# design 1

`config.mk`:
```
export PLATFORM = sky130hd
export DESIGN_NAME = slim_hit_ctrl_flat
export DESIGN_NICKNAME = d
export VERILOG_FILES = /design/src/rtl/jf_game_pkg.sv /design/src/rtl/slim_hit_ctrl_if.sv /design/src/rtl/slim_box_cmp.sv /design/src/rtl/slim_hit_ctrl.sv /design/src/flat_wrapper.sv
export SDC_FILE = /design/constraint.sdc
export NUM_CORES = 1
export LEC_CHECK = 0
export CORE_AREA = 2 2 113 115
export DETAILED_ROUTE_END_ITERATION = 8
export DIE_AREA = 0 0 115 117
export PLACE_DENSITY = 0.46
export SYNTH_ARGS = -nofsm -noshare
export SYNTH_HDL_FRONTEND = slang
export SYNTH_SLANG_ARGS = --single-unit
```
`constraint.sdc`:
```
create_clock -name clk -period 4.4 [get_ports clk]
set_clock_uncertainty 0.15 [all_clocks]
set_input_delay 0.44 -clock clk [delete_from_list [all_inputs] [get_ports clk]]
set_output_delay 0.44 -clock clk [all_outputs]
set_load 0.01 [all_outputs]
```
`src/rtl/jf_game_pkg.sv`:
```
`default_nettype none
// ============================================================================
// jf_game_pkg : shared screen widths, FSM encoding and defaults for game logic
// Revision    : 1.0 - initial release
// ============================================================================
package jf_game_pkg;

    localparam int X_W            = 10;
    localparam int Y_W            = 9;
    localparam int SEL_W          = 3;
    localparam int LIVES_W        = 2;
    localparam int LIVES_INIT_DEF = 3;

    typedef enum logic [1:0] {
        ST_IDLE   = 2'd0,
        ST_SCAN   = 2'd1,
        ST_REPORT = 2'd2
    } state_e;

endpackage
`default_nettype wire

```
`src/rtl/slim_hit_ctrl_if.sv`:
```
`default_nettype none
// ============================================================================
// slim_hit_ctrl_if : frame, player, slime-table and status bundle
// Revision         : 1.0 - initial release
// ============================================================================
interface slim_hit_ctrl_if;
    import jf_game_pkg::*;

    logic                 frame_tick;
    logic [X_W-1:0]       x_blue;
    logic [Y_W-1:0]       y_blue;
    logic [SEL_W-1:0]     slim_sel;
    logic [X_W-1:0]       x_slim;
    logic [Y_W-1:0]       y_slim;
    logic                 slim_frozen;
    logic                 slim_valid;
    logic                 busy;
    logic                 hit;
    logic [SEL_W-1:0]     hit_idx;
    logic [LIVES_W-1:0]   lives;
    logic                 game_over;
    logic                 invuln;

    modport slave (
        input  frame_tick, x_blue, y_blue, x_slim, y_slim, slim_frozen, slim_valid,
        output slim_sel, busy, hit, hit_idx, lives, game_over, invuln
    );

    modport master (
        output frame_tick, x_blue, y_blue, x_slim, y_slim, slim_frozen, slim_valid,
        input  slim_sel, busy, hit, hit_idx, lives, game_over, invuln
    );

endinterface
`default_nettype wire

```
`src/rtl/slim_box_cmp.sv`:
```
`default_nettype none
// ============================================================================
// slim_box_cmp : combinational strict window test |xa-xb|<HIT_DX, |ya-yb|<HIT_DY
// Revision     : 1.0 - initial release
// ============================================================================
module slim_box_cmp
    import jf_game_pkg::*;
#(
    parameter int HIT_DX = 55,
    parameter int HIT_DY = 38
)(
    input  wire logic [X_W-1:0] i_xa,
    input  wire logic [Y_W-1:0] i_ya,
    input  wire logic [X_W-1:0] i_xb,
    input  wire logic [Y_W-1:0] i_yb,
    output logic                o_hit
);

    localparam logic [X_W:0] c_dx = (X_W+1)'(HIT_DX);
    localparam logic [Y_W:0] c_dy = (Y_W+1)'(HIT_DY);

    logic signed [X_W:0] w_dx;
    logic signed [Y_W:0] w_dy;
    logic        [X_W:0] w_adx;
    logic        [Y_W:0] w_ady;

    // One extra bit keeps the difference signed, so small coordinates never wrap.
    assign w_dx  = $signed({1'b0, i_xa}) - $signed({1'b0, i_xb});
    assign w_dy  = $signed({1'b0, i_ya}) - $signed({1'b0, i_yb});
    assign w_adx = w_dx[X_W] ? $unsigned(-w_dx) : $unsigned(w_dx);
    assign w_ady = w_dy[Y_W] ? $unsigned(-w_dy) : $unsigned(w_dy);
    assign o_hit = (w_adx < c_dx) && (w_ady < c_dy);

endmodule
`default_nettype wire

```
`src/rtl/slim_hit_ctrl.sv`:
```
`default_nettype none
// ============================================================================
// slim_hit_ctrl : per-frame player/slime collision scan, lives and cooldown
// Option        : SLIM_INVULN_EN enables the post-hit invulnerability counter
// Revision      : 1.0 - initial release
// ============================================================================
module slim_hit_ctrl
    import jf_game_pkg::*;
#(
    parameter int N_SLIM        = 4,
    parameter int HIT_DX        = 55,
    parameter int HIT_DY        = 38,
    parameter int INVULN_FRAMES = 60,
    parameter int LIVES_INIT    = LIVES_INIT_DEF
)(
    input wire logic      clk,
    input wire logic      rst_n,
    slim_hit_ctrl_if.slave bus
);

    localparam logic [SEL_W-1:0] c_last = SEL_W'(N_SLIM - 1);

    state_e               state_q, state_d;
    logic [X_W-1:0]       x_lat_q, x_lat_d;
    logic [Y_W-1:0]       y_lat_q, y_lat_d;
    logic [SEL_W-1:0]     sel_q, sel_d;
    logic                 any_hit_q, any_hit_d;
    logic [SEL_W-1:0]     first_idx_q, first_idx_d;
    logic                 hit_q, hit_d;
    logic [SEL_W-1:0]     hit_idx_q, hit_idx_d;
    logic [LIVES_W-1:0]   lives_q, lives_d;
    logic                 game_over_q, game_over_d;
    logic                 w_box_hit, w_slot_hit, w_invuln, w_take_hit;

    slim_box_cmp #(
        .HIT_DX (HIT_DX),
        .HIT_DY (HIT_DY)
    ) u_box (
        .i_xa  (x_lat_q),
        .i_ya  (y_lat_q),
        .i_xb  (bus.x_slim),
        .i_yb  (bus.y_slim),
        .o_hit (w_box_hit)
    );

    assign w_slot_hit = w_box_hit & bus.slim_valid & ~bus.slim_frozen;
    assign w_take_hit = (state_q == ST_REPORT) & any_hit_q & ~w_invuln & ~game_over_q;

    always_ff @(posedge clk or negedge rst_n) begin
        if (!rst_n) state_q <= ST_IDLE;
        else        state_q <= state_d;
    end

    always_comb begin
        state_d = state_q;
        case (state_q)
            ST_IDLE:   if (bus.frame_tick) state_d = ST_SCAN;
            ST_SCAN:   if (sel_q == c_last) state_d = ST_REPORT;
            ST_REPORT: state_d = ST_IDLE;
            default:   state_d = ST_IDLE;
        endcase
    end

    always_comb begin
        x_lat_d     = x_lat_q;
        y_lat_d     = y_lat_q;
        sel_d       = sel_q;
        any_hit_d   = any_hit_q;
        first_idx_d = first_idx_q;
        hit_idx_d   = hit_idx_q;
        lives_d     = lives_q;
        case (state_q)
            ST_IDLE: begin
                if (bus.frame_tick) begin
                    x_lat_d   = bus.x_blue;
                    y_lat_d   = bus.y_blue;
                    any_hit_d = 1'b0;
                    sel_d     = '0;
                end
            end
            ST_SCAN: begin
                if (w_slot_hit && !any_hit_q) begin
                    any_hit_d   = 1'b1;
                    first_idx_d = sel_q;
                end
                sel_d = (sel_q == c_last) ? '0 : sel_q + 1'b1;
            end
            default: ;
        endcase
        if (w_take_hit) begin
            hit_idx_d = first_idx_q;
            lives_d   = (lives_q == '0) ? '0 : lives_q - 1'b1;
        end
        hit_d       = w_take_hit;
        game_over_d = game_over_q | (lives_d == '0);
    end

    always_ff @(posedge clk or negedge rst_n) begin
        if (!rst_n) begin
            x_lat_q     <= '0;
            y_lat_q     <= '0;
            sel_q       <= '0;
            any_hit_q   <= 1'b0;
            first_idx_q <= '0;
            hit_q       <= 1'b0;
            hit_idx_q   <= '0;
            lives_q     <= LIVES_W'(LIVES_INIT);
            game_over_q <= 1'b0;
        end else begin
            x_lat_q     <= x_lat_d;
            y_lat_q     <= y_lat_d;
            sel_q       <= sel_d;
            any_hit_q   <= any_hit_d;
            first_idx_q <= first_idx_d;
            hit_q       <= hit_d;
            hit_idx_q   <= hit_idx_d;
            lives_q     <= lives_d;
            game_over_q <= game_over_d;
        end
    end

`ifdef SLIM_INVULN_EN
    localparam int c_cool_w = $clog2(INVULN_FRAMES + 2);
    // One extra count absorbs the tail of the hit frame, leaving INVULN_FRAMES whole frames protected.
    localparam logic [c_cool_w-1:0] c_cool_load = c_cool_w'(INVULN_FRAMES + 1);

    logic [c_cool_w-1:0] cool_q, cool_d;

    always_comb begin
        cool_d = cool_q;
        if (bus.frame_tick && (cool_q != '0)) cool_d = cool_q - 1'b1;
        if (w_take_hit)                       cool_d = c_cool_load;
    end

    always_ff @(posedge clk or negedge rst_n) begin
        if (!rst_n) cool_q <= '0;
        else        cool_q <= cool_d;
    end

    assign w_invuln = (cool_q != '0);
`else
    // No cooldown in this build; only a meaningless negative setting could raise invuln.
    assign w_invuln = (INVULN_FRAMES < 0);
`endif

    assign bus.slim_sel  = sel_q;
    assign bus.busy      = (state_q != ST_IDLE);
    assign bus.hit       = hit_q;
    assign bus.hit_idx   = hit_idx_q;
    assign bus.lives     = lives_q;
    assign bus.game_over = game_over_q;
    assign bus.invuln    = w_invuln;

endmodule
`default_nettype wire

```
`src/flat_wrapper.sv`:
```
// flat-port wrapper written by rule: the top's interface ports become plain ports
module slim_hit_ctrl_flat import jf_game_pkg::*;
#(
    parameter int N_SLIM        = 4,
    parameter int HIT_DX        = 55,
    parameter int HIT_DY        = 38,
    parameter int INVULN_FRAMES = 60,
    parameter int LIVES_INIT    = LIVES_INIT_DEF
)
  (clk, rst_n, bus_frame_tick, bus_x_blue, bus_y_blue, bus_x_slim, bus_y_slim, bus_slim_frozen, bus_slim_valid, bus_slim_sel, bus_busy, bus_hit, bus_hit_idx, bus_lives, bus_game_over, bus_invuln);
  slim_hit_ctrl_if bus_i ();
  input wire logic clk;
  input wire logic rst_n;
  input wire logic [$bits(bus_i.frame_tick)-1:0] bus_frame_tick;
  input wire logic [$bits(bus_i.x_blue)-1:0] bus_x_blue;
  input wire logic [$bits(bus_i.y_blue)-1:0] bus_y_blue;
  input wire logic [$bits(bus_i.x_slim)-1:0] bus_x_slim;
  input wire logic [$bits(bus_i.y_slim)-1:0] bus_y_slim;
  input wire logic [$bits(bus_i.slim_frozen)-1:0] bus_slim_frozen;
  input wire logic [$bits(bus_i.slim_valid)-1:0] bus_slim_valid;
  output wire logic [$bits(bus_i.slim_sel)-1:0] bus_slim_sel;
  output wire logic [$bits(bus_i.busy)-1:0] bus_busy;
  output wire logic [$bits(bus_i.hit)-1:0] bus_hit;
  output wire logic [$bits(bus_i.hit_idx)-1:0] bus_hit_idx;
  output wire logic [$bits(bus_i.lives)-1:0] bus_lives;
  output wire logic [$bits(bus_i.game_over)-1:0] bus_game_over;
  output wire logic [$bits(bus_i.invuln)-1:0] bus_invuln;
  assign bus_i.frame_tick = bus_frame_tick;
  assign bus_i.x_blue = bus_x_blue;
  assign bus_i.y_blue = bus_y_blue;
  assign bus_i.x_slim = bus_x_slim;
  assign bus_i.y_slim = bus_y_slim;
  assign bus_i.slim_frozen = bus_slim_frozen;
  assign bus_i.slim_valid = bus_slim_valid;
  assign bus_slim_sel = bus_i.slim_sel;
  assign bus_busy = bus_i.busy;
  assign bus_hit = bus_i.hit;
  assign bus_hit_idx = bus_i.hit_idx;
  assign bus_lives = bus_i.lives;
  assign bus_game_over = bus_i.game_over;
  assign bus_invuln = bus_i.invuln;
  slim_hit_ctrl #(.N_SLIM(N_SLIM), .HIT_DX(HIT_DX), .HIT_DY(HIT_DY), .INVULN_FRAMES(INVULN_FRAMES), .LIVES_INIT(LIVES_INIT)) u_core (.clk(clk), .rst_n(rst_n), .bus(bus_i));
endmodule
```
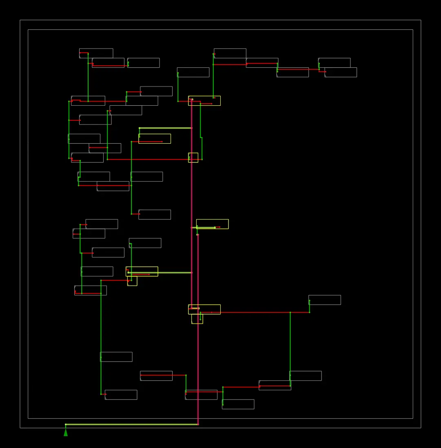
Design 1: clock nets
total clock sinks: 35
clock buffer count from CTS: 5
insertion delay to the later sink of the worst-skew pair: 290 ps
clock buffer instance count of the final layout: 5

==> flow_summary.html <==
<!-- implementation run metrics -->
<table>
<tr><th>Metric</th><th>Value</th></tr>
<tr><th colspan="2">Final timing</th></tr>
<tr><td>Worst setup slack after layout</td><td>631 ps</td></tr>
<tr><td>Final critical path time including I/O delays and setup</td><td>~3800 ps</td></tr>
<tr><td>Maximum clock frequency</td><td>0.265 GHz</td></tr>
<tr><td>Final Max Tran Viols</td><td>0</td></tr>
<tr><th colspan="2">Place</th></tr>
<tr><td>IO buf count</td><td>53</td></tr>
<tr><td>Half-perimeter wire length after detailed placement</td><td>5.36 mm</td></tr>
<tr><th colspan="2">Run status</th></tr>
<tr><td>Status</td><td>finished, final reports clean</td></tr>
<tr><th colspan="2">Layout</th></tr>
<tr><td>Count of fill cells added during filler insertion</td><td>1300</td></tr>
<tr><td>Clk cell area share</td><td>3.91%</td></tr>
<tr><td>Multi-input logic area</td><td>1930 um^2</td></tr>
<tr><td>Syn-to-layout area delta</td><td>27.7%</td></tr>
<tr><td>Comb/total area</td><td>50.6%</td></tr>
<tr><td>Post-route insts no fill</td><td>just over 500</td></tr>
<tr><th colspan="2">GRT</th></tr>
<tr><td>Largest net degree at the start of global routing</td><td>36</td></tr>
<tr><th colspan="2">Synth</th></tr>
<tr><td>Post-synthesis net count</td><td>between 300 and 400</td></tr>
<tr><td>Cell accounting for the most synthesized area</td><td>dfrtp_1</td></tr>
<tr><td>Syn Inst Count</td><td>316</td></tr>
<tr><th colspan="2">Floorplan</th></tr>
<tr><td>Effective utilization at floorplan</td><td>24.2%</td></tr>
<tr><td># Taps</td><td>150</td></tr>
<tr><th colspan="2">Pwr</th></tr>
<tr><td>Combinational Power</td><td>1.83 mW</td></tr>
<tr><th colspan="2">Setup path</th></tr>
<tr><td>Chain of cells forming the critical path</td><td>clkdlybuf4s50_1 -&gt; ha_1 -&gt; inv_1 -&gt; fa_1 -&gt; a211o_1 -&gt; a211oi_2 -&gt; o221ai_2 -&gt; a221o_1 -&gt; or2_1 -&gt; and4_4 -&gt; nor3_4 -&gt; nand4_4 -&gt; mux2_4</td></tr>
<tr><td>Reg-to-reg critical path startpoint</td><td>u_core.y_lat_q[0]</td></tr>
</table>
[metal layers]
layer	part of all wire (%)	vias to the layer above
met5	0	-
met4	1.7	0
met3	2.8	7
met2	47	39
met1	49	1191
li1	-	1257
[cells by family after synthesis]
family / synth area share [%]
other: 0.126
AND-OR/OR-AND: 19.1
buffers and inverters: 5.92
AND/OR/NAND/NOR: 19.1
flip-flops: 29.5
XOR/XNOR: 5.29
adder cells (fa/ha/maj): 10.6
multiplexers: 10.4

# design 2

## config.mk

```make
export PLATFORM = sky130hd
export DESIGN_NAME = acc_seq_ctrl
export DESIGN_NICKNAME = d
export VERILOG_FILES = /design/src/rtl/acc_seq_ctrl.sv
export SDC_FILE = /design/constraint.sdc
export NUM_CORES = 1
export LEC_CHECK = 0
export ABC_AREA = 1
export CAP_MARGIN = 10
export CORE_AREA = 2 2 71 73
export DETAILED_ROUTE_END_ITERATION = 8
export DIE_AREA = 0 0 73 75
export MAX_ROUTING_LAYER = met4
export PLACE_DENSITY = 0.85
export SETUP_SLACK_MARGIN = 0.15
export SLEW_MARGIN = 30
export SYNTH_ARGS = -nofsm -noshare
export SYNTH_HDL_FRONTEND = slang
export SYNTH_SLANG_ARGS = --single-unit
```

## constraint.sdc

```tcl
create_clock -name clk -period 3.2 [get_ports clk]
set_input_delay 0.96 -clock clk [delete_from_list [all_inputs] [get_ports clk]]
set_output_delay 0.96 -clock clk [all_outputs]
set_load 0.05 [all_outputs]
```

## src/rtl/acc_seq_ctrl.sv

```systemverilog
// acc_seq_ctrl
//   Sequencer for the accumulator core. A start command clears the
//   accumulator, streams a contiguous block of operands from a
//   synchronous-read operand memory into it, waits for the accumulator
//   pipeline to drain, then latches the final sum and pulses done.
//
// Ports
//   clk           clock, all logic on the rising edge
//   reset         synchronous, active-high reset
//   start_i       start pulse, honoured only in IDLE
//   base_i        first operand address, captured with start_i
//   len_i         operand count 0..2^AWIDTH (larger values clamp), captured with start_i
//   idle_o        high while in IDLE
//   done_o        one-cycle pulse when result_o is updated
//   result_o      last completed sum, held until the next completion
//   mem_ce_o      operand memory read enable
//   mem_addr_o    operand memory read address
//   mem_q_i       operand memory read data, valid the cycle after mem_ce_o
//   acc_run_o     accumulator clear strobe (core run_i)
//   acc_valid_o   accumulator operand valid (core valid_i)
//   acc_number_o  accumulator operand (core number_i)
//   acc_result_i  accumulator running sum (core result_o)
module acc_seq_ctrl #(
  parameter int IN_DATA_WIDTH = 8,
  parameter int DWIDTH        = 16,
  parameter int AWIDTH        = 8
) (
  input  logic                     clk,
  input  logic                     reset,
  input  logic                     start_i,
  input  logic [AWIDTH-1:0]        base_i,
  input  logic [AWIDTH:0]          len_i,
  output logic                     idle_o,
  output logic                     done_o,
  output logic [DWIDTH-1:0]        result_o,
  output logic                     mem_ce_o,
  output logic [AWIDTH-1:0]        mem_addr_o,
  input  logic [IN_DATA_WIDTH-1:0] mem_q_i,
  output logic                     acc_run_o,
  output logic                     acc_valid_o,
  output logic [IN_DATA_WIDTH-1:0] acc_number_o,
  input  logic [DWIDTH-1:0]        acc_result_i
);

  typedef enum logic [2:0] {
    S_IDLE,
    S_CLEAR,
    S_FETCH,
    S_DRAIN,
    S_DONE
  } state_t;

  // Largest legal operand count: the whole memory.
  localparam logic [AWIDTH:0] LEN_MAX = {1'b1, {AWIDTH{1'b0}}};
  localparam logic [AWIDTH:0] LEN_ONE = {{AWIDTH{1'b0}}, 1'b1};

  state_t              state_q, state_d;
  logic [AWIDTH-1:0]   addr_q, addr_d;      // next fetch address
  logic [AWIDTH:0]     cnt_q, cnt_d;        // operands still to fetch
  logic                drain_q, drain_d;    // second DRAIN cycle marker
  logic [DWIDTH-1:0]   result_q, result_d;
  logic                acc_valid_q;

  always_ff @(posedge clk) begin
    if (reset) begin
      state_q     <= S_IDLE;
      addr_q      <= '0;
      cnt_q       <= '0;
      drain_q     <= 1'b0;
      result_q    <= '0;
      acc_valid_q <= 1'b0;
    end else begin
      state_q     <= state_d;
      addr_q      <= addr_d;
      cnt_q       <= cnt_d;
      drain_q     <= drain_d;
      result_q    <= result_d;
      // Read data arrives one cycle after the enable, so valid is the
      // enable delayed by one cycle.
      acc_valid_q <= mem_ce_o;
    end
  end

  always_comb begin
    state_d   = state_q;
    addr_d    = addr_q;
    cnt_d     = cnt_q;
    drain_d   = drain_q;
    result_d  = result_q;
    idle_o    = 1'b0;
    done_o    = 1'b0;
    mem_ce_o  = 1'b0;
    acc_run_o = 1'b0;

    unique case (state_q)
      S_IDLE: begin
        idle_o = 1'b1;
        if (start_i) begin
          addr_d  = base_i;
          cnt_d   = (len_i > LEN_MAX) ? LEN_MAX : len_i;
          state_d = S_CLEAR;
        end
      end
      S_CLEAR: begin
        acc_run_o = 1'b1;
        drain_d   = 1'b0;
        state_d   = (cnt_q != '0) ? S_FETCH : S_DRAIN;
      end
      S_FETCH: begin
        mem_ce_o = 1'b1;
        // Address wraps naturally at the top of the memory.
        addr_d   = addr_q + 1'b1;
        cnt_d    = cnt_q - LEN_ONE;
        if (cnt_q == LEN_ONE) begin
          drain_d = 1'b0;
          state_d = S_DRAIN;
        end
      end
      S_DRAIN: begin
        drain_d = 1'b1;
        // Two cycles cover the last read plus the core's add latency.
        if (drain_q) begin
          result_d = acc_result_i;
          state_d  = S_DONE;
        end
      end
      S_DONE: begin
        done_o  = 1'b1;
        state_d = S_IDLE;
      end
      default: begin
        state_d = S_IDLE;
      end
    endcase
  end

  assign result_o     = result_q;
  assign mem_addr_o   = addr_q;
  assign acc_valid_o  = acc_valid_q;
  // Forced zero keeps the core's trailing extra add from changing the sum.
  assign acc_number_o = acc_valid_q ? mem_q_i : '0;

endmodule

```

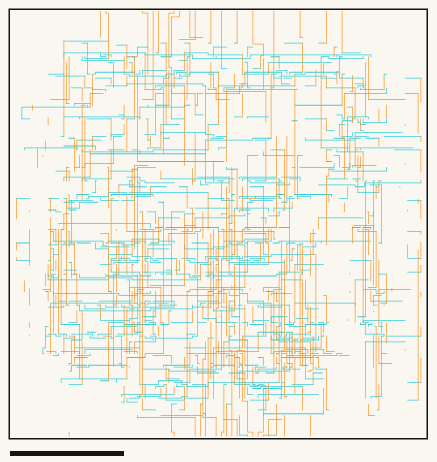
Design 2: wiring by layer
Bar = 20 um. Only two layers are drawn.
layer	colour	wire length
M1	cyan	2280 um
M2	orange	2440 um

==> cell type report <==
| cell class | instances | area share (%) |
|---|---|---|
| Clock buffer | 7 | 2.44 |
| Sequential cell | 38 | 24.3 |
| Multi-Input combinational cell | 219 | 36.0 |
| Tap cell | 54 | 2.16 |
| Inverter | 40 | 4.87 |
| Timing Repair Buffer | 85 | 29.3 |
| Clock inverter | 1 | 0.958 |
==> metal layers <==
metal | GRT usage, % | wire length (um) | vias to the layer above
met3 | 4.82 | 374 | 7
met2 | 33.2 | 2440 | 79
met4 | 7.20 | 70 | 0
met1 | 25.0 | 2280 | 962
met5 | - | 0 | -
li1 | - | - | 1157
==> flow_summary.html <==
<!-- implementation run metrics -->
<table>
<tr><th>Metric</th><th>Value</th></tr>
<tr><th colspan="2">Run status</th></tr>
<tr><td>Status</td><td>finished, final reports clean</td></tr>
<tr><th colspan="2">Final timing</th></tr>
<tr><td>Max-slew headroom</td><td>48.0%</td></tr>
<tr><td>Count of final hold-check violations</td><td>0</td></tr>
<tr><td>Setup repair after global routing missed its margin</td><td>no</td></tr>
<tr><td>Final critical path time including I/O delays and setup</td><td>2800 ps</td></tr>
<tr><th colspan="2">Floorplan</th></tr>
<tr><td>Die Footprint</td><td>roughly 5500 um^2</td></tr>
<tr><td>I/O pin count</td><td>around 80</td></tr>
<tr><td>Placeable core area</td><td>4660 um^2</td></tr>
<tr><td>Std-Cell Rows</td><td>25</td></tr>
<tr><td>Die outline width</td><td>73 um</td></tr>
<tr><th colspan="2">Route</th></tr>
<tr><td>Aggregate routed wire length</td><td>5.16 mm</td></tr>
<tr><td>Number of DRC violations after detailed routing</td><td>0</td></tr>
<tr><td>Violation count after the first detailed-routing iteration</td><td>112</td></tr>
<tr><th colspan="2">Worst hold path</th></tr>
<tr><td>Hold Crit Class</td><td>flop to flop</td></tr>
<tr><td>Worst hold path endpoint</td><td>result_o[1]</td></tr>
<tr><th colspan="2">Synth</th></tr>
<tr><td>Post-synthesis adder-cell area fraction</td><td>2.31%</td></tr>
<tr><td>Post-synthesis net count</td><td>358</td></tr>
<tr><td>Synthesized registers</td><td>38</td></tr>
<tr><td>Fraction of the yosys area taken by sequential cells</td><td>between 30% and 40%</td></tr>
<tr><td>Number of synthesis warnings</td><td>0</td></tr>
<tr><td>Cell accounting for the most synthesized area</td><td>dfxtp_1</td></tr>
<tr><td>Dominant register cell</td><td>dfxtp_1</td></tr>
<tr><td>Portion of synthesized cell area occupied by the leading cell type</td><td>35.1%</td></tr>
<tr><td>Average instance area after synthesis</td><td>6.99 um^2</td></tr>
<tr><td>Syn Inst Count</td><td>310</td></tr>
<tr><th colspan="2">Pwr</th></tr>
<tr><td>Relative contribution of combinational cells to total power</td><td>54.0%</td></tr>
<tr><td>Worst voltage drop across the vdd grid</td><td>roughly 0.0005 V</td></tr>
<tr><td>Power in the clock group</td><td>0.399 mW</td></tr>
<tr><td>Tot Pwr</td><td>2.36 mW</td></tr>
<tr><td>Power density over the cells</td><td>754 nW/um^2</td></tr>
<tr><th colspan="2">Layout</th></tr>
<tr><td>Net count reported at finish</td><td>437</td></tr>
<tr><td>Number of flip-flops in the largest register</td><td>16</td></tr>
<tr><td>Ratio of cells with drive above 1 in the final layout</td><td>11.3%</td></tr>
<tr><td>Count of fill cells added during filler insertion</td><td>402</td></tr>
<tr><td>Post-route insts no fill</td><td>between 400 and 500</td></tr>
<tr><td>Final instance area</td><td>3130 um^2</td></tr>
<tr><td>Multi-input logic area</td><td>1130 um^2</td></tr>
<tr><th colspan="2">Setup path</th></tr>
<tr><td>Critical path startpoint</td><td>state_q[0]</td></tr>
<tr><td>Slowest Stage Delay on Critical Path</td><td>790 ps</td></tr>
<tr><td>CP arrival</td><td>1840 ps</td></tr>
<tr><td>Worst Path Class, Setup</td><td>flop to primary output</td></tr>
<tr><td>Buffers and inverters on the worst path</td><td>2</td></tr>
<tr><td>CP top delay family</td><td>buffers and inverters</td></tr>
<tr><td>Cell at the slowest stage of the critical path</td><td>clkdlybuf4s50_1</td></tr>
<tr><td>Startpoint type of the worst setup path</td><td>flop</td></tr>
<tr><td>Cells on worst reg2reg path</td><td>7</td></tr>
<tr><th colspan="2">Clocking</th></tr>
<tr><td>Count of hold-fix buffers inserted at cts</td><td>0</td></tr>
<tr><td>Postcts setup bufs</td><td>0</td></tr>
<tr><td>Post-CTS clock slew at the launch and capture registers of the worst setup and hold paths</td><td>70 ps</td></tr>
<tr><td>Master cell of the clock root buffer</td><td>clkbuf_8</td></tr>
<tr><td>CTS tree</td><td>done</td></tr>
<tr><td>Total clock sinks</td><td>38</td></tr>
<tr><td>Maximum level of the CTS H-tree</td><td>2</td></tr>
<tr><th colspan="2">GRT</th></tr>
<tr><td>Global-route wire length before repair</td><td>8.51 mm</td></tr>
<tr><td>Vias in the first global route</td><td>1934</td></tr>
<tr><td>GR Overflow Total</td><td>0</td></tr>
<tr><td>Global router's overall resource usage</td><td>20.5%</td></tr>
<tr><th colspan="2">Place</th></tr>
<tr><td>Half-perimeter wire length after detailed placement</td><td>3.98 mm</td></tr>
</table>

# design 3

Design 3, signal wires on met3:
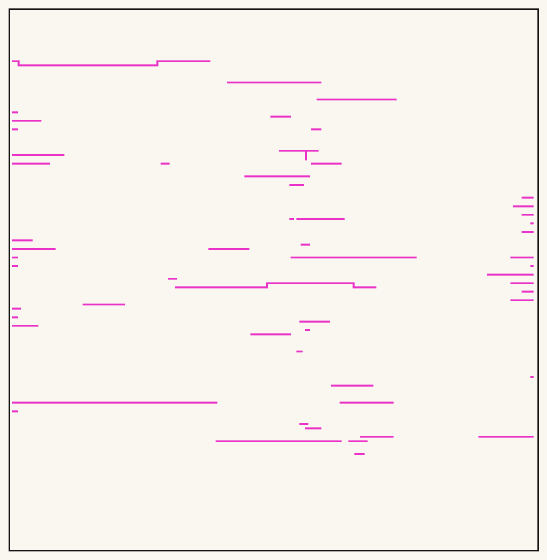
**src/rtl/sudoku_grid_reader.sv**
```systemverilog
// Sudoku grid reader: walks the 81 cells of the solver grid in row-major
// order through the synchronous read port, streams them out on a
// valid/ready interface, and checks every row for a complete 1..9 set.
module sudoku_grid_reader #(
   parameter int GRID_N = 9,
   parameter int VAL_W  = 4,
   parameter int IDX_W  = 4
) (
   input  logic              Clk,
   input  logic              Reset,
   input  logic              Start,
   output logic              RdEn,
   output logic [IDX_W-1:0]  RdRow,
   output logic [IDX_W-1:0]  RdCol,
   input  logic [VAL_W-1:0]  RdData,
   output logic              OutValid,
   input  logic              OutReady,
   output logic [IDX_W-1:0]  OutRow,
   output logic [IDX_W-1:0]  OutCol,
   output logic [VAL_W-1:0]  OutValue,
   output logic              Busy,
   output logic              Done,
   output logic [GRID_N-1:0] RowErr,
   output logic              GridOk
);

   localparam logic [1:0] S_IDLE  = 2'd0;
   localparam logic [1:0] S_ISSUE = 2'd1;
   localparam logic [1:0] S_DRAIN = 2'd2;

   localparam logic [IDX_W-1:0] LAST_IDX = IDX_W'(GRID_N - 1);

   logic [1:0]        r_state;
   logic [IDX_W-1:0]  r_rd_row, r_rd_col;
   logic              r_inflight;
   logic [IDX_W-1:0]  r_inf_row, r_inf_col;
   logic [1:0]        r_cnt;
   logic [IDX_W-1:0]  r_head_row, r_head_col, r_tail_row, r_tail_col;
   logic [VAL_W-1:0]  r_head_val, r_tail_val;
   logic [GRID_N-1:0] r_mask;
   logic              r_dup, r_bad;
   logic [GRID_N-1:0] r_row_err;
   logic              r_grid_ok;
   logic              r_done;

   logic              w_pop, w_push, w_rden, w_last_ptr, w_start_ok, w_drain_done;
   logic [2:0]        w_level;
   logic [GRID_N-1:0] w_bit, w_mask_nxt;
   logic              w_hit, w_dup_nxt, w_bad_nxt, w_row_fail;

   // Handshake, issue throttle and FSM transition conditions.
   // The throttle counts this cycle's pop so a full-rate stream keeps issuing.
   always_comb begin
      w_pop        = (r_cnt != 2'd0) && OutReady;
      w_push       = r_inflight;
      w_level      = {1'b0, r_cnt} + {2'b00, r_inflight};
      w_rden       = (r_state == S_ISSUE) && (w_level < (3'd2 + {2'b00, w_pop}));
      w_last_ptr   = (r_rd_row == LAST_IDX) && (r_rd_col == LAST_IDX);
      w_start_ok   = (r_state == S_IDLE) && Start && !r_done;
      w_drain_done = (r_state == S_DRAIN) && !r_inflight && (r_cnt == 2'd1) && w_pop;
   end

   // Row checker: one-hot of the captured digit and the updated row flags.
   always_comb begin
      w_bit = '0;
      for (int i = 0; i < GRID_N; i++) begin
         if (RdData == VAL_W'(i + 1)) w_bit[i] = 1'b1;
      end
      w_hit      = |w_bit;
      w_mask_nxt = r_mask | w_bit;
      w_dup_nxt  = r_dup | (|(r_mask & w_bit));
      w_bad_nxt  = r_bad | !w_hit;
      w_row_fail = w_bad_nxt || w_dup_nxt || (w_mask_nxt != {GRID_N{1'b1}});
   end

   // Control FSM, read pointer, row error bits and completion flags.
   always_ff @(posedge Clk) begin
      if (Reset) begin
         r_state   <= S_IDLE;
         r_rd_row  <= '0;
         r_rd_col  <= '0;
         r_row_err <= '0;
         r_grid_ok <= 1'b0;
         r_done    <= 1'b0;
      end else begin
         r_done <= 1'b0;
         case (r_state)
            S_IDLE: begin
               if (w_start_ok) begin
                  r_state   <= S_ISSUE;
                  r_rd_row  <= '0;
                  r_rd_col  <= '0;
                  r_row_err <= '0;
                  r_grid_ok <= 1'b0;
               end
            end
            S_ISSUE: begin
               if (w_rden) begin
                  if (w_last_ptr) begin
                     r_state <= S_DRAIN;
                  end else if (r_rd_col == LAST_IDX) begin
                     r_rd_col <= '0;
                     r_rd_row <= r_rd_row + IDX_W'(1);
                  end else begin
                     r_rd_col <= r_rd_col + IDX_W'(1);
                  end
               end
            end
            S_DRAIN: begin
               if (w_drain_done) begin
                  r_state   <= S_IDLE;
                  r_done    <= 1'b1;
                  r_grid_ok <= (r_row_err == '0);
               end
            end
            default: r_state <= S_IDLE;
         endcase
         if (w_push && (r_inf_col == LAST_IDX)) r_row_err[r_inf_row] <= w_row_fail;
      end
   end

   // Per-row digit mask and flags, cleared at each row end and on Start.
   always_ff @(posedge Clk) begin
      if (Reset || w_start_ok) begin
         r_mask <= '0;
         r_dup  <= 1'b0;
         r_bad  <= 1'b0;
      end else if (w_push) begin
         if (r_inf_col == LAST_IDX) begin
            r_mask <= '0;
            r_dup  <= 1'b0;
            r_bad  <= 1'b0;
         end else begin
            r_mask <= w_mask_nxt;
            r_dup  <= w_dup_nxt;
            r_bad  <= w_bad_nxt;
         end
      end
   end

   // In-flight read flag; reset discards a pending read.
   always_ff @(posedge Clk) begin
      if (Reset) r_inflight <= 1'b0;
      else       r_inflight <= w_rden;
   end

   // Tag of the in-flight read, used when its data returns.
   always_ff @(posedge Clk) begin
      if (w_rden) begin
         r_inf_row <= RdRow;
         r_inf_col <= RdCol;
      end
   end

   // Two-entry head/tail FIFO; the head holds its contents when emptied.
   always_ff @(posedge Clk) begin
      if (Reset) begin
         r_cnt      <= 2'd0;
         r_head_row <= '0;
         r_head_col <= '0;
         r_head_val <= '0;
      end else begin
         if (w_push && !w_pop) begin
            if (r_cnt == 2'd0) begin
               r_head_row <= r_inf_row;
               r_head_col <= r_inf_col;
               r_head_val <= RdData;
            end else begin
               r_tail_row <= r_inf_row;
               r_tail_col <= r_inf_col;
               r_tail_val <= RdData;
            end
            r_cnt <= r_cnt + 2'd1;
         end else if (w_pop && !w_push) begin
            if (r_cnt == 2'd2) begin
               r_head_row <= r_tail_row;
               r_head_col <= r_tail_col;
               r_head_val <= r_tail_val;
            end
            r_cnt <= r_cnt - 2'd1;
         end else if (w_push && w_pop) begin
            if (r_cnt == 2'd1) begin
               r_head_row <= r_inf_row;
               r_head_col <= r_inf_col;
               r_head_val <= RdData;
            end else begin
               r_head_row <= r_tail_row;
               r_head_col <= r_tail_col;
               r_head_val <= r_tail_val;
               r_tail_row <= r_inf_row;
               r_tail_col <= r_inf_col;
               r_tail_val <= RdData;
            end
         end
      end
   end

   assign RdEn     = w_rden;
   assign RdRow    = r_rd_row;
   assign RdCol    = r_rd_col;
   assign OutValid = (r_cnt != 2'd0);
   assign OutRow   = r_head_row;
   assign OutCol   = r_head_col;
   assign OutValue = r_head_val;
   assign Busy     = (r_state != S_IDLE);
   assign Done     = r_done;
   assign RowErr   = r_row_err;
   assign GridOk   = r_grid_ok;

endmodule

```
**config.mk**
```make
export PLATFORM = sky130hd
export DESIGN_NAME = sudoku_grid_reader
export DESIGN_NICKNAME = d
export VERILOG_FILES = /design/src/rtl/sudoku_grid_reader.sv
export SDC_FILE = /design/constraint.sdc
export NUM_CORES = 1
export LEC_CHECK = 0
export CAP_MARGIN = 0
export CORE_AREA = 2 2 82 84
export DETAILED_ROUTE_END_ITERATION = 10
export DIE_AREA = 0 0 84 86
export PLACE_DENSITY = 0.78
export SLEW_MARGIN = 0
export SYNTH_ARGS = -nofsm -noshare
export SYNTH_HDL_FRONTEND = slang
export SYNTH_SLANG_ARGS = --single-unit
```
**constraint.sdc**
```tcl
create_clock -name Clk -period 2.6 [get_ports Clk]
set_input_delay 0.39 -clock Clk [delete_from_list [all_inputs] [get_ports Clk]]
set_output_delay 0.39 -clock Clk [all_outputs]
set_load 0.05 [all_outputs]
```
==> flow_summary.html <==
<!-- implementation run metrics -->
<table>
<tr><th>Metric</th><th>Value</th></tr>
<tr><th colspan="2">Route</th></tr>
<tr><td>Aggregate routed wire length</td><td>7.33 mm</td></tr>
<tr><td>Vias per std cell</td><td>between 5 and 6</td></tr>
<tr><td>Met2 WL</td><td>3.46 mm</td></tr>
<tr><td>Metal3 WL</td><td>329 um</td></tr>
<tr><td>Violation count after the first detailed-routing iteration</td><td>237</td></tr>
<tr><td>M1 wire length</td><td>3.43 mm</td></tr>
<tr><td>Antenna violation net count after detailed routing</td><td>0</td></tr>
<tr><th colspan="2">Synth</th></tr>
<tr><td>Post-synthesis adder-cell area fraction</td><td>4.98%</td></tr>
<tr><td>Synthesized registers</td><td>67</td></tr>
<tr><td>Post-synth tally of flip-flops with integrated enable</td><td>20</td></tr>
<tr><td>Most numerous cell in the Yosys netlist</td><td>dfxtp_1</td></tr>
<tr><td>Share of synthesized cell area in and-or and or-and compound cells</td><td>14.1%</td></tr>
<tr><td>Logic family by area</td><td>simple AND/OR/NAND/NOR gates</td></tr>
<tr><td>Async set-reset flop share out of synthesis</td><td>0%</td></tr>
<tr><td>Cell accounting for the most synthesized area</td><td>dfxtp_1</td></tr>
<tr><td>Post-synthesis net count</td><td>between 300 and 400</td></tr>
<tr><td>Area share of xor/xnor cells in the synthesized design</td><td>0.536%</td></tr>
<tr><td>Fraction of the yosys area taken by sequential cells</td><td>47.2%</td></tr>
<tr><td>Top post-synthesis cells by area</td><td>dfxtp_1 (29%), edfxtp_1 (18%), mux2i_1 (6.1%)</td></tr>
<tr><th colspan="2">Floorplan</th></tr>
<tr><td>I/O pin count</td><td>42</td></tr>
<tr><td>Effective utilization at floorplan</td><td>52.0%</td></tr>
<tr><td>Chip Height</td><td>between 80 and 90 um</td></tr>
<tr><td>Die Footprint</td><td>7220 um^2</td></tr>
<tr><th colspan="2">Layout</th></tr>
<tr><td>Count of non-CTS inverters in the layout</td><td>12</td></tr>
<tr><td>Net count reported at finish</td><td>~400</td></tr>
<tr><td>Clock buffer instance count of the final layout</td><td>11</td></tr>
<tr><td>Number of combinational gates with multiple inputs</td><td>about 230</td></tr>
<tr><td>Clk cell area share</td><td>5.11%</td></tr>
<tr><td>Ratio of cells with drive above 1 in the final layout</td><td>approximately 14%</td></tr>
<tr><td>Count of fill cells added during filler insertion</td><td>~530</td></tr>
<tr><td>Multi-input logic area</td><td>~1600 um^2</td></tr>
<tr><th colspan="2">GRT</th></tr>
<tr><td>Met2 capacity usage during global routing</td><td>35.4%</td></tr>
<tr><td>Initial antenna violation count</td><td>0</td></tr>
<tr><th colspan="2">Pwr</th></tr>
<tr><td>Sw Share</td><td>37.2%</td></tr>
<tr><td>Part of the power in the clock network</td><td>25.6%</td></tr>
<tr><td>Internal power contribution</td><td>about 2.2 mW</td></tr>
<tr><th colspan="2">Setup path</th></tr>
<tr><td>Destination of the worst register-to-register timing path</td><td>RdCol[1]</td></tr>
<tr><td>Cells on worst reg2reg path</td><td>7</td></tr>
<tr><td>Startpoint type of the worst setup path</td><td>flop</td></tr>
<tr><td>Critical path startpoint</td><td>r_cnt[0]</td></tr>
<tr><td>Worst Path Class, Setup</td><td>flop to primary output</td></tr>
<tr><td>Reg-to-reg critical path startpoint</td><td>r_cnt[0]</td></tr>
<tr><td>CP Data Required Time</td><td>approximately 2200 ps</td></tr>
<tr><td>Critical-path maximum fanout</td><td>4</td></tr>
<tr><th colspan="2">Place</th></tr>
<tr><td>IO buf count</td><td>~41</td></tr>
<tr><th colspan="2">Worst hold path</th></tr>
<tr><td>Hold Path Cell Cnt</td><td>2</td></tr>
<tr><td>Hold Crit Class</td><td>flop to flop</td></tr>
<tr><th colspan="2">Clocking</th></tr>
<tr><td>Count of hold-fix buffers inserted at cts</td><td>0</td></tr>
<tr><td>Master cell of the clock root buffer</td><td>clkbuf_8</td></tr>
<tr><td>Count of instances resized after the clock tree is built</td><td>0</td></tr>
<tr><td>Post-CTS clock slew at the launch and capture registers of the worst setup and hold paths</td><td>70 ps</td></tr>
<tr><th colspan="2">Final timing</th></tr>
<tr><td>Final setup violation count</td><td>0</td></tr>
<tr><td>Worst hold-check slack</td><td>just under 500 ps</td></tr>
<tr><td>Maximum clock frequency</td><td>0.403 GHz</td></tr>
<tr><td>Setup repair after global routing missed its margin</td><td>no</td></tr>
<tr><td>Count of final hold-check violations</td><td>0</td></tr>
<tr><td>Worst Max-Slew Pin Slew</td><td>roughly 670 ps</td></tr>
<tr><td>Final critical-path share of the clock period</td><td>95.5%</td></tr>
<tr><th colspan="2">Run</th></tr>
<tr><td>Total number of warnings across the stage logs</td><td>33</td></tr>
<tr><th colspan="2">Run status</th></tr>
<tr><td>Status</td><td>finished, final reports clean</td></tr>
</table>
About 'signal wires on met3' of design 3:
nets with wire on the layer	48
wire length on this layer	329 um
main direction	horizontal
share of all routed wire	4.5%
longest straight run	32.4 um

==> critical path, cell delays in order, from the launching register on <==
cell	delay, ps
dfxtp_1	410
inv_1	90
ha_1	250
or3b_4	430
a21o_2	270
nor2_4	160
buf_12	150
==> metrics by stage <==
| step | instances | area (um^2) | setup WS, ps |
|---|---|---|---|
| 2_1_floorplan | 330 | 3280 | 125 |
| 3_3_place_gp | 449 | 3870 | 110 |
| 3_5_place_dp | 449 | 3870 | 53.2 |
| 4_1_cts | 465 | 4080 | 41.6 |
| 5_1_grt | 465 | 4090 | 25.6 |
| 6_report | 465 | 4090 | 117 |

# design 4

Design 4, wiring by layer:
Bar = 50 um. Only two layers are drawn.
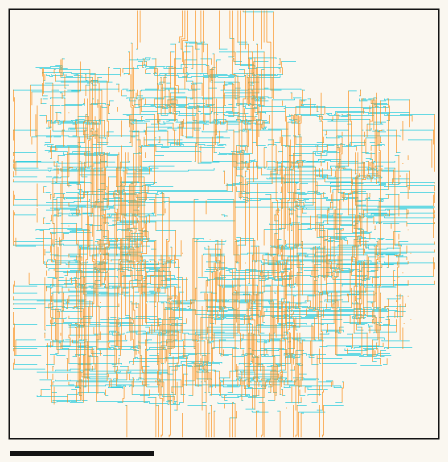
File: src/rtl/alu_issue_ctrl.sv
// ALU issue controller: takes decode requests, holds the ALU for ALU_LAT cycles and
// returns the captured result to writeback (MUL returns low word, then high word).
module alu_issue_ctrl #(
  parameter int WORD_SIZE = 16,
  parameter int ALU_LAT   = 1,
  parameter int TAG_W     = 4
) (
  input  logic                   clk,
  input  logic                   rst,
  input  logic                   req_valid,
  output logic                   req_ready,
  input  logic [3:0]             req_op,
  input  logic [WORD_SIZE-1:0]   req_a,
  input  logic [WORD_SIZE-1:0]   req_b,
  input  logic [TAG_W-1:0]       req_tag,
  output logic [3:0]             alu_op,
  output logic [WORD_SIZE-1:0]   alu_in1,
  output logic [WORD_SIZE-1:0]   alu_in2,
  output logic                   alu_enable,
  input  logic [2*WORD_SIZE-1:0] alu_out,
  output logic                   wb_valid,
  input  logic                   wb_ready,
  output logic [WORD_SIZE-1:0]   wb_data,
  output logic [TAG_W-1:0]       wb_tag,
  output logic                   wb_hi,
  output logic                   wb_err,
  output logic                   busy,
  output logic [15:0]            op_count
);

  localparam logic [3:0] ALU_ADD   = 4'h0;
  localparam logic [3:0] ALU_SUB   = 4'h1;
  localparam logic [3:0] ALU_MUL   = 4'h2;
  localparam logic [3:0] ALU_SLT   = 4'h3;
  localparam logic [3:0] ALU_AND   = 4'h4;
  localparam logic [3:0] ALU_OR    = 4'h5;
  localparam logic [3:0] ALU_XOR   = 4'h6;
  localparam logic [3:0] ALU_SHIFT = 4'h7;
  localparam logic [3:0] ALU_DIV   = 4'h8;

  localparam int               CNT_W    = (ALU_LAT > 1) ? $clog2(ALU_LAT) : 1;
  localparam logic [CNT_W-1:0] CNT_LOAD = CNT_W'(ALU_LAT - 1);

  typedef enum logic [1:0] {
    IDLE  = 2'd0,
    ISSUE = 2'd1,
    WB_LO = 2'd2,
    WB_HI = 2'd3
  } state_t;

  state_t               state_r;
  logic [CNT_W-1:0]     cnt_r;
  logic [3:0]           op_r;
  logic [TAG_W-1:0]     tag_r;
  logic                 err_r;
  logic [WORD_SIZE-1:0] res_hi_r;

  logic accept_s;
  logic legal_s;
  logic div_zero_s;

  function automatic logic is_legal_op(input logic [3:0] op);
    case (op)
      ALU_ADD, ALU_SUB, ALU_MUL, ALU_SLT, ALU_AND,
      ALU_OR, ALU_XOR, ALU_SHIFT, ALU_DIV: return 1'b1;
      default:                             return 1'b0;
    endcase
  endfunction

  // Request decode: handshake and the two conditions that bypass the ALU.
  always_comb begin
    accept_s   = req_valid && req_ready && (state_r == IDLE);
    legal_s    = is_legal_op(req_op);
    div_zero_s = (req_op == ALU_DIV) && (req_b == {WORD_SIZE{1'b0}});
  end

  // Issue/writeback sequencer; every output is a register updated on transitions.
  always_ff @(posedge clk) begin
    if (!rst) begin
      state_r    <= IDLE;
      cnt_r      <= {CNT_W{1'b0}};
      op_r       <= 4'h0;
      tag_r      <= {TAG_W{1'b0}};
      err_r      <= 1'b0;
      res_hi_r   <= {WORD_SIZE{1'b0}};
      req_ready  <= 1'b1;
      alu_op     <= 4'h0;
      alu_in1    <= {WORD_SIZE{1'b0}};
      alu_in2    <= {WORD_SIZE{1'b0}};
      alu_enable <= 1'b0;
      wb_valid   <= 1'b0;
      wb_data    <= {WORD_SIZE{1'b0}};
      wb_tag     <= {TAG_W{1'b0}};
      wb_hi      <= 1'b0;
      wb_err     <= 1'b0;
      busy       <= 1'b0;
      op_count   <= 16'h0000;
    end else begin
      case (state_r)
        IDLE: begin
          if (accept_s) begin
            op_r      <= req_op;
            tag_r     <= req_tag;
            req_ready <= 1'b0;
            busy      <= 1'b1;
            if (legal_s && !div_zero_s) begin
              state_r    <= ISSUE;
              cnt_r      <= CNT_LOAD;
              err_r      <= 1'b0;
              alu_enable <= 1'b1;
              alu_op     <= req_op;
              alu_in1    <= req_a;
              alu_in2    <= req_b;
            end else begin
              // Error requests never touch the ALU; illegal ops report 0, divide by zero all ones.
              state_r  <= WB_LO;
              err_r    <= 1'b1;
              res_hi_r <= {WORD_SIZE{1'b0}};
              wb_valid <= 1'b1;
              wb_data  <= legal_s ? {WORD_SIZE{1'b1}} : {WORD_SIZE{1'b0}};
              wb_tag   <= req_tag;
              wb_hi    <= 1'b0;
              wb_err   <= 1'b1;
            end
          end
        end
        ISSUE: begin
          if (cnt_r == {CNT_W{1'b0}}) begin
            state_r    <= WB_LO;
            res_hi_r   <= alu_out[2*WORD_SIZE-1:WORD_SIZE];
            alu_enable <= 1'b0;
            alu_op     <= 4'h0;
            alu_in1    <= {WORD_SIZE{1'b0}};
            alu_in2    <= {WORD_SIZE{1'b0}};
            wb_valid   <= 1'b1;
            wb_data    <= alu_out[WORD_SIZE-1:0];
            wb_tag     <= tag_r;
            wb_hi      <= 1'b0;
            wb_err     <= 1'b0;
          end else begin
            cnt_r <= cnt_r - {{(CNT_W-1){1'b0}}, 1'b1};
          end
        end
        WB_LO: begin
          if (wb_ready) begin
            if ((op_r == ALU_MUL) && !err_r) begin
              state_r <= WB_HI;
              wb_data <= res_hi_r;
              wb_hi   <= 1'b1;
            end else begin
              state_r   <= IDLE;
              req_ready <= 1'b1;
              busy      <= 1'b0;
              wb_valid  <= 1'b0;
              wb_data   <= {WORD_SIZE{1'b0}};
              wb_tag    <= {TAG_W{1'b0}};
              wb_hi     <= 1'b0;
              wb_err    <= 1'b0;
              op_count  <= op_count + 16'h0001;
            end
          end
        end
        WB_HI: begin
          if (wb_ready) begin
            state_r   <= IDLE;
            req_ready <= 1'b1;
            busy      <= 1'b0;
            wb_valid  <= 1'b0;
            wb_data   <= {WORD_SIZE{1'b0}};
            wb_tag    <= {TAG_W{1'b0}};
            wb_hi     <= 1'b0;
            wb_err    <= 1'b0;
            op_count  <= op_count + 16'h0001;
          end
        end
        default: begin
          state_r    <= IDLE;
          req_ready  <= 1'b1;
          busy       <= 1'b0;
          alu_enable <= 1'b0;
          alu_op     <= 4'h0;
          alu_in1    <= {WORD_SIZE{1'b0}};
          alu_in2    <= {WORD_SIZE{1'b0}};
          wb_valid   <= 1'b0;
          wb_data    <= {WORD_SIZE{1'b0}};
          wb_tag     <= {TAG_W{1'b0}};
          wb_hi      <= 1'b0;
          wb_err     <= 1'b0;
        end
      endcase
    end
  end

endmodule

File: config.mk
export PLATFORM = sky130hd
export DESIGN_NAME = alu_issue_ctrl
export DESIGN_NICKNAME = d
export VERILOG_FILES = /design/src/rtl/alu_issue_ctrl.sv
export SDC_FILE = /design/constraint.sdc
export NUM_CORES = 1
export LEC_CHECK = 0
export ABC_AREA = 1
export CAP_MARGIN = 20
export CELL_PAD_IN_SITES_DETAIL_PLACEMENT = 1
export CELL_PAD_IN_SITES_GLOBAL_PLACEMENT = 1
export CORE_MARGIN = 8
export CORE_UTILIZATION = 29
export DETAILED_ROUTE_END_ITERATION = 12
export GPL_TIMING_DRIVEN = 0
export PLACE_DENSITY = 0.72
export REMOVE_ABC_BUFFERS = 1
export SLEW_MARGIN = 20
export SYNTH_ARGS = -nofsm -noshare
export SYNTH_HDL_FRONTEND = slang
export SYNTH_SLANG_ARGS = --single-unit
File: constraint.sdc
create_clock -name clk -period 1.9 [get_ports clk]
set_clock_uncertainty 0.15 [all_clocks]
set_input_delay 0.38 -clock clk [delete_from_list [all_inputs] [get_ports clk]]
set_output_delay 0.38 -clock clk [all_outputs]
set_load 0.05 [all_outputs]
==> flow_summary.html <==
<!-- implementation run metrics -->
<table>
<tr><th>Metric</th><th>Value</th></tr>
<tr><th colspan="2">Synth</th></tr>
<tr><td>Share of synthesized cell area in and, or, nand and nor gates</td><td>34.2%</td></tr>
<tr><td>Area share of xor/xnor cells in the synthesized design</td><td>0.512%</td></tr>
<tr><td>Number of synthesis warnings</td><td>0</td></tr>
<tr><td>Synthesized registers</td><td>105</td></tr>
<tr><td>Async set-reset flop share out of synthesis</td><td>0%</td></tr>
<tr><td>Logic family by area</td><td>simple AND/OR/NAND/NOR gates</td></tr>
<tr><th colspan="2">Layout</th></tr>
<tr><td>Final instance area</td><td>8130 um^2</td></tr>
<tr><td>Flop area</td><td>2110 um^2</td></tr>
<tr><td>Syn-to-layout area delta</td><td>58.2%</td></tr>
<tr><td>Count of fill cells added during filler insertion</td><td>2195</td></tr>
<tr><td>Number of combinational gates with multiple inputs</td><td>about 560</td></tr>
<tr><th colspan="2">Run status</th></tr>
<tr><td>Status</td><td>finished, violations left</td></tr>
<tr><td>Violations in the final reports</td><td>negative setup slack</td></tr>
<tr><th colspan="2">Route</th></tr>
<tr><td>Uppermost layer routed</td><td>met4</td></tr>
<tr><td>Vias per std cell</td><td>4.85</td></tr>
<tr><td>Violation count after the first detailed-routing iteration</td><td>306</td></tr>
<tr><td>Iteration tally of the first detailed-router pass</td><td>4</td></tr>
<tr><th colspan="2">GRT</th></tr>
<tr><td>Met3 capacity usage during global routing</td><td>7.13%</td></tr>
<tr><td>Global router's overall resource usage</td><td>19.4%</td></tr>
<tr><td>Largest net degree at the start of global routing</td><td>46</td></tr>
<tr><th colspan="2">Clocking</th></tr>
<tr><td>Count of instances resized after the clock tree is built</td><td>147</td></tr>
<tr><td>Maximum buffer depth of the clock tree</td><td>2</td></tr>
<tr><td>Master cell of the clock root buffer</td><td>clkbuf_16</td></tr>
<tr><th colspan="2">Floorplan</th></tr>
<tr><td>I/O pin count</td><td>154</td></tr>
<tr><td>Placeable core area</td><td>17300 um^2</td></tr>
<tr><th colspan="2">Pwr</th></tr>
<tr><td>Tot Pwr</td><td>between 10 and 15 mW</td></tr>
<tr><th colspan="2">Setup path</th></tr>
<tr><td>Chain of cells forming the critical path</td><td>inv_2 -&gt; buf_6 -&gt; ha_4 -&gt; inv_8 -&gt; nor3_4 -&gt; buf_6 -&gt; nand3_4 -&gt; buf_12 -&gt; nand2_4 -&gt; nand2_1 -&gt; a21oi_1</td></tr>
<tr><td>Critical path startpoint</td><td>state_r[1]</td></tr>
<tr><td>Startpoint type of the worst setup path</td><td>flop</td></tr>
<tr><td>Cell with the most instances on the worst path</td><td>buf_6</td></tr>
<tr><th colspan="2">Final timing</th></tr>
<tr><td>Final critical path time including I/O delays and setup</td><td>2000 ps</td></tr>
<tr><td>Max-slew headroom</td><td>37.7%</td></tr>
<tr><td>Final setup violation count</td><td>59</td></tr>
<tr><td>Worst setup slack after layout</td><td>-98.4 ps</td></tr>
<tr><td>Final Max Tran Viols</td><td>0</td></tr>
</table>
## Picture notes: 'wiring by layer' of design 4
layer	colour	wire length
M1	cyan	9540 um
M2	orange	10500 um

-- where the power goes --
| group | leakage [nW] | total, mW | switching [mW] | internal, mW |
|---|---|---|---|---|
| registers | 0.860 | 3.15 | 0.339 | 2.81 |
| clock network | 0.148 | 1.94 | 0.888 | 1.05 |
| logic | 2.69 | 7.58 | 4.91 | 2.67 |
| total | 3.70 | 12.7 | 6.13 | 6.53 |
-- stage by stage --
stage	setup slack (ps)	utilization (%)
floorplan	-1230	-
CTS	6.54	45.1
global placement	-3230	38.8
finish	-98.4	47.0
detailed placement	-1550	39.1
global route	-174	47.0

# design 5

Design 5, signal wires on met2:
Bar = 20 um.
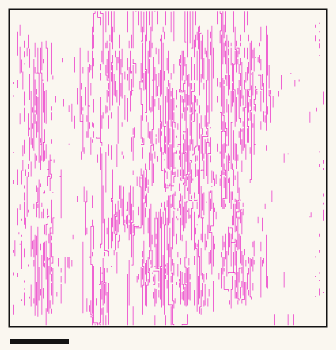
Design 5, clock nets:
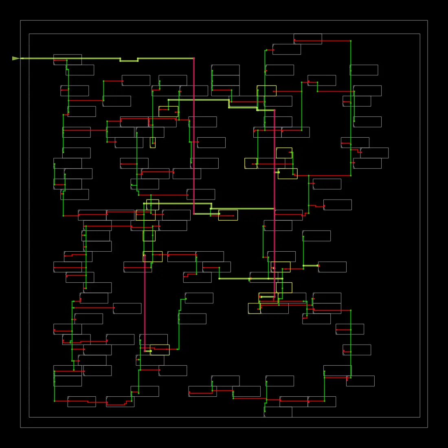
[src/rtl/fpu_mm_sequencer.sv]
// Command sequencer for the memory-mapped FPU slave: programs operands, starts
// the slave, polls done, reads the result and hands it back on a response port.
module fpu_mm_sequencer #(
    parameter int unsigned TIMEOUT = 1023
) (
    input  logic        clk,
    input  logic        reset,
    input  logic        cmd_valid,
    output logic        cmd_ready,
    input  logic        cmd_sign_a,
    input  logic        cmd_sign_b,
    input  logic [7:0]  cmd_int_a,
    input  logic [7:0]  cmd_int_b,
    input  logic [7:0]  cmd_frac_a,
    input  logic [7:0]  cmd_frac_b,
    input  logic [1:0]  cmd_op,
    output logic        rsp_valid,
    input  logic        rsp_ready,
    output logic [31:0] rsp_result,
    output logic        rsp_timeout,
    output logic        busy,
    output logic        avm_chipselect,
    output logic        avm_write,
    output logic        avm_read,
    output logic [4:0]  avm_address,
    output logic [31:0] avm_writedata,
    input  logic [31:0] avm_readdata
);

    typedef enum logic [2:0] {IDLE, WRITE, POLL, READ_RES, RESP} state_t;

    localparam logic [4:0]  ADDR_START  = 5'h07;
    localparam logic [4:0]  ADDR_RESULT = 5'h08;
    localparam logic [4:0]  ADDR_DONE   = 5'h09;
    localparam logic [16:0] POLL_LAST   = 17'(TIMEOUT - 1);

    state_t      state;
    logic [3:0]  step;
    logic [16:0] poll_cnt;
    logic        sign_a_q, sign_b_q;
    logic [7:0]  int_a_q, int_b_q, frac_a_q, frac_b_q;
    logic [1:0]  op_q;

    // Address/data of write beat idx; beat 0 disarms start so beat 8 is a true rising edge.
    function automatic logic [36:0] write_beat(input logic [3:0] idx);
        logic [36:0] beat;
        case (idx)
            4'd0:    beat = {ADDR_START, 32'd0};
            4'd1:    beat = {5'h00, 31'd0, sign_a_q};
            4'd2:    beat = {5'h01, 24'd0, int_a_q};
            4'd3:    beat = {5'h02, 24'd0, frac_a_q};
            4'd4:    beat = {5'h03, 31'd0, sign_b_q};
            4'd5:    beat = {5'h04, 24'd0, int_b_q};
            4'd6:    beat = {5'h05, 24'd0, frac_b_q};
            4'd7:    beat = {5'h06, 30'd0, op_q};
            default: beat = {ADDR_START, 32'd1};
        endcase
        return beat;
    endfunction

    assign cmd_ready = (state == IDLE) && !reset;
    assign rsp_valid = (state == RESP) && !reset;
    assign busy      = (state != IDLE) && !reset;

    always_ff @(posedge clk) begin
        if (reset) begin
            state          <= IDLE;
            step           <= 4'd0;
            poll_cnt       <= 17'd0;
            sign_a_q       <= 1'b0;
            sign_b_q       <= 1'b0;
            int_a_q        <= 8'd0;
            int_b_q        <= 8'd0;
            frac_a_q       <= 8'd0;
            frac_b_q       <= 8'd0;
            op_q           <= 2'd0;
            rsp_result     <= 32'd0;
            rsp_timeout    <= 1'b0;
            avm_chipselect <= 1'b0;
            avm_write      <= 1'b0;
            avm_read       <= 1'b0;
            avm_address    <= 5'd0;
            avm_writedata  <= 32'd0;
        end else begin
            case (state)
                IDLE: begin
                    if (cmd_valid) begin
                        sign_a_q       <= cmd_sign_a;
                        sign_b_q       <= cmd_sign_b;
                        int_a_q        <= cmd_int_a;
                        int_b_q        <= cmd_int_b;
                        frac_a_q       <= cmd_frac_a;
                        frac_b_q       <= cmd_frac_b;
                        op_q           <= cmd_op;
                        step           <= 4'd0;
                        poll_cnt       <= 17'd0;
                        state          <= WRITE;
                        avm_chipselect <= 1'b1;
                        avm_write      <= 1'b1;
                        {avm_address, avm_writedata} <= write_beat(4'd0);
                    end
                end
                WRITE: begin
                    // Outputs are registered, so each cycle loads the beat shown next cycle.
                    if (step == 4'd8) begin
                        state         <= POLL;
                        avm_write     <= 1'b0;
                        avm_read      <= 1'b1;
                        avm_address   <= ADDR_DONE;
                        avm_writedata <= 32'd0;
                    end else begin
                        step <= step + 4'd1;
                        {avm_address, avm_writedata} <= write_beat(step + 4'd1);
                    end
                end
                POLL: begin
                    if (avm_readdata[0]) begin
                        state       <= READ_RES;
                        avm_address <= ADDR_RESULT;
                    end else if (poll_cnt == POLL_LAST) begin
                        state          <= RESP;
                        rsp_result     <= 32'd0;
                        rsp_timeout    <= 1'b1;
                        avm_chipselect <= 1'b0;
                        avm_read       <= 1'b0;
                        avm_address    <= 5'd0;
                    end else begin
                        poll_cnt <= poll_cnt + 17'd1;
                    end
                end
                READ_RES: begin
                    rsp_result     <= avm_readdata;
                    rsp_timeout    <= 1'b0;
                    state          <= RESP;
                    avm_chipselect <= 1'b0;
                    avm_read       <= 1'b0;
                    avm_address    <= 5'd0;
                end
                RESP: begin
                    if (rsp_ready) begin
                        state <= IDLE;
                    end
                end
                default: begin
                    state <= IDLE;
                end
            endcase
        end
    end

endmodule

[config.mk]
export PLATFORM = sky130hd
export DESIGN_NAME = fpu_mm_sequencer
export DESIGN_NICKNAME = d
export VERILOG_FILES = /design/src/rtl/fpu_mm_sequencer.sv
export SDC_FILE = /design/constraint.sdc
export NUM_CORES = 1
export LEC_CHECK = 0
export CAP_MARGIN = 20
export CORE_MARGIN = 2
export CORE_UTILIZATION = 47
export DETAILED_ROUTE_END_ITERATION = 12
export GPL_ROUTABILITY_DRIVEN = 0
export PLACE_DENSITY = 0.8
export SYNTH_ARGS = -nofsm -noshare
export SYNTH_HDL_FRONTEND = slang
export SYNTH_SLANG_ARGS = --single-unit
[constraint.sdc]
create_clock -name clk -period 2.7 [get_ports clk]
set_input_delay 0.54 -clock clk [delete_from_list [all_inputs] [get_ports clk]]
set_output_delay 0.54 -clock clk [all_outputs]
set_load 0.1 [all_outputs]
==> flow_summary.html <==
<!-- implementation run metrics -->
<table>
<tr><th>Metric</th><th>Value</th></tr>
<tr><th colspan="2">Run status</th></tr>
<tr><td>Status</td><td>finished, final reports clean</td></tr>
<tr><th colspan="2">GRT</th></tr>
<tr><td>Global-route wire length before repair</td><td>between 15 and 20 mm</td></tr>
<tr><td>Layer carrying the most global-route usage</td><td>met2</td></tr>
<tr><td>Met2 capacity usage during global routing</td><td>35.1%</td></tr>
<tr><td>Global router's overall resource usage</td><td>between 20% and 30%</td></tr>
<tr><td>Initial antenna violation count</td><td>0</td></tr>
<tr><td>Met3 capacity usage during global routing</td><td>5.11%</td></tr>
<tr><th colspan="2">Setup path</th></tr>
<tr><td>Critical-path maximum fanout</td><td>17</td></tr>
<tr><td>Crit. End Element</td><td>primary output</td></tr>
<tr><td>Worst Path Class, Setup</td><td>flop to primary output</td></tr>
<tr><td>Destination of the worst register-to-register timing path</td><td>poll_cnt[12]</td></tr>
<tr><td>CP arrival</td><td>between 1500 and 2000 ps</td></tr>
<tr><td>CP Data Required Time</td><td>between 2000 and 2500 ps</td></tr>
<tr><td>Reg-to-reg critical path startpoint</td><td>state[1]</td></tr>
<tr><th colspan="2">Route</th></tr>
<tr><td>Antenna violation net count after detailed routing</td><td>0</td></tr>
<tr><td>Violation count after the first detailed-routing iteration</td><td>238</td></tr>
<tr><td>DR vias</td><td>4491</td></tr>
<tr><td>Aggregate routed wire length</td><td>between 10 and 15 mm</td></tr>
<tr><td>Per-cell routed wire length</td><td>15.2 um</td></tr>
<tr><th colspan="2">Floorplan</th></tr>
<tr><td>Chip Height</td><td>107 um</td></tr>
<tr><td>Die outline width</td><td>107 um</td></tr>
<tr><th colspan="2">Clocking</th></tr>
<tr><td>Count of instances resized after the clock tree is built</td><td>0</td></tr>
<tr><td>Maximum level of the CTS H-tree</td><td>3</td></tr>
<tr><td>Postcts setup bufs</td><td>0</td></tr>
<tr><td>Count of hold-fix buffers inserted at cts</td><td>0</td></tr>
<tr><td>Maximum buffer depth of the clock tree</td><td>2</td></tr>
<tr><td>CTS tree</td><td>done</td></tr>
<tr><td>Post-CTS clock slew at the launch and capture registers of the worst setup and hold paths</td><td>100 ps</td></tr>
<tr><td>Insertion delay to the later sink of the worst-skew pair</td><td>380 ps</td></tr>
<tr><th colspan="2">Layout</th></tr>
<tr><td>Most frequent cells in the layout</td><td>dfxtp_1 (108), nand2_1 (93), clkdlybuf4s50_1 (70)</td></tr>
<tr><td>Final core utilization</td><td>60.7%</td></tr>
<tr><td>Flop area</td><td>2160 um^2</td></tr>
<tr><td>Syn-to-layout area delta</td><td>25.9%</td></tr>
<tr><td>Share of cell area taken by flip-flops and latches</td><td>34.5%</td></tr>
<tr><td>Post-route insts no fill</td><td>a little over 800</td></tr>
<tr><td>Net count reported at finish</td><td>754</td></tr>
<tr><td>Count of non-CTS inverters in the layout</td><td>7</td></tr>
<tr><td>Largest register by flop count</td><td>rsp_result</td></tr>
<tr><td>Nonclk buf count</td><td>~130</td></tr>
<tr><th colspan="2">Place</th></tr>
<tr><td>IO buf count</td><td>122</td></tr>
<tr><td>Number of cells after detailed placement</td><td>799</td></tr>
<tr><td>Placement Setup Slack</td><td>8.39 ps</td></tr>
<tr><th colspan="2">Synth</th></tr>
<tr><td>Area share of xor/xnor cells in the synthesized design</td><td>2.46%</td></tr>
<tr><td>Post-synth tally of flip-flops with integrated enable</td><td>0</td></tr>
<tr><td>Distinct cells, synth</td><td>65</td></tr>
<tr><td>Ys cells</td><td>568</td></tr>
<tr><td>Top post-synthesis cells by area</td><td>dfxtp_1 (43%), a22o_1 (7.2%), nand2_1 (7.0%)</td></tr>
<tr><td>Logic family by area</td><td>AND-OR/OR-AND gates</td></tr>
<tr><th colspan="2">Pwr</th></tr>
<tr><td>Tot Pwr</td><td>around 4.1 mW</td></tr>
<tr><td>Worst voltage drop across the vdd grid</td><td>0.000351 V</td></tr>
<tr><td>Relative contribution of combinational cells to total power</td><td>33.0%</td></tr>
<tr><td>Power density over the cells</td><td>~650 nW/um^2</td></tr>
<tr><td>Part of the power in the clock network</td><td>a little under a quarter</td></tr>
<tr><th colspan="2">Worst hold path</th></tr>
<tr><td>Worst hold path startpoint</td><td>frac_a_q[7]</td></tr>
<tr><td>Worst hold path endpoint</td><td>frac_a_q[7]</td></tr>
<tr><th colspan="2">Final timing</th></tr>
<tr><td>Final Max Tran Viols</td><td>0</td></tr>
<tr><td>Final critical path time including I/O delays and setup</td><td>2360 ps</td></tr>
<tr><td>Final critical-path share of the clock period</td><td>87.3%</td></tr>
</table>
Notes on 'signal wires on met2' of design 5 above:
longest straight run	35.4 um
main direction	vertical
nets with wire on the layer	635
wire length on this layer	5700 um
share of all routed wire	46%

Notes on 'clock nets' of design 5 above:
total clock sinks: 108
power in the clock group: 0.940 mW
clock buffer count from CTS: 9
clock buffer instance count of the final layout: 10

## power by group through the flow
stage               registers [mW]  logic, mW  clock network (mW)
finish                        1.80       1.35               0.940
global route                  1.82       1.44                1.02
CTS                           1.80       1.35               0.958
detailed placement            1.84       1.35                   0
global placement              1.83       1.33                   0
floorplan                     2.09      0.777                   0
## critical path: stages, from the launching register on
cell     delay (ps)
dfxtp_1         770
nor2_1          230
and3_1          270
buf_12          170
## routing by layer
metal	vias to the layer above	part of all wire (%)
met1	2091	45
met5	-	0
li1	2198	-
met3	16	7.8
met4	0	1.2
met2	186	46

# design 6

Design 6, signal wires on met2:
Bar = 50 um.
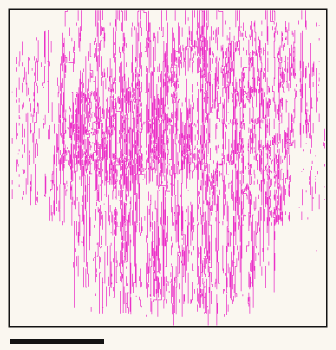
`src/rtl/gamepad_pkg.sv`:
```
// Shared definitions for the gamepad scan scheduler: register map, CSR bits,
// event layout and sequencer states.
package gamepad_pkg;

    localparam int unsigned ADDR_W     = 2;
    localparam int unsigned DATA_W     = 32;
    localparam int unsigned PERIOD_W   = 24;
    localparam int unsigned SEL_W      = 4;

    localparam logic [ADDR_W-1:0] ADDR_CSR    = 2'd0;
    localparam logic [ADDR_W-1:0] ADDR_PERIOD = 2'd1;
    localparam logic [ADDR_W-1:0] ADDR_EVENT  = 2'd2;
    localparam logic [ADDR_W-1:0] ADDR_SNAP   = 2'd3;

    localparam int unsigned CSR_EN     = 0;
    localparam int unsigned CSR_IRQ_EN = 1;
    localparam int unsigned CSR_EMPTY  = 2;
    localparam int unsigned CSR_FULL   = 3;
    localparam int unsigned CSR_OVF    = 4;

    localparam logic [PERIOD_W-1:0] PERIOD_RST = 24'h0F4240;

    typedef enum logic [1:0] {
        IDLE = 2'd0,
        WAIT = 2'd1,
        SCAN = 2'd2,
        CMP  = 2'd3
    } state_t;

    // Event word: bit31 valid, bits[27:24] pad index, low bits new pad value
    typedef struct packed {
        logic        valid;
        logic [2:0]  rsvd;
        logic [3:0]  pad;
        logic [23:0] value;
    } evt_t;

endpackage

```
`src/rtl/gamepad_evt_fifo.sv`:
```
// Synchronous event FIFO with occupancy counter; a push into a full FIFO is
// dropped unless a pop frees a slot in the same cycle.
module gamepad_evt_fifo #(
    parameter int unsigned DEPTH = 8,
    parameter int unsigned WIDTH = 32
) (
    input  logic             clk,
    input  logic             rst,
    input  logic             push,
    input  logic             pop,
    input  logic [WIDTH-1:0] wdata,
    output logic [WIDTH-1:0] head_c,
    output logic             empty_c,
    output logic             full_c,
    output logic             drop_c
);

    localparam int unsigned PTR_W = (DEPTH > 1) ? $clog2(DEPTH) : 1;
    localparam int unsigned CNT_W = $clog2(DEPTH + 1);

    logic [WIDTH-1:0] mem [DEPTH];
    logic [PTR_W-1:0] wr_ptr;
    logic [PTR_W-1:0] rd_ptr;
    logic [CNT_W-1:0] count;
    logic             do_push;
    logic             do_pop;

    // Flag and handshake decode
    always_comb begin
        empty_c = (count == '0);
        full_c  = (count == CNT_W'(DEPTH));
        do_pop  = pop && !empty_c;
        do_push = push && (!full_c || do_pop);
        drop_c  = push && !do_push;
        head_c  = mem[rd_ptr];
    end

    // Storage write
    always_ff @(posedge clk) begin
        if (do_push) begin
            mem[wr_ptr] <= wdata;
        end
    end

    // Pointers and occupancy
    always_ff @(posedge clk) begin
        if (rst) begin
            wr_ptr <= '0;
            rd_ptr <= '0;
            count  <= '0;
        end else begin
            if (do_push) wr_ptr <= wr_ptr + PTR_W'(1);
            if (do_pop)  rd_ptr <= rd_ptr + PTR_W'(1);
            if (do_push && !do_pop)      count <= count + CNT_W'(1);
            else if (!do_push && do_pop) count <= count - CNT_W'(1);
        end
    end

endmodule

```
`src/rtl/gamepad_sched.sv`:
```
// Periodic gamepad scan scheduler: triggers the scanner, diffs each pad
// against its snapshot and queues change events behind a small register bus.
module gamepad_sched
    import gamepad_pkg::*;
#(
    parameter int unsigned N_PAD      = 4,
    parameter int unsigned REG_WIDTH  = 12,
    parameter int unsigned FIFO_DEPTH = 8
) (
    input  logic                       clk,
    input  logic                       rst,
    output logic                       scan_run,
    input  logic                       scan_done,
    input  logic [N_PAD*REG_WIDTH-1:0] scan_value,
    input  logic [ADDR_W-1:0]          bus_addr,
    input  logic [DATA_W-1:0]          bus_wdata,
    output logic [DATA_W-1:0]          bus_rdata,
    input  logic                       bus_we,
    input  logic                       bus_cyc,
    output logic                       bus_ack,
    output logic                       irq
);

    localparam int unsigned PAD_W = (N_PAD > 1) ? $clog2(N_PAD) : 1;

    state_t               state;
    state_t               state_nxt;
    logic                 en;
    logic                 irq_en;
    logic                 overflow;
    logic [PERIOD_W-1:0]  period;
    logic [PERIOD_W-1:0]  cnt;
    logic [SEL_W-1:0]     snap_sel;
    logic [PAD_W-1:0]     pad_idx;
    logic [REG_WIDTH-1:0] stage [N_PAD];
    logic [REG_WIDTH-1:0] snap  [N_PAD];
    logic                 bus_busy;

    logic                 bus_start_c;
    logic                 bus_wr_c;
    logic                 evt_pop_c;
    logic                 ovf_clr_c;
    logic                 last_pad_c;
    logic                 evt_push_c;
    evt_t                 evt_c;
    logic [REG_WIDTH-1:0] cur_stage_c;
    logic [REG_WIDTH-1:0] cur_snap_c;
    logic [REG_WIDTH-1:0] sel_snap_c;
    logic [DATA_W-1:0]    rd_data_c;
    logic [DATA_W-1:0]    fifo_head_c;
    logic                 fifo_empty_c;
    logic                 fifo_full_c;
    logic                 fifo_drop_c;
    logic                 wdata_unused;

    assign wdata_unused = ^bus_wdata[DATA_W-1:PERIOD_W];

    // Sequencer state register
    always_ff @(posedge clk) begin
        if (rst) state <= IDLE;
        else     state <= state_nxt;
    end

    // Sequencer next state; a pass in flight always finishes before IDLE
    always_comb begin
        state_nxt = state;
        unique case (state)
            IDLE: if (en) state_nxt = WAIT;
            WAIT: begin
                if (!en)             state_nxt = IDLE;
                else if (cnt == '0)  state_nxt = SCAN;
            end
            SCAN: if (scan_done) state_nxt = CMP;
            CMP:  if (last_pad_c) state_nxt = en ? WAIT : IDLE;
            default: state_nxt = IDLE;
        endcase
    end

    // Period counter, pad walker and scanner run request
    always_ff @(posedge clk) begin
        if (rst) begin
            cnt      <= '0;
            pad_idx  <= '0;
            scan_run <= 1'b0;
        end else begin
            scan_run <= (state_nxt == SCAN);
            if (state_nxt == WAIT && state != WAIT) cnt <= period;
            else if (state == WAIT && cnt != '0)    cnt <= cnt - PERIOD_W'(1);
            if (state == CMP && !last_pad_c) pad_idx <= pad_idx + PAD_W'(1);
            else                             pad_idx <= '0;
        end
    end

    // Current pad select for compare and snapshot readback
    always_comb begin
        cur_stage_c = '0;
        cur_snap_c  = '0;
        sel_snap_c  = '0;
        for (int unsigned p = 0; p < N_PAD; p++) begin
            if (pad_idx == PAD_W'(p)) begin
                cur_stage_c = stage[p];
                cur_snap_c  = snap[p];
            end
            if (snap_sel == SEL_W'(p)) sel_snap_c = snap[p];
        end
        last_pad_c = (pad_idx == PAD_W'(N_PAD - 1));
        evt_push_c = (state == CMP) && (cur_stage_c != cur_snap_c);
        evt_c       = '0;
        evt_c.valid = 1'b1;
        evt_c.pad   = SEL_W'(pad_idx);
        evt_c.value = 24'(cur_stage_c);
    end

    // Staging capture at end of scan; snapshot follows every detected change
    always_ff @(posedge clk) begin
        if (rst) begin
            for (int unsigned p = 0; p < N_PAD; p++) begin
                stage[p] <= '0;
                snap[p]  <= '0;
            end
        end else begin
            if (state == SCAN && scan_done) begin
                for (int unsigned p = 0; p < N_PAD; p++) begin
                    stage[p] <= scan_value[p*REG_WIDTH +: REG_WIDTH];
                end
            end
            if (evt_push_c) begin
                for (int unsigned p = 0; p < N_PAD; p++) begin
                    if (pad_idx == PAD_W'(p)) snap[p] <= cur_stage_c;
                end
            end
        end
    end

    gamepad_evt_fifo #(
        .DEPTH (FIFO_DEPTH),
        .WIDTH (DATA_W)
    ) u_fifo (
        .clk     (clk),
        .rst     (rst),
        .push    (evt_push_c),
        .pop     (evt_pop_c),
        .wdata   (evt_c),
        .head_c  (fifo_head_c),
        .empty_c (fifo_empty_c),
        .full_c  (fifo_full_c),
        .drop_c  (fifo_drop_c)
    );

    // Bus access decode: one access per bus_cyc assertion
    always_comb begin
        bus_start_c = bus_cyc && !bus_busy;
        bus_wr_c    = bus_start_c && bus_we;
        evt_pop_c   = bus_start_c && !bus_we && (bus_addr == ADDR_EVENT);
        ovf_clr_c   = bus_wr_c && (bus_addr == ADDR_CSR) && bus_wdata[CSR_OVF];
        rd_data_c   = '0;
        unique case (bus_addr)
            ADDR_CSR: begin
                rd_data_c[CSR_EN]     = en;
                rd_data_c[CSR_IRQ_EN] = irq_en;
                rd_data_c[CSR_EMPTY]  = fifo_empty_c;
                rd_data_c[CSR_FULL]   = fifo_full_c;
                rd_data_c[CSR_OVF]    = overflow;
            end
            ADDR_PERIOD: rd_data_c = DATA_W'(period);
            ADDR_EVENT:  rd_data_c = fifo_empty_c ? '0 : fifo_head_c;
            ADDR_SNAP:   rd_data_c = DATA_W'(sel_snap_c);
            default:     rd_data_c = '0;
        endcase
    end

    // Control registers; a new overflow wins over a same-cycle clear
    always_ff @(posedge clk) begin
        if (rst) begin
            en       <= 1'b0;
            irq_en   <= 1'b0;
            overflow <= 1'b0;
            period   <= PERIOD_RST;
            snap_sel <= '0;
        end else begin
            if (bus_wr_c) begin
                unique case (bus_addr)
                    ADDR_CSR: begin
                        en     <= bus_wdata[CSR_EN];
                        irq_en <= bus_wdata[CSR_IRQ_EN];
                    end
                    ADDR_PERIOD: period   <= bus_wdata[PERIOD_W-1:0];
                    ADDR_SNAP:   snap_sel <= bus_wdata[SEL_W-1:0];
                    default: ;
                endcase
            end
            overflow <= fifo_drop_c || (overflow && !ovf_clr_c);
        end
    end

    // Bus response, interrupt and access-in-progress tracking
    always_ff @(posedge clk) begin
        if (rst) begin
            bus_busy  <= 1'b0;
            bus_ack   <= 1'b0;
            bus_rdata <= '0;
            irq       <= 1'b0;
        end else begin
            bus_busy  <= bus_cyc;
            bus_ack   <= bus_start_c;
            bus_rdata <= (bus_start_c && !bus_we) ? rd_data_c : '0;
            irq       <= irq_en && !fifo_empty_c;
        end
    end

endmodule

```
`config.mk`:
```
export PLATFORM = sky130hd
export DESIGN_NAME = gamepad_sched
export DESIGN_NICKNAME = d
export VERILOG_FILES = /design/src/rtl/gamepad_pkg.sv /design/src/rtl/gamepad_evt_fifo.sv /design/src/rtl/gamepad_sched.sv
export SDC_FILE = /design/constraint.sdc
export NUM_CORES = 1
export LEC_CHECK = 0
export CAP_MARGIN = 20
export CORE_MARGIN = 3
export CORE_UTILIZATION = 52
export CTS_CLUSTER_DIAMETER = 60
export DETAILED_ROUTE_END_ITERATION = 12
export PLACE_DENSITY = 0.74
export SETUP_SLACK_MARGIN = 0.2
export SYNTH_ARGS = -nofsm -noshare
export SYNTH_HDL_FRONTEND = slang
export SYNTH_SLANG_ARGS = --single-unit
```
`constraint.sdc`:
```
create_clock -name clk -period 4.18 [get_ports clk]
set_input_delay 0.627 -clock clk [delete_from_list [all_inputs] [get_ports clk]]
set_output_delay 0.627 -clock clk [all_outputs]
set_load 0.05 [all_outputs]
```
==> flow_summary.html <==
<!-- implementation run metrics -->
<table>
<tr><th>Metric</th><th>Value</th></tr>
<tr><th colspan="2">Synth</th></tr>
<tr><td>Distinct cells, synth</td><td>75</td></tr>
<tr><td>Share of synthesized cell area in and-or and or-and compound cells</td><td>approximately a tenth</td></tr>
<tr><td>Async set-reset flop share out of synthesis</td><td>0%</td></tr>
<tr><td>Number of synthesis warnings</td><td>0</td></tr>
<tr><td>Post-synthesis adder-cell area fraction</td><td>1.16%</td></tr>
<tr><td>Syn Inst Count</td><td>1123</td></tr>
<tr><th colspan="2">Run status</th></tr>
<tr><td>Status</td><td>finished, final reports clean</td></tr>
<tr><th colspan="2">Final timing</th></tr>
<tr><td>Setup repair after global routing missed its margin</td><td>yes</td></tr>
<tr><td>Final critical path time including I/O delays and setup</td><td>3920 ps</td></tr>
<tr><td>Worst setup slack after layout</td><td>261 ps</td></tr>
<tr><th colspan="2">Clocking</th></tr>
<tr><td>Maximum level of the CTS H-tree</td><td>2</td></tr>
<tr><th colspan="2">Place</th></tr>
<tr><td>IO buf count</td><td>108</td></tr>
<tr><td>Half-perimeter wire length after detailed placement</td><td>about 22 mm</td></tr>
<tr><th colspan="2">Setup path</th></tr>
<tr><td>Worst Path Class, Setup</td><td>flop to flop</td></tr>
<tr><th colspan="2">Floorplan</th></tr>
<tr><td>Die outline width</td><td>168 um</td></tr>
<tr><td>Chip Height</td><td>168 um</td></tr>
<tr><td>Effective utilization at floorplan</td><td>between 50 and 60%</td></tr>
<tr><th colspan="2">Route</th></tr>
<tr><td>Antenna violation net count after detailed routing</td><td>0</td></tr>
<tr><th colspan="2">Layout</th></tr>
<tr><td>Biggest Area Class</td><td>flip-flops and latches</td></tr>
<tr><td>Non-clock buffering overhead in the final layout</td><td>roughly a tenth</td></tr>
<tr><td>Final core utilization</td><td>approximately two thirds</td></tr>
</table>
Notes on 'signal wires on met2' of design 6 above:
share of all routed wire	48%
main direction	vertical
nets with wire on the layer	1174
longest straight run	58.5 um

## worst max-delay path: stages (launching register included)
cell      delay [ps]
dfxtp_4          400
inv_2             70
ha_2             210
and2b_4          190
buf_8            150
a221o_1          320
a221oi_2         220
o22ai_2          120
nor4_2           330
buf_4            190
a41o_4           250
nor2_4            60
ha_4             180
inv_2             50
ha_1             210
a21o_1           190
a21oi_2          160
xnor2_1          100
or3_1            320
a21oi_1          120
## report_power, final
group,switching [mW],internal (mW),leakage [nW]
clock,1.12,1.71,0.527
combinational,0.161,0.129,2.45
sequential,0.0332,3.31,2.85
total,1.31,5.15,5.82

# design 7

Design 7, clock nets:
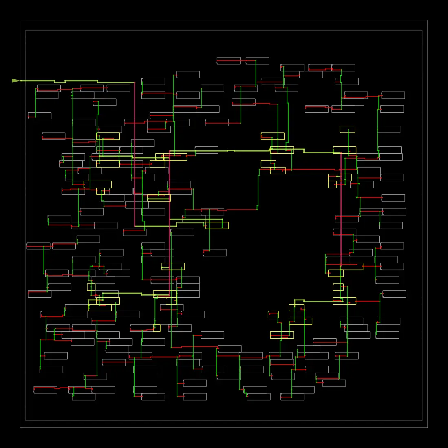
==> config.mk <==
export PLATFORM = sky130hd
export DESIGN_NAME = modular_reduce_r_flat
export DESIGN_NICKNAME = d
export VERILOG_FILES = /design/src/rtl/modular_reduce_r_if.sv /design/src/rtl/modular_reduce_r.sv /design/src/flat_wrapper.sv
export SDC_FILE = /design/constraint.sdc
export NUM_CORES = 1
export LEC_CHECK = 0
export ABC_AREA = 1
export CAP_MARGIN = 40
export CORE_MARGIN = 2
export CORE_UTILIZATION = 40
export CTS_CLUSTER_DIAMETER = 60
export DETAILED_ROUTE_END_ITERATION = 12
export GPL_ROUTABILITY_DRIVEN = 0
export PLACE_DENSITY = 0.66
export SYNTH_ARGS = -nofsm -noshare
export SYNTH_HDL_FRONTEND = slang
export SYNTH_SLANG_ARGS = --single-unit
==> constraint.sdc <==
create_clock -name clk -period 7.41 [get_ports clk]
set_clock_uncertainty 0.1 [all_clocks]
set_input_delay 1.1115 -clock clk [delete_from_list [all_inputs] [get_ports clk]]
set_output_delay 1.1115 -clock clk [all_outputs]
set_load 0.02 [all_outputs]
==> src/rtl/modular_reduce_r_if.sv <==
// Operand/result bundle for modular_reduce_r; the quotient signal exists only
// when QUOTIENT_OUT_EN is defined.
interface modular_reduce_r_if #(
    parameter int DATA_W = 64,
    parameter int MOD_W  = 32
);
    logic              start;
    logic [DATA_W-1:0] value;
    logic [MOD_W-1:0]  modulus;
    logic [MOD_W-1:0]  remainder;
    logic              done;
    logic              busy;
    logic              err;
`ifdef QUOTIENT_OUT_EN
    logic [DATA_W-1:0] quotient;
`endif

    modport master (
        output start, value, modulus,
        input  remainder, done, busy, err
`ifdef QUOTIENT_OUT_EN
        , input quotient
`endif
    );

    modport slave (
        input  start, value, modulus,
        output remainder, done, busy, err
`ifdef QUOTIENT_OUT_EN
        , output quotient
`endif
    );
endinterface

==> src/rtl/modular_reduce_r.sv <==
// Sequential restoring shift-subtract reducer: remainder = value mod modulus,
// one dividend bit per clock. Define QUOTIENT_OUT_EN to also produce the quotient.
module modular_reduce_r #(
    parameter int DATA_W = 64,
    parameter int MOD_W  = 32
) (
    input logic              clk,
    input logic              rst,
    modular_reduce_r_if.slave bus
);
    localparam int CNT_W = $clog2(DATA_W);

    typedef enum logic [1:0] {
        IDLE = 2'd0,
        RUN  = 2'd1,
        DONE = 2'd2
    } state_t;

    state_t            state, state_d;
    logic [DATA_W-1:0] value_sh;
    logic [MOD_W-1:0]  mod_r;
    logic [MOD_W-1:0]  p;
    logic [CNT_W-1:0]  cnt;
    logic [MOD_W-1:0]  remainder_r;
    logic              err_r;

    logic              accept;
    logic              last_bit;
    logic [MOD_W:0]    p_sh;
    logic              ge;
    logic [MOD_W-1:0]  p_next;

    assign accept   = (state == IDLE) && bus.start;
    assign last_bit = (cnt == '0);

    // The shifted partial remainder needs MOD_W+1 bits; after the restoring
    // step it is always below modulus, so only MOD_W bits are stored.
    assign p_sh   = {p, value_sh[DATA_W-1]};
    assign ge     = (p_sh >= {1'b0, mod_r});
    assign p_next = ge ? (p_sh[MOD_W-1:0] - mod_r) : p_sh[MOD_W-1:0];

    // NOTE: every signal written in this always_comb gets a default first,
    // otherwise an unassigned path infers a latch.
    always_comb begin
        state_d = state;
        unique case (state)
            IDLE: if (bus.start) state_d = (bus.modulus == '0) ? DONE : RUN;
            RUN:  if (last_bit)  state_d = DONE;
            DONE: state_d = IDLE;
            default: state_d = IDLE;
        endcase
    end

    // NOTE: sequential state uses non-blocking assignments so every register
    // samples pre-edge values regardless of statement order.
    always_ff @(posedge clk or posedge rst) begin
        if (rst) state <= IDLE;
        else     state <= state_d;
    end

    always_ff @(posedge clk or posedge rst) begin
        if (rst) begin
            value_sh    <= '0;
            mod_r       <= '0;
            p           <= '0;
            cnt         <= '0;
            remainder_r <= '0;
            err_r       <= 1'b0;
        end else if (accept) begin
            value_sh <= bus.value;
            mod_r    <= bus.modulus;
            p        <= '0;
            cnt      <= CNT_W'(DATA_W - 1);
            if (bus.modulus == '0) begin
                err_r       <= 1'b1;
                remainder_r <= '0;
            end else begin
                err_r <= 1'b0;
            end
        end else if (state == RUN) begin
            value_sh <= value_sh << 1;
            p        <= p_next;
            cnt      <= cnt - 1'b1;
            if (last_bit) remainder_r <= p_next;
        end
    end

`ifdef QUOTIENT_OUT_EN
    logic [DATA_W-1:0] q_sh;
    logic [DATA_W-1:0] quotient_r;

    always_ff @(posedge clk or posedge rst) begin
        if (rst) begin
            q_sh       <= '0;
            quotient_r <= '0;
        end else if (accept) begin
            q_sh <= '0;
            if (bus.modulus == '0) quotient_r <= '0;
        end else if (state == RUN) begin
            q_sh <= {q_sh[DATA_W-2:0], ge};
            if (last_bit) quotient_r <= {q_sh[DATA_W-2:0], ge};
        end
    end

    assign bus.quotient = quotient_r;
`endif

    assign bus.remainder = remainder_r;
    assign bus.err       = err_r;
    assign bus.done      = (state == DONE);
    assign bus.busy      = (state != IDLE);
endmodule

==> src/flat_wrapper.sv <==
// flat-port wrapper written by rule: the top's interface ports become plain ports
module modular_reduce_r_flat 
#(
    parameter int DATA_W = 64,
    parameter int MOD_W  = 32
)
  (clk, rst, bus_start, bus_value, bus_modulus, bus_remainder, bus_done, bus_busy, bus_err);
  modular_reduce_r_if #(.DATA_W(DATA_W), .MOD_W(MOD_W)) bus_i ();
  input logic clk;
  input logic rst;
  input wire logic [$bits(bus_i.start)-1:0] bus_start;
  input wire logic [$bits(bus_i.value)-1:0] bus_value;
  input wire logic [$bits(bus_i.modulus)-1:0] bus_modulus;
  output wire logic [$bits(bus_i.remainder)-1:0] bus_remainder;
  output wire logic [$bits(bus_i.done)-1:0] bus_done;
  output wire logic [$bits(bus_i.busy)-1:0] bus_busy;
  output wire logic [$bits(bus_i.err)-1:0] bus_err;
  assign bus_i.start = bus_start;
  assign bus_i.value = bus_value;
  assign bus_i.modulus = bus_modulus;
  assign bus_remainder = bus_i.remainder;
  assign bus_done = bus_i.done;
  assign bus_busy = bus_i.busy;
  assign bus_err = bus_i.err;
  modular_reduce_r #(.DATA_W(DATA_W), .MOD_W(MOD_W)) u_core (.clk(clk), .rst(rst), .bus(bus_i));
endmodule
==> flow_summary.html <==
<!-- implementation run metrics -->
<table>
<tr><th>Metric</th><th>Value</th></tr>
<tr><th colspan="2">Synth</th></tr>
<tr><td>Cell accounting for the most synthesized area</td><td>dfrtp_1</td></tr>
<tr><td>Syn Inst Count</td><td>approximately 1400</td></tr>
<tr><td>Async set-reset flop share out of synthesis</td><td>100%</td></tr>
<tr><td>Dominant register cell</td><td>dfrtp_1</td></tr>
<tr><td>Portion of synthesized cell area occupied by the leading cell type</td><td>between 40 and 50%</td></tr>
<tr><td>Post-synth tally of flip-flops with integrated enable</td><td>0</td></tr>
<tr><td>Ranking of synthesized cells by instance count</td><td>nand2_1 (611), inv_1 (204), dfrtp_1 (169)</td></tr>
<tr><td>Share of synthesized cell area in and-or and or-and compound cells</td><td>4.12%</td></tr>
<tr><td>Top post-synthesis cells by area</td><td>dfrtp_1 (42%), nand2_1 (23%), nand3_1 (7.7%)</td></tr>
<tr><td>Ys cells</td><td>1433</td></tr>
<tr><td>Post-synthesis net count</td><td>1567</td></tr>
<tr><td>Synthesized registers</td><td>169</td></tr>
<tr><th colspan="2">Place</th></tr>
<tr><td>Half-perimeter wire length after detailed placement</td><td>18.1 mm</td></tr>
<tr><td>Standard cell area after detailed placement</td><td>11600 um^2</td></tr>
<tr><td>Placement Setup Slack</td><td>3260 ps</td></tr>
<tr><th colspan="2">Route</th></tr>
<tr><td>Violation count after the first detailed-routing iteration</td><td>approximately 550</td></tr>
<tr><td>Metal3 WL</td><td>~1.6 mm</td></tr>
<tr><td>Aggregate routed wire length</td><td>25.3 mm</td></tr>
<tr><td>Per-cell routed wire length</td><td>13.4 um</td></tr>
<tr><td>Vias per std cell</td><td>4.78</td></tr>
<tr><td>Uppermost layer routed</td><td>met4</td></tr>
<tr><td>M1 wire length</td><td>between 10 and 15 mm</td></tr>
<tr><td>Iteration tally of the first detailed-router pass</td><td>5</td></tr>
<tr><td>Met2 WL</td><td>11.4 mm</td></tr>
<tr><th colspan="2">GRT</th></tr>
<tr><td>Layer carrying the most global-route usage</td><td>met2</td></tr>
<tr><td>Met1 track utilization from global routing</td><td>26.6%</td></tr>
<tr><td>Met2 capacity usage during global routing</td><td>31.8%</td></tr>
<tr><td>Largest net degree at the start of global routing</td><td>~86</td></tr>
<tr><td>Global-route wire length before repair</td><td>roughly 42 mm</td></tr>
<tr><th colspan="2">Run</th></tr>
<tr><td>Max_cap viols</td><td>0</td></tr>
<tr><td>Total number of warnings across the stage logs</td><td>27</td></tr>
<tr><th colspan="2">Final timing</th></tr>
<tr><td>Count of final hold-check violations</td><td>0</td></tr>
<tr><td>Setup repair after global routing missed its margin</td><td>no</td></tr>
<tr><td>Final critical path time including I/O delays and setup</td><td>roughly 3700 ps</td></tr>
<tr><td>Sum of negative setup slack</td><td>0 ps</td></tr>
<tr><th colspan="2">Worst hold path</th></tr>
<tr><td>Hold Crit Class</td><td>flop to flop</td></tr>
<tr><td>Hold Path Cell Cnt</td><td>2</td></tr>
<tr><th colspan="2">Floorplan</th></tr>
<tr><td>Chip Height</td><td>approximately 160 um</td></tr>
<tr><td>Std-Cell Rows</td><td>57</td></tr>
<tr><td>Placeable core area</td><td>between 20000 and 25000 um^2</td></tr>
<tr><th colspan="2">Pwr</th></tr>
<tr><td>Lkg Pwr</td><td>6.53 nW</td></tr>
<tr><td>Relative contribution of combinational cells to total power</td><td>59.6%</td></tr>
<tr><td>Sequential cell fraction of total power</td><td>25.1%</td></tr>
<tr><td>Combinational Power</td><td>3.69 mW</td></tr>
<tr><td>Sequential logic power</td><td>1.56 mW</td></tr>
<tr><td>Worst voltage drop across the vdd grid</td><td>approximately 0.00018 V</td></tr>
<tr><th colspan="2">Setup path</th></tr>
<tr><td>CP top delay family</td><td>buffers and inverters</td></tr>
<tr><td>Crit path to</td><td>u_core.bus.remainder[13]</td></tr>
<tr><td>Cell at the slowest stage of the critical path</td><td>buf_4</td></tr>
<tr><td>Worst Path Class, Setup</td><td>primary input to flop</td></tr>
<tr><td>Critical-path maximum fanout</td><td>85</td></tr>
<tr><td>Crit. End Element</td><td>flop</td></tr>
<tr><th colspan="2">Clocking</th></tr>
<tr><td>Count of instances resized after the clock tree is built</td><td>0</td></tr>
<tr><td>Master cell of the clock root buffer</td><td>clkbuf_16</td></tr>
<tr><td>Clock buffer count from CTS</td><td>17</td></tr>
<tr><th colspan="2">Layout</th></tr>
<tr><td>Number of inserted diodes</td><td>0</td></tr>
<tr><td>Post-route insts no fill</td><td>1883</td></tr>
<tr><td>Final core utilization</td><td>50.1%</td></tr>
<tr><td>Net count reported at finish</td><td>1680</td></tr>
<tr><th colspan="2">Run status</th></tr>
<tr><td>Status</td><td>finished, final reports clean</td></tr>
</table>
## Picture notes: 'clock nets' of design 7
total clock sinks: 169
clock buffer instance count of the final layout: 17
power in the clock group: 0.943 mW
registers: 169

-- registers in the layout (all words and copies together) (netlist names) --
name	flops
u_core.mod_r	32
u_core.p	32
u_core.bus.err	1
u_core.bus.remainder	32
u_core.cnt	6
u_core.value_sh	64
u_core.state	2
-- area by class of cell --
type / instances / area [um^2] / share of cell area [%]
multi-input combinational: 1008 / 4720 / 38.6
clock buffer: 17 / 425 / 3.48
sequential: 169 / 4230 / 34.6
tap: 324 / 405 / 3.31
inverter: 207 / 782 / 6.39
clock inverter: 15 / 204 / 1.67
timing repair buffer: 143 / 1470 / 12.0

# design 8

Design 8, signal wires on met2:
Bar = 20 um.
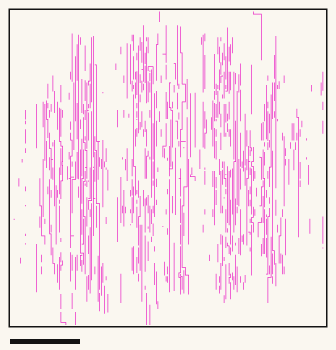
Design 8, wiring by layer:
Bar = 20 um. Only two layers are drawn.
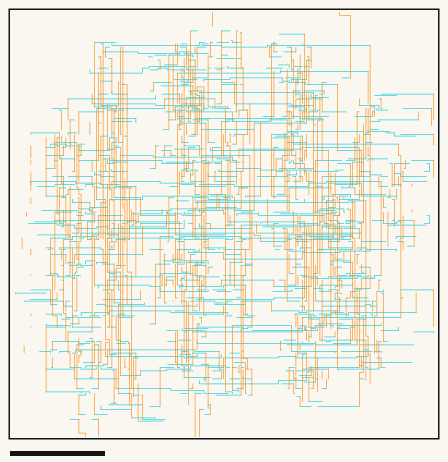
[src/rtl/pwm_bank.sv]
// Multi-channel PWM bank: one shared period counter, per-channel PWM/toggle/one-shot
// outputs, and a single-slot configuration buffer that commits on counter wrap.
module pwm_bank #(
  parameter int unsigned CNT_W = 8,
  parameter int unsigned CH    = 4,
  localparam int unsigned CH_W = (CH > 1) ? $clog2(CH) : 1
) (
  input  logic             clk,
  input  logic             rst,
  input  logic             en,
  input  logic [CNT_W-1:0] period,
  input  logic             cfg_valid,
  output logic             cfg_ready,
  input  logic [CH_W-1:0]  cfg_ch,
  input  logic [1:0]       cfg_mode,
  input  logic [CNT_W-1:0] cfg_duty,
  output logic [CH-1:0]    out,
  output logic             wrap
);

  typedef enum logic [1:0] {
    MODE_OFF = 2'b00,
    MODE_PWM = 2'b01,
    MODE_TOG = 2'b10,
    MODE_ONE = 2'b11
  } mode_e;

  logic [CNT_W-1:0] cnt_q;
  mode_e            mode_q [CH];
  logic [CNT_W-1:0] duty_q [CH];

  logic             pend_q;
  logic [CH_W-1:0]  pend_ch_q;
  mode_e            pend_mode_q;
  logic [CNT_W-1:0] pend_duty_q;

  logic             wrap_evt_c;
  logic             xfer_c;
  logic             pend_nxt_c;
  logic [CH-1:0]    out_nxt_c;

  // Wrap detection, handshake and next output values from the active registers.
  always_comb begin
    wrap_evt_c = en && (cnt_q >= period);
    xfer_c     = cfg_valid && cfg_ready;
    pend_nxt_c = pend_q;
    out_nxt_c  = out;
    if (xfer_c) begin
      pend_nxt_c = 1'b1;
    end else if (wrap_evt_c) begin
      pend_nxt_c = 1'b0;
    end
    if (en) begin
      for (int i = 0; i < int'(CH); i++) begin
        case (mode_q[i])
          MODE_PWM: out_nxt_c[i] = (cnt_q < duty_q[i]);
          MODE_TOG: out_nxt_c[i] = wrap_evt_c ? ~out[i] : out[i];
          MODE_ONE: out_nxt_c[i] = wrap_evt_c;
          default:  out_nxt_c[i] = 1'b0;
        endcase
      end
    end
  end

  always_ff @(posedge clk) begin
    if (rst) begin
      cnt_q       <= '0;
      out         <= '0;
      wrap        <= 1'b0;
      cfg_ready   <= 1'b0;
      pend_q      <= 1'b0;
      pend_ch_q   <= '0;
      pend_mode_q <= MODE_OFF;
      pend_duty_q <= '0;
      for (int i = 0; i < int'(CH); i++) begin
        mode_q[i] <= MODE_OFF;
        duty_q[i] <= '0;
      end
    end else begin
      wrap      <= wrap_evt_c;
      out       <= out_nxt_c;
      cfg_ready <= ~pend_nxt_c;
      pend_q    <= pend_nxt_c;
      if (en) begin
        cnt_q <= wrap_evt_c ? '0 : cnt_q + CNT_W'(1);
      end
      // Out-of-range channel indices match no channel and are dropped here.
      if (wrap_evt_c && pend_q) begin
        for (int i = 0; i < int'(CH); i++) begin
          if (pend_ch_q == CH_W'(i)) begin
            mode_q[i] <= pend_mode_q;
            duty_q[i] <= pend_duty_q;
          end
        end
      end
      if (xfer_c) begin
        pend_ch_q   <= cfg_ch;
        pend_mode_q <= mode_e'(cfg_mode);
        pend_duty_q <= cfg_duty;
      end
    end
  end

endmodule
[config.mk]
export PLATFORM = sky130hd
export DESIGN_NAME = pwm_bank
export DESIGN_NICKNAME = d
export VERILOG_FILES = /design/src/rtl/pwm_bank.sv
export SDC_FILE = /design/constraint.sdc
export NUM_CORES = 1
export LEC_CHECK = 0
export CAP_MARGIN = 20
export CELL_PAD_IN_SITES_DETAIL_PLACEMENT = 0
export CELL_PAD_IN_SITES_GLOBAL_PLACEMENT = 1
export CORE_MARGIN = 2
export CORE_UTILIZATION = 49
export DETAILED_ROUTE_END_ITERATION = 8
export GPL_TIMING_DRIVEN = 0
export PLACE_DENSITY = 0.93
export SETUP_SLACK_MARGIN = 0.1
export SLEW_MARGIN = 20
export SYNTH_ARGS = -nofsm -noshare
export SYNTH_HDL_FRONTEND = slang
export SYNTH_SLANG_ARGS = --single-unit
[constraint.sdc]
create_clock -name clk -period 4.4 [get_ports clk]
set_input_delay 0.88 -clock clk [delete_from_list [all_inputs] [get_ports clk]]
set_output_delay 0.88 -clock clk [all_outputs]
set_load 0.01 [all_outputs]
==> flow_summary.html <==
<!-- implementation run metrics -->
<table>
<tr><th>Metric</th><th>Value</th></tr>
<tr><th colspan="2">Synth</th></tr>
<tr><td>Syn Inst Count</td><td>between 300 and 400</td></tr>
<tr><td>Ys cells</td><td>360</td></tr>
<tr><td>Synthesized registers</td><td>67</td></tr>
<tr><th colspan="2">Clocking</th></tr>
<tr><td>Maximum level of the CTS H-tree</td><td>3</td></tr>
<tr><th colspan="2">Final timing</th></tr>
<tr><td>Worst hold-check slack</td><td>509 ps</td></tr>
<tr><td>Worst setup slack after layout</td><td>about 1200 ps</td></tr>
<tr><th colspan="2">Route</th></tr>
<tr><td>Vias per std cell</td><td>5.19</td></tr>
<tr><td>Aggregate routed wire length</td><td>about 7.6 mm</td></tr>
<tr><td>Antenna violation net count after detailed routing</td><td>0</td></tr>
<tr><th colspan="2">Run status</th></tr>
<tr><td>Status</td><td>finished, final reports clean</td></tr>
<tr><th colspan="2">Setup path</th></tr>
<tr><td>CP top delay family</td><td>AND-OR/OR-AND gates</td></tr>
<tr><td>Destination of the worst register-to-register timing path</td><td>duty_q[1][3]</td></tr>
<tr><th colspan="2">Floorplan</th></tr>
<tr><td>Effective utilization at floorplan</td><td>about half</td></tr>
<tr><td>Die outline width</td><td>89.9 um</td></tr>
<tr><td>Std-Cell Rows</td><td>31</td></tr>
<tr><td>Die Footprint</td><td>roughly 8100 um^2</td></tr>
<tr><th colspan="2">Pwr</th></tr>
<tr><td>Power in the clock group</td><td>around 0.50 mW</td></tr>
<tr><td>Tot Pwr</td><td>about 1.3 mW</td></tr>
<tr><td>Top Consumer</td><td>sequential cells</td></tr>
<tr><td>Sequential logic power</td><td>about 0.7 mW</td></tr>
<tr><th colspan="2">GRT</th></tr>
<tr><td>Global router's overall resource usage</td><td>about a fifth</td></tr>
<tr><td>Global-route wire length before repair</td><td>12.4 mm</td></tr>
<tr><td>Initial antenna violation count</td><td>0</td></tr>
<tr><th colspan="2">Place</th></tr>
<tr><td>Standard cell area after detailed placement</td><td>~4000 um^2</td></tr>
</table>
About 'signal wires on met2' of design 8:
longest straight run	43.2 um
share of all routed wire	47%
main direction	vertical

About 'wiring by layer' of design 8:
layer	colour	wire length
M2	orange	3540 um
M1	cyan	3440 um

sequential cells by signal (all words and copies together), names as in the netlist, 2 cells and up:
name and count:
pend_mode_q 2, out 4, duty_q 32, mode_q 8, pend_ch_q 2, cnt_q 8
pend_duty_q 8
logic make-up after synthesis:
logic type | after synthesis | share of synthesized area, %
AND-OR/OR-AND | 67 | 11.4
adder cells (fa/ha/maj) | 37 | 12.8
buffers and inverters | 47 | 4.98
XOR/XNOR | 4 | 0.969
flip-flops | 67 | 48.2
AND/OR/NAND/NOR | 138 | 21.7

# design 9

Design 9, signal wires on met2:
Bar = 50 um.
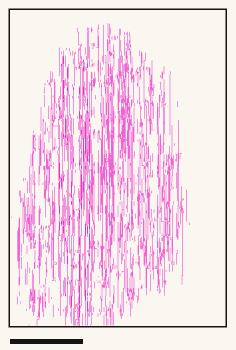
Design 9, wiring by layer:
Bar = 50 um. Only two layers are drawn.
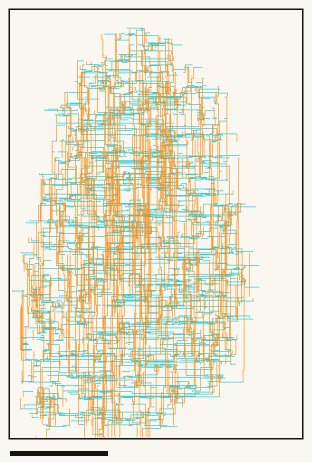
[config.mk]
export PLATFORM = sky130hd
export DESIGN_NAME = rs_enc
export DESIGN_NICKNAME = d
export VERILOG_FILES = /design/src/rtl/rs_enc.sv
export SDC_FILE = /design/constraint.sdc
export NUM_CORES = 1
export LEC_CHECK = 0
export ABC_CLOCK_PERIOD_IN_PS = 3000
export CAP_MARGIN = 10
export CORE_ASPECT_RATIO = 1.5
export CORE_MARGIN = 5
export CORE_UTILIZATION = 30
export DETAILED_ROUTE_END_ITERATION = 8
export DONT_BUFFER_PORTS = 1
export PLACE_DENSITY = 0.48
export SLEW_MARGIN = 20
export SYNTH_ARGS = -nofsm -noshare
export SYNTH_HDL_FRONTEND = slang
export SYNTH_SLANG_ARGS = --single-unit
export TNS_END_PERCENT = 5
[constraint.sdc]
create_clock -name aclk -period 3 [get_ports aclk]
set_input_delay 0.75 -clock aclk [delete_from_list [all_inputs] [get_ports aclk]]
set_output_delay 0.75 -clock aclk [all_outputs]
set_load 0.05 [all_outputs]
[src/rtl/rs_enc.sv]
// Systematic Reed-Solomon encoder over GF(2^SYMB_WIDTH): message symbols pass through,
// then 2*T_LEN parity symbols from an LFSR division by prod (x + alpha^i), i = 0..2T_LEN-1.
module rs_enc #(
  parameter int SYMB_WIDTH = 8,
  parameter int N_LEN      = 255,
  parameter int K_LEN      = 239,
  parameter int PRIM_POLY  = 'h11D
) (
  input  logic                  aclk,
  input  logic                  aresetn,
  input  logic [SYMB_WIDTH-1:0] s_tdata,
  input  logic                  s_tvalid,
  output logic                  s_tready,
  input  logic                  s_tlast,
  output logic [SYMB_WIDTH-1:0] m_tdata,
  output logic                  m_tvalid,
  input  logic                  m_tready,
  output logic                  m_tlast,
  output logic                  len_err
);

  // Both streams use valid/ready: a beat transfers on a rising aclk edge where valid
  // and ready are both high; once valid rises, data/last hold until that transfer.

  localparam int T_LEN = (N_LEN - K_LEN) / 2;
  localparam int NPAR  = 2 * T_LEN;
  localparam int CW    = $clog2(K_LEN + 1);
  localparam int PW    = $clog2(NPAR + 1);

  typedef logic [SYMB_WIDTH-1:0] symb_t;
  typedef logic [NPAR:0][SYMB_WIDTH-1:0] poly_t;
  typedef enum logic {ST_MSG, ST_PAR} state_t;

  function automatic symb_t gf_mult(input symb_t a, input symb_t b);
    symb_t p;
    symb_t x;
    p = '0;
    x = a;
    for (int i = 0; i < SYMB_WIDTH; i++) begin
      if (b[i]) p = p ^ x;
      x = x[SYMB_WIDTH-1] ? ((x << 1) ^ symb_t'(PRIM_POLY)) : (x << 1);
    end
    return p;
  endfunction

  function automatic symb_t alpha_to_symb(input int e);
    symb_t p;
    p = symb_t'(1);
    for (int i = 0; i < e; i++) p = gf_mult(p, symb_t'(2));
    return p;
  endfunction

  // Expand the generator one root at a time; coefficient NPAR stays 1 (monic).
  function automatic poly_t gen_poly();
    poly_t c;
    symb_t a;
    c    = '0;
    c[0] = symb_t'(1);
    for (int i = 0; i < NPAR; i++) begin
      a = alpha_to_symb(i);
      for (int j = NPAR; j > 0; j--) c[j] = c[j-1] ^ gf_mult(c[j], a);
      c[0] = gf_mult(c[0], a);
    end
    return c;
  endfunction

  localparam poly_t G = gen_poly();

  state_t                       state, state_nxt;
  logic [NPAR-1:0][SYMB_WIDTH-1:0] par, par_acc;
  logic [CW-1:0]                msg_cnt;
  logic [PW-1:0]                par_cnt;
  symb_t                        fb;
  logic                         out_free, accept, par_load, msg_last, par_final;

  // State register
  always_ff @(posedge aclk or negedge aresetn) begin
    if (!aresetn) state <= ST_MSG;
    else          state <= state_nxt;
  end

  // Next-state logic
  always_comb begin
    state_nxt = state;
    case (state)
      ST_MSG: if (accept && (s_tlast || msg_last)) state_nxt = ST_PAR;
      ST_PAR: if (par_load && par_final)          state_nxt = ST_MSG;
      default: state_nxt = ST_MSG;
    endcase
  end

  // Output / control decode
  always_comb begin
    out_free  = ~m_tvalid | m_tready;
    s_tready  = (state == ST_MSG) & out_free;
    accept    = s_tvalid & s_tready;
    par_load  = (state == ST_PAR) & out_free;
    msg_last  = (msg_cnt == CW'(K_LEN - 1));
    par_final = (par_cnt == PW'(NPAR - 1));
  end

  // One gf_mult plus one XOR per stage on the accept path.
  always_comb begin
    fb         = s_tdata ^ par[NPAR-1];
    par_acc    = '0;
    par_acc[0] = gf_mult(fb, G[0]);
    for (int j = 1; j < NPAR; j++) par_acc[j] = par[j-1] ^ gf_mult(fb, G[j]);
  end

  always_ff @(posedge aclk or negedge aresetn) begin
    if (!aresetn) begin
      par      <= '0;
      msg_cnt  <= '0;
      par_cnt  <= '0;
      m_tdata  <= '0;
      m_tvalid <= 1'b0;
      m_tlast  <= 1'b0;
      len_err  <= 1'b0;
    end else begin
      len_err <= accept & msg_last & ~s_tlast;
      if (accept) begin
        par      <= par_acc;
        msg_cnt  <= (s_tlast || msg_last) ? '0 : msg_cnt + CW'(1);
        m_tdata  <= s_tdata;
        m_tvalid <= 1'b1;
        m_tlast  <= 1'b0;
      end else if (par_load) begin
        // Shifting out parity leaves the register all-zero for the next block.
        par      <= {par[NPAR-2:0], symb_t'(0)};
        par_cnt  <= par_final ? '0 : par_cnt + PW'(1);
        m_tdata  <= par[NPAR-1];
        m_tvalid <= 1'b1;
        m_tlast  <= par_final;
      end else if (m_tready) begin
        m_tvalid <= 1'b0;
      end
    end
  end

endmodule

==> flow_summary.html <==
<!-- implementation run metrics -->
<table>
<tr><th>Metric</th><th>Value</th></tr>
<tr><th colspan="2">Layout</th></tr>
<tr><td>Number of inserted diodes</td><td>0</td></tr>
<tr><td>Biggest Area Class</td><td>multi-input combinational cells</td></tr>
<tr><td>Syn-to-layout area delta</td><td>15.8%</td></tr>
<tr><td>Comb/total area</td><td>45.8%</td></tr>
<tr><th colspan="2">GRT</th></tr>
<tr><td>Layer carrying the most global-route usage</td><td>met2</td></tr>
<tr><th colspan="2">Setup path</th></tr>
<tr><td>Crit path to</td><td>par[103]</td></tr>
<tr><td>Cells on worst reg2reg path</td><td>6</td></tr>
<tr><td>Buffers and inverters on the worst path</td><td>0</td></tr>
<tr><td>CP Data Required Time</td><td>3350 ps</td></tr>
<tr><th colspan="2">Run status</th></tr>
<tr><td>Status</td><td>finished, final reports clean</td></tr>
<tr><th colspan="2">Synth</th></tr>
<tr><td>Synthesized registers</td><td>153</td></tr>
<tr><td>Async set-reset flop share out of synthesis</td><td>100%</td></tr>
<tr><td>Share of synthesized cell area in and, or, nand and nor gates</td><td>12.5%</td></tr>
<tr><th colspan="2">Route</th></tr>
<tr><td>Number of DRC violations after detailed routing</td><td>0</td></tr>
<tr><th colspan="2">Clocking</th></tr>
<tr><td>CTS tree</td><td>done</td></tr>
</table>
About 'signal wires on met2' of design 9:
share of all routed wire	52%
longest straight run	75.5 um

About 'wiring by layer' of design 9:
layer	colour	wire length
M1	cyan	10300 um
M2	orange	12600 um

## timing repair
action                     CTS  global route
gates resized                0             0
buffers inserted             0             0
hold endpoints to repair   153            71
setup endpoints to repair    0             0
## worst min-delay path by stage
stage	end	from	cells after the start
4_1_cts	par_cnt[0]	aresetn	0
5_1_grt	par[89]	aresetn	1
6_report	par[119]	aresetn	1
2_1_floorplan	len_err	aresetn	0
3_5_place_dp	par_cnt[4]	aresetn	0
3_3_place_gp	par_cnt[4]	aresetn	0

# design 10

Design 10, clock nets:
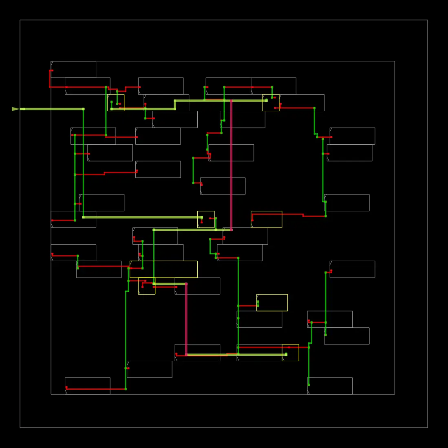
===== src/rtl/adder_bist_driver.sv =====
// Self-test initiator for small adders: sweeps every {b,a} operand pair, waits a
// settle time, then compares the adder result against a behavioural a+b.
module adder_bist_driver #(
    parameter int WIDTH  = 4,
    parameter int SETTLE = 1,
    parameter int ERR_W  = 8
) (
    input  logic               clk,
    input  logic               rst,
    input  logic               start,
    output logic [WIDTH-1:0]   dut_a,
    output logic [WIDTH-1:0]   dut_b,
    input  logic [WIDTH-1:0]   dut_sum,
    input  logic               dut_cout,
    output logic               busy,
    output logic               done,
    output logic               pass,
    output logic [ERR_W-1:0]   err_count,
    output logic               first_fail_valid,
    output logic [2*WIDTH-1:0] first_fail_vec
);

    // state     | meaning
    // ST_IDLE   | waiting for start after reset
    // ST_DRIVE  | register operands of vector v onto dut_a/dut_b
    // ST_SETTLE | let the adder settle for SETTLE cycles
    // ST_CHECK  | sample and compare the adder result
    // ST_DONE   | sweep finished, results held until start or rst
    typedef enum logic [2:0] {
        ST_IDLE,
        ST_DRIVE,
        ST_SETTLE,
        ST_CHECK,
        ST_DONE
    } state_t;

    localparam int CNT_W = (SETTLE > 1) ? $clog2(SETTLE) : 1;
    localparam logic [CNT_W-1:0] CNT_LOAD = CNT_W'((SETTLE > 0) ? SETTLE - 1 : 0);
    localparam logic [2*WIDTH-1:0] V_LAST = '1;

    state_t             state;
    state_t             state_next;
    logic [2*WIDTH-1:0] v;
    logic [CNT_W-1:0]   cnt;
    logic               last_vec;
    logic               mismatch;

    assign last_vec = (v == V_LAST);
    // Compare against the operands the adder actually saw, not the counter.
    assign mismatch = {dut_cout, dut_sum} != ({1'b0, dut_a} + {1'b0, dut_b});

    always_ff @(posedge clk) begin
        if (rst) begin
            state <= ST_IDLE;
        end else begin
            state <= state_next;
        end
    end

    always_comb begin
        state_next = state;
        case (state)
            ST_IDLE, ST_DONE: begin
                if (start) state_next = ST_DRIVE;
            end
            ST_DRIVE:  state_next = (SETTLE > 0) ? ST_SETTLE : ST_CHECK;
            ST_SETTLE: begin
                if (cnt == '0) state_next = ST_CHECK;
            end
            ST_CHECK:  state_next = last_vec ? ST_DONE : ST_DRIVE;
            default:   state_next = ST_IDLE;
        endcase
    end

    always_comb begin
        busy = (state == ST_DRIVE) || (state == ST_SETTLE) || (state == ST_CHECK);
        done = (state == ST_DONE);
        pass = done && (err_count == '0);
    end

    always_ff @(posedge clk) begin
        if (rst) begin
            v                <= '0;
            cnt              <= '0;
            dut_a            <= '0;
            dut_b            <= '0;
            err_count        <= '0;
            first_fail_valid <= 1'b0;
            first_fail_vec   <= '0;
        end else begin
            case (state)
                ST_IDLE, ST_DONE: begin
                    if (start) begin
                        v                <= '0;
                        err_count        <= '0;
                        first_fail_valid <= 1'b0;
                        first_fail_vec   <= '0;
                    end
                end
                ST_DRIVE: begin
                    dut_a <= v[WIDTH-1:0];
                    dut_b <= v[2*WIDTH-1:WIDTH];
                    cnt   <= CNT_LOAD;
                end
                ST_SETTLE: begin
                    if (cnt != '0) cnt <= cnt - 1'b1;
                end
                ST_CHECK: begin
                    if (mismatch) begin
                        if (err_count != '1) err_count <= err_count + 1'b1;
                        if (!first_fail_valid) begin
                            first_fail_valid <= 1'b1;
                            first_fail_vec   <= v;
                        end
                    end
                    if (!last_vec) v <= v + 1'b1;
                end
                default: ;
            endcase
        end
    end

endmodule


===== config.mk =====
export PLATFORM = sky130hd
export DESIGN_NAME = adder_bist_driver
export DESIGN_NICKNAME = d
export VERILOG_FILES = /design/src/rtl/adder_bist_driver.sv
export SDC_FILE = /design/constraint.sdc
export NUM_CORES = 1
export LEC_CHECK = 0
export CAP_MARGIN = 20
export CORE_MARGIN = 5
export CORE_UTILIZATION = 57
export CTS_BUF_LIST = sky130_fd_sc_hd__clkbuf_2 sky130_fd_sc_hd__clkbuf_4 sky130_fd_sc_hd__clkbuf_8
export DETAILED_ROUTE_END_ITERATION = 16
export PLACE_DENSITY = 0.87
export SYNTH_ARGS = -nofsm -noshare
export SYNTH_HDL_FRONTEND = slang
export SYNTH_SLANG_ARGS = --single-unit

===== constraint.sdc =====
create_clock -name clk -period 3.6 [get_ports clk]
set_input_delay 0.54 -clock clk [delete_from_list [all_inputs] [get_ports clk]]
set_output_delay 0.54 -clock clk [all_outputs]
set_load 0.02 [all_outputs]

==> flow_summary.html <==
<!-- implementation run metrics -->
<table>
<tr><th>Metric</th><th>Value</th></tr>
<tr><th colspan="2">Synth</th></tr>
<tr><td>Number of synthesis warnings</td><td>0</td></tr>
<tr><td>Portion of synthesized cell area occupied by the leading cell type</td><td>roughly two fifths</td></tr>
<tr><td>Area figure in the yosys stat output</td><td>about 1800 um^2</td></tr>
<tr><td>Post-synth tally of flip-flops with integrated enable</td><td>0</td></tr>
<tr><td>Average instance area after synthesis</td><td>9.11 um^2</td></tr>
<tr><td>Top post-synthesis cells by area</td><td>dfxtp_1 (40%), nor2_1 (5.4%), ha_1 (4.8%)</td></tr>
<tr><td>Ranking of synthesized cells by instance count</td><td>dfxtp_1 (36), nor2_1 (26), nand2_1 (15)</td></tr>
<tr><td>Ys cells</td><td>200</td></tr>
<tr><th colspan="2">Route</th></tr>
<tr><td>Antenna violation net count after detailed routing</td><td>0</td></tr>
<tr><td>Iteration tally of the first detailed-router pass</td><td>4</td></tr>
<tr><td>Violation count after the first detailed-routing iteration</td><td>157</td></tr>
<tr><td>Aggregate routed wire length</td><td>approximately 4.2 mm</td></tr>
<tr><th colspan="2">Final timing</th></tr>
<tr><td>Worst hold-check slack</td><td>499 ps</td></tr>
<tr><td>Final setup violation count</td><td>0</td></tr>
<tr><td>Worst setup slack after layout</td><td>948 ps</td></tr>
<tr><td>Final critical path time including I/O delays and setup</td><td>about 2700 ps</td></tr>
<tr><th colspan="2">Layout</th></tr>
<tr><td>Net count reported at finish</td><td>251</td></tr>
<tr><td>Registers</td><td>36</td></tr>
<tr><td>Biggest Area Class</td><td>multi-input combinational cells</td></tr>
<tr><td>Post-route insts no fill</td><td>between 200 and 300</td></tr>
<tr><td>Count of non-CTS inverters in the layout</td><td>7</td></tr>
<tr><td>Final core utilization</td><td>75.3%</td></tr>
<tr><th colspan="2">Floorplan</th></tr>
<tr><td>Std-Cell Rows</td><td>20</td></tr>
<tr><td>Die outline width</td><td>66.6 um</td></tr>
<tr><th colspan="2">Setup path</th></tr>
<tr><td>Critical-path maximum fanout</td><td>16</td></tr>
<tr><td>Cell at the slowest stage of the critical path</td><td>a21oi_2</td></tr>
<tr><td>Reg-to-reg critical path startpoint</td><td>dut_b[0]</td></tr>
<tr><th colspan="2">Place</th></tr>
<tr><td>IO buf count</td><td>35</td></tr>
<tr><td>Routability cong.</td><td>approximately 0.83</td></tr>
<tr><td>Half-perimeter wire length after detailed placement</td><td>2.87 mm</td></tr>
<tr><th colspan="2">Run</th></tr>
<tr><td>Total number of warnings across the stage logs</td><td>27</td></tr>
<tr><th colspan="2">Run status</th></tr>
<tr><td>Status</td><td>finished, final reports clean</td></tr>
<tr><th colspan="2">Clocking</th></tr>
<tr><td>Maximum level of the CTS H-tree</td><td>2</td></tr>
</table>
Notes on 'clock nets' of design 10 above:
clock buffer count from CTS: 5
clock buffer instance count of the final layout: 7
power in the clock group: 0.326 mW

## power breakdown
group / internal (mW) / total, mW / switching [mW] / leakage [nW]
Combinational: 0.0455 / 0.106 / 0.0603 / 0.531
Sequential: 0.404 / 0.414 / 0.0101 / 0.290
Clock: 0.184 / 0.326 / 0.142 / 0.0515
Total: 0.634 / 0.847 / 0.212 / 0.873
## flip-flops by register name, indices dropped and copies added (netlist names)
name / count
err_count: 8
v: 8
state: 3
dut_a: 4
dut_b: 4
first_fail_vec: 8
first_fail_valid: 1

# design 11

Design 11, supply network:
Bar = 10 um. Pins as bars on the die edge.
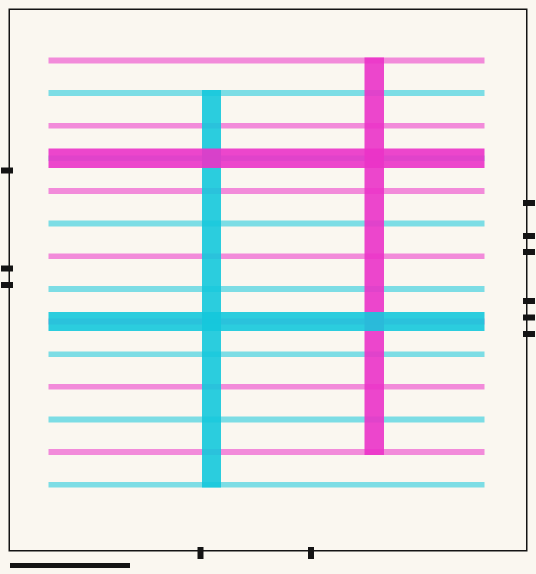
Design 11, wiring by layer:
Bar = 10 um. Only two layers are drawn.
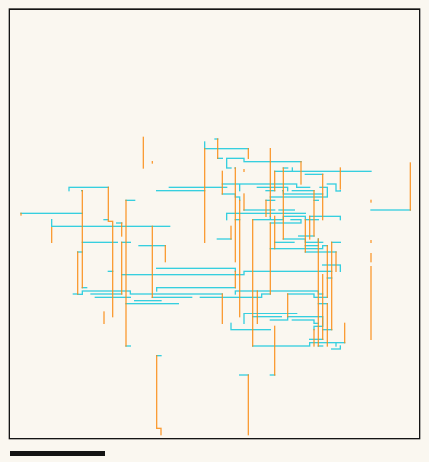
Design 11, signal wires on met2:
Bar = 10 um.
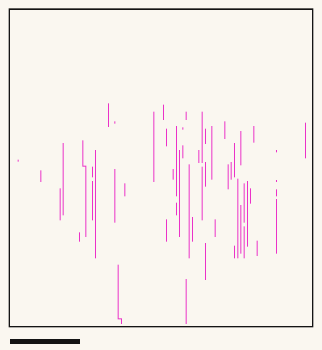
$ cat src/rtl/mult_ctrl.sv
// Shift-add multiplier sequencer: LOAD, then per multiplier bit CHECK -> [ADD] -> SHIFT, then a DONE pulse.
// Moore outputs; done arrives 2 + 2N + popcount(multiplier) cycles after start; start is ignored while busy.
module mult_ctrl #(
  parameter int N = 4
) (
  input  logic                 clk,
  input  logic                 reset,
  input  logic                 start,
  input  logic                 q0,
  output logic                 LOAD,
  output logic                 ADD,
  output logic                 SHIFT,
  output logic                 busy,
  output logic                 done,
  output logic [$clog2(N)-1:0] bit_cnt
);

  localparam int CW = $clog2(N);
  localparam logic [CW-1:0] LAST_BIT = CW'(N - 1);

  typedef enum logic [2:0] {
    S_IDLE,
    S_LOAD,
    S_CHECK,
    S_ADD,
    S_SHIFT,
    S_DONE
  } state_t;

  state_t state, state_nxt;

  always_ff @(posedge clk) begin
    if (reset) begin
      state   <= S_IDLE;
      bit_cnt <= '0;
    end else begin
      state <= state_nxt;
      // Counter saturates at the last bit so it never wraps inside an operation.
      if (state == S_LOAD) begin
        bit_cnt <= '0;
      end else if (state == S_SHIFT && bit_cnt != LAST_BIT) begin
        bit_cnt <= bit_cnt + CW'(1);
      end
    end
  end

  always_comb begin
    state_nxt = state;
    LOAD      = 1'b0;
    ADD       = 1'b0;
    SHIFT     = 1'b0;
    busy      = 1'b1;
    done      = 1'b0;
    case (state)
      S_IDLE: begin
        busy = 1'b0;
        if (start) state_nxt = S_LOAD;
      end
      S_LOAD: begin
        LOAD      = 1'b1;
        state_nxt = S_CHECK;
      end
      S_CHECK: begin
        state_nxt = q0 ? S_ADD : S_SHIFT;
      end
      S_ADD: begin
        ADD       = 1'b1;
        state_nxt = S_SHIFT;
      end
      S_SHIFT: begin
        SHIFT     = 1'b1;
        state_nxt = (bit_cnt == LAST_BIT) ? S_DONE : S_CHECK;
      end
      S_DONE: begin
        done      = 1'b1;
        state_nxt = S_IDLE;
      end
      default: begin
        busy      = 1'b0;
        state_nxt = S_IDLE;
      end
    endcase
  end

endmodule

$ cat config.mk
export PLATFORM = sky130hd
export DESIGN_NAME = mult_ctrl
export DESIGN_NICKNAME = d
export VERILOG_FILES = /design/src/rtl/mult_ctrl.sv
export SDC_FILE = /design/constraint.sdc
export NUM_CORES = 1
export LEC_CHECK = 0
export CORE_AREA = 3 3 40 42
export DETAILED_ROUTE_END_ITERATION = 8
export DIE_AREA = 0 0 43 45
export SKIP_CTS_REPAIR_TIMING = 1
export SLEW_MARGIN = 10
export SYNTH_ARGS = -nofsm -noshare
export SYNTH_HDL_FRONTEND = slang
export SYNTH_SLANG_ARGS = --single-unit
$ cat constraint.sdc
create_clock -name clk -period 2.32 [get_ports clk]
set_input_delay 0.232 -clock clk [delete_from_list [all_inputs] [get_ports clk]]
set_output_delay 0.232 -clock clk [all_outputs]
set_load 0.03 [all_outputs]
==> flow_summary.html <==
<!-- implementation run metrics -->
<table>
<tr><th>Metric</th><th>Value</th></tr>
<tr><th colspan="2">Synth</th></tr>
<tr><td>Post-synthesis adder-cell area fraction</td><td>~3.7%</td></tr>
<tr><td>Logic family by area</td><td>simple AND/OR/NAND/NOR gates</td></tr>
<tr><td>Distinct cells, synth</td><td>25</td></tr>
<tr><td>Fraction of the yosys area taken by sequential cells</td><td>29.5%</td></tr>
<tr><td>Dominant register cell</td><td>dfxtp_1</td></tr>
<tr><td>Share of synthesized cell area in and, or, nand and nor gates</td><td>43.2%</td></tr>
<tr><td>Number of synthesis warnings</td><td>0</td></tr>
<tr><td>Most numerous cell in the Yosys netlist</td><td>dfxtp_1</td></tr>
<tr><th colspan="2">Layout</th></tr>
<tr><td>Flop area</td><td>around 100 um^2</td></tr>
<tr><td>Biggest Area Class</td><td>multi-input combinational cells</td></tr>
<tr><td>Number of inserted diodes</td><td>0</td></tr>
<tr><td>Multi-input logic area</td><td>208 um^2</td></tr>
<tr><td>Net count reported at finish</td><td>about 52</td></tr>
<tr><td>Clock buffer instance count of the final layout</td><td>4</td></tr>
<tr><th colspan="2">Final timing</th></tr>
<tr><td>Count of final hold-check violations</td><td>0</td></tr>
<tr><td>Max-slew headroom</td><td>66.5%</td></tr>
<tr><td>Setup repair after global routing missed its margin</td><td>no</td></tr>
<tr><td>Final critical path time including I/O delays and setup</td><td>2090 ps</td></tr>
<tr><th colspan="2">Floorplan</th></tr>
<tr><td>Effective utilization at floorplan</td><td>a little over a quarter</td></tr>
<tr><td>I/O pin count</td><td>11</td></tr>
<tr><th colspan="2">Route</th></tr>
<tr><td>Antenna violation net count after detailed routing</td><td>0</td></tr>
<tr><td>Per-cell routed wire length</td><td>10.5 um</td></tr>
<tr><td>Aggregate routed wire length</td><td>642 um</td></tr>
<tr><th colspan="2">Clocking</th></tr>
<tr><td>Maximum level of the CTS H-tree</td><td>1</td></tr>
<tr><td>Insertion delay to the later sink of the worst-skew pair</td><td>around 240 ps</td></tr>
<tr><th colspan="2">GRT</th></tr>
<tr><td>Global router's overall resource usage</td><td>8.58%</td></tr>
<tr><td>Vias in the first global route</td><td>281</td></tr>
<tr><th colspan="2">Place</th></tr>
<tr><td>Half-perimeter wire length after detailed placement</td><td>471 um</td></tr>
<tr><th colspan="2">Pwr</th></tr>
<tr><td>Combinational Power</td><td>0.0678 mW</td></tr>
<tr><th colspan="2">Run status</th></tr>
<tr><td>Status</td><td>finished, final reports clean</td></tr>
<tr><th colspan="2">Setup path</th></tr>
<tr><td>Crit path to</td><td>LOAD</td></tr>
</table>
Notes on 'supply network' of design 11 above:
net	colour
VSS	cyan
VDD	magenta
rows	13
met1 rails	14
signal pins	11

Notes on 'wiring by layer' of design 11 above:
layer	colour	wire length
M2	orange	257 um
M1	cyan	309 um

Notes on 'signal wires on met2' of design 11 above:
main direction	vertical
share of all routed wire	40%
longest straight run	15.3 um
nets with wire on the layer	40
wire length on this layer	257 um

-- per-layer routing --
| metal | global-route usage [%] | part of all wire, % | routed length [um] |
|---|---|---|---|
| met4 | 5.42 | 2.3 | 15 |
| met3 | 4.78 | 9.5 | 61 |
| met5 | 0 | 0 | 0 |
| met2 | 12.0 | 40 | 256 |
| met1 | 10.1 | 48 | 309 |
-- through the flow --
step | cell area, um^2 | instances | utilization (%)
detailed placement | 434 | 57 | 33.8
CTS | 460 | 61 | 35.8
floorplan | 339 | 35 | -
global route | 460 | 61 | 35.8
finish | 460 | 61 | 35.8
global placement | 434 | 57 | 33.8


==> gallery <==
Clock nets.
Plate I
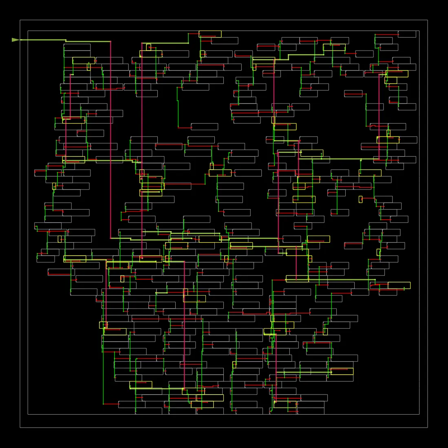
Plate II
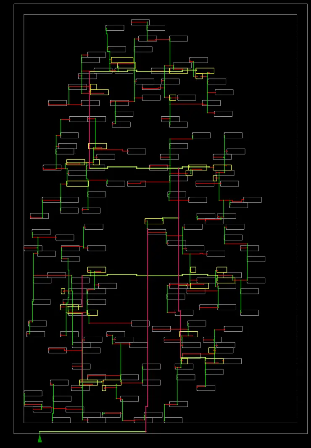
Plate III
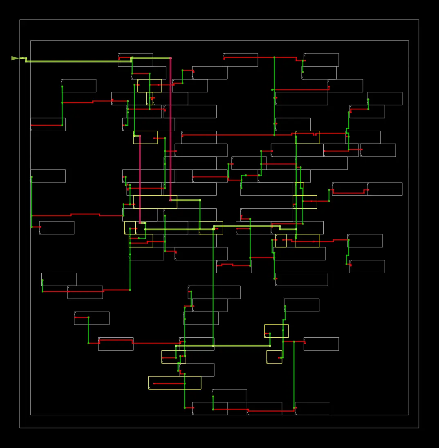
Plate IV
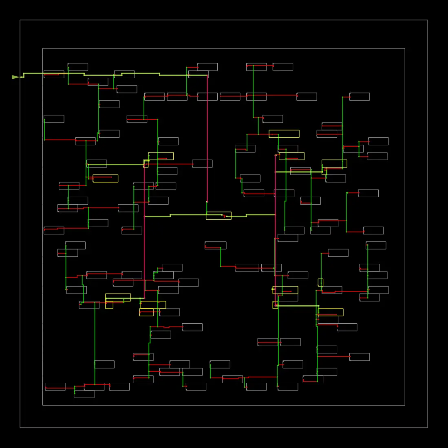
Plate V
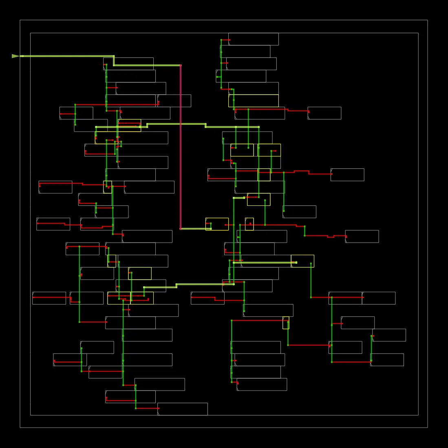
Plate VI
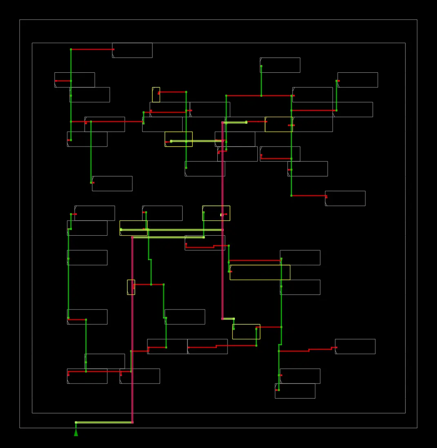
- Plate V = design 8
- Plate III = design 3
- Plate I = design 6
- Plate II = design 9
- Plate IV = design 4
- Plate VI = design 2
- fewest sequential cells: Plate VI
- most clock buffers: Plate I


==> notes/layouts.md <==
Pictures saved along the way, in no particular order.

Signal wires on met2.
(a)
Bar = 20 um.
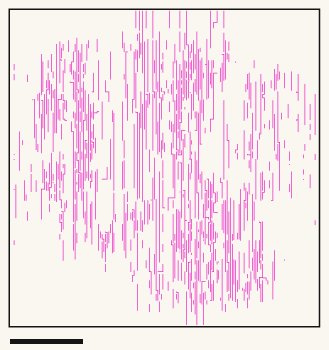
(b)
Bar = 20 um.
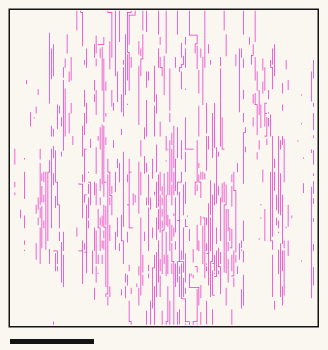
(c)
Bar = 20 um.
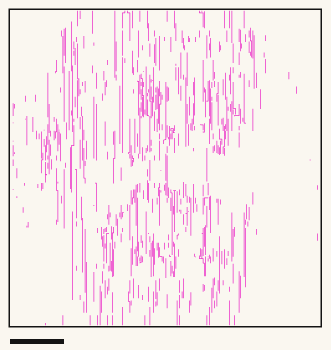
(d)
Bar = 50 um.
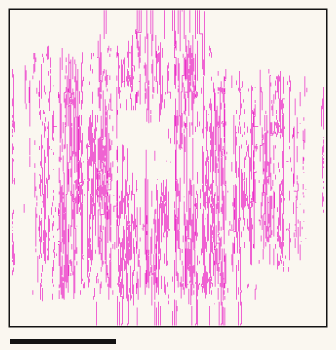
(e)
Bar = 50 um.
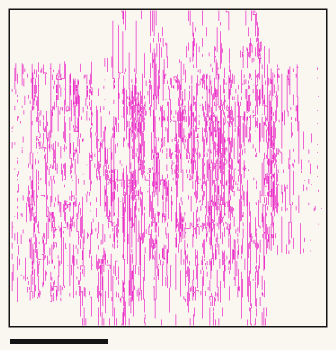
(f)
Bar = 20 um.
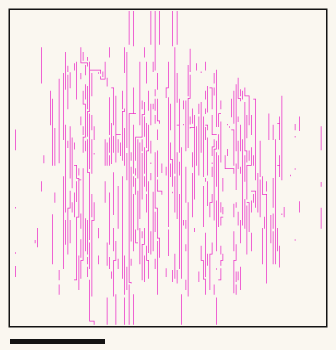
The one with the smallest die is (f).
The one with the largest die is (e).
(a) -> design 3
(c) -> design 1
(b) -> design 2
(f) -> design 10
(d) -> design 4
(e) -> design 7

Power is estimated from default activity; no workload was simulated.
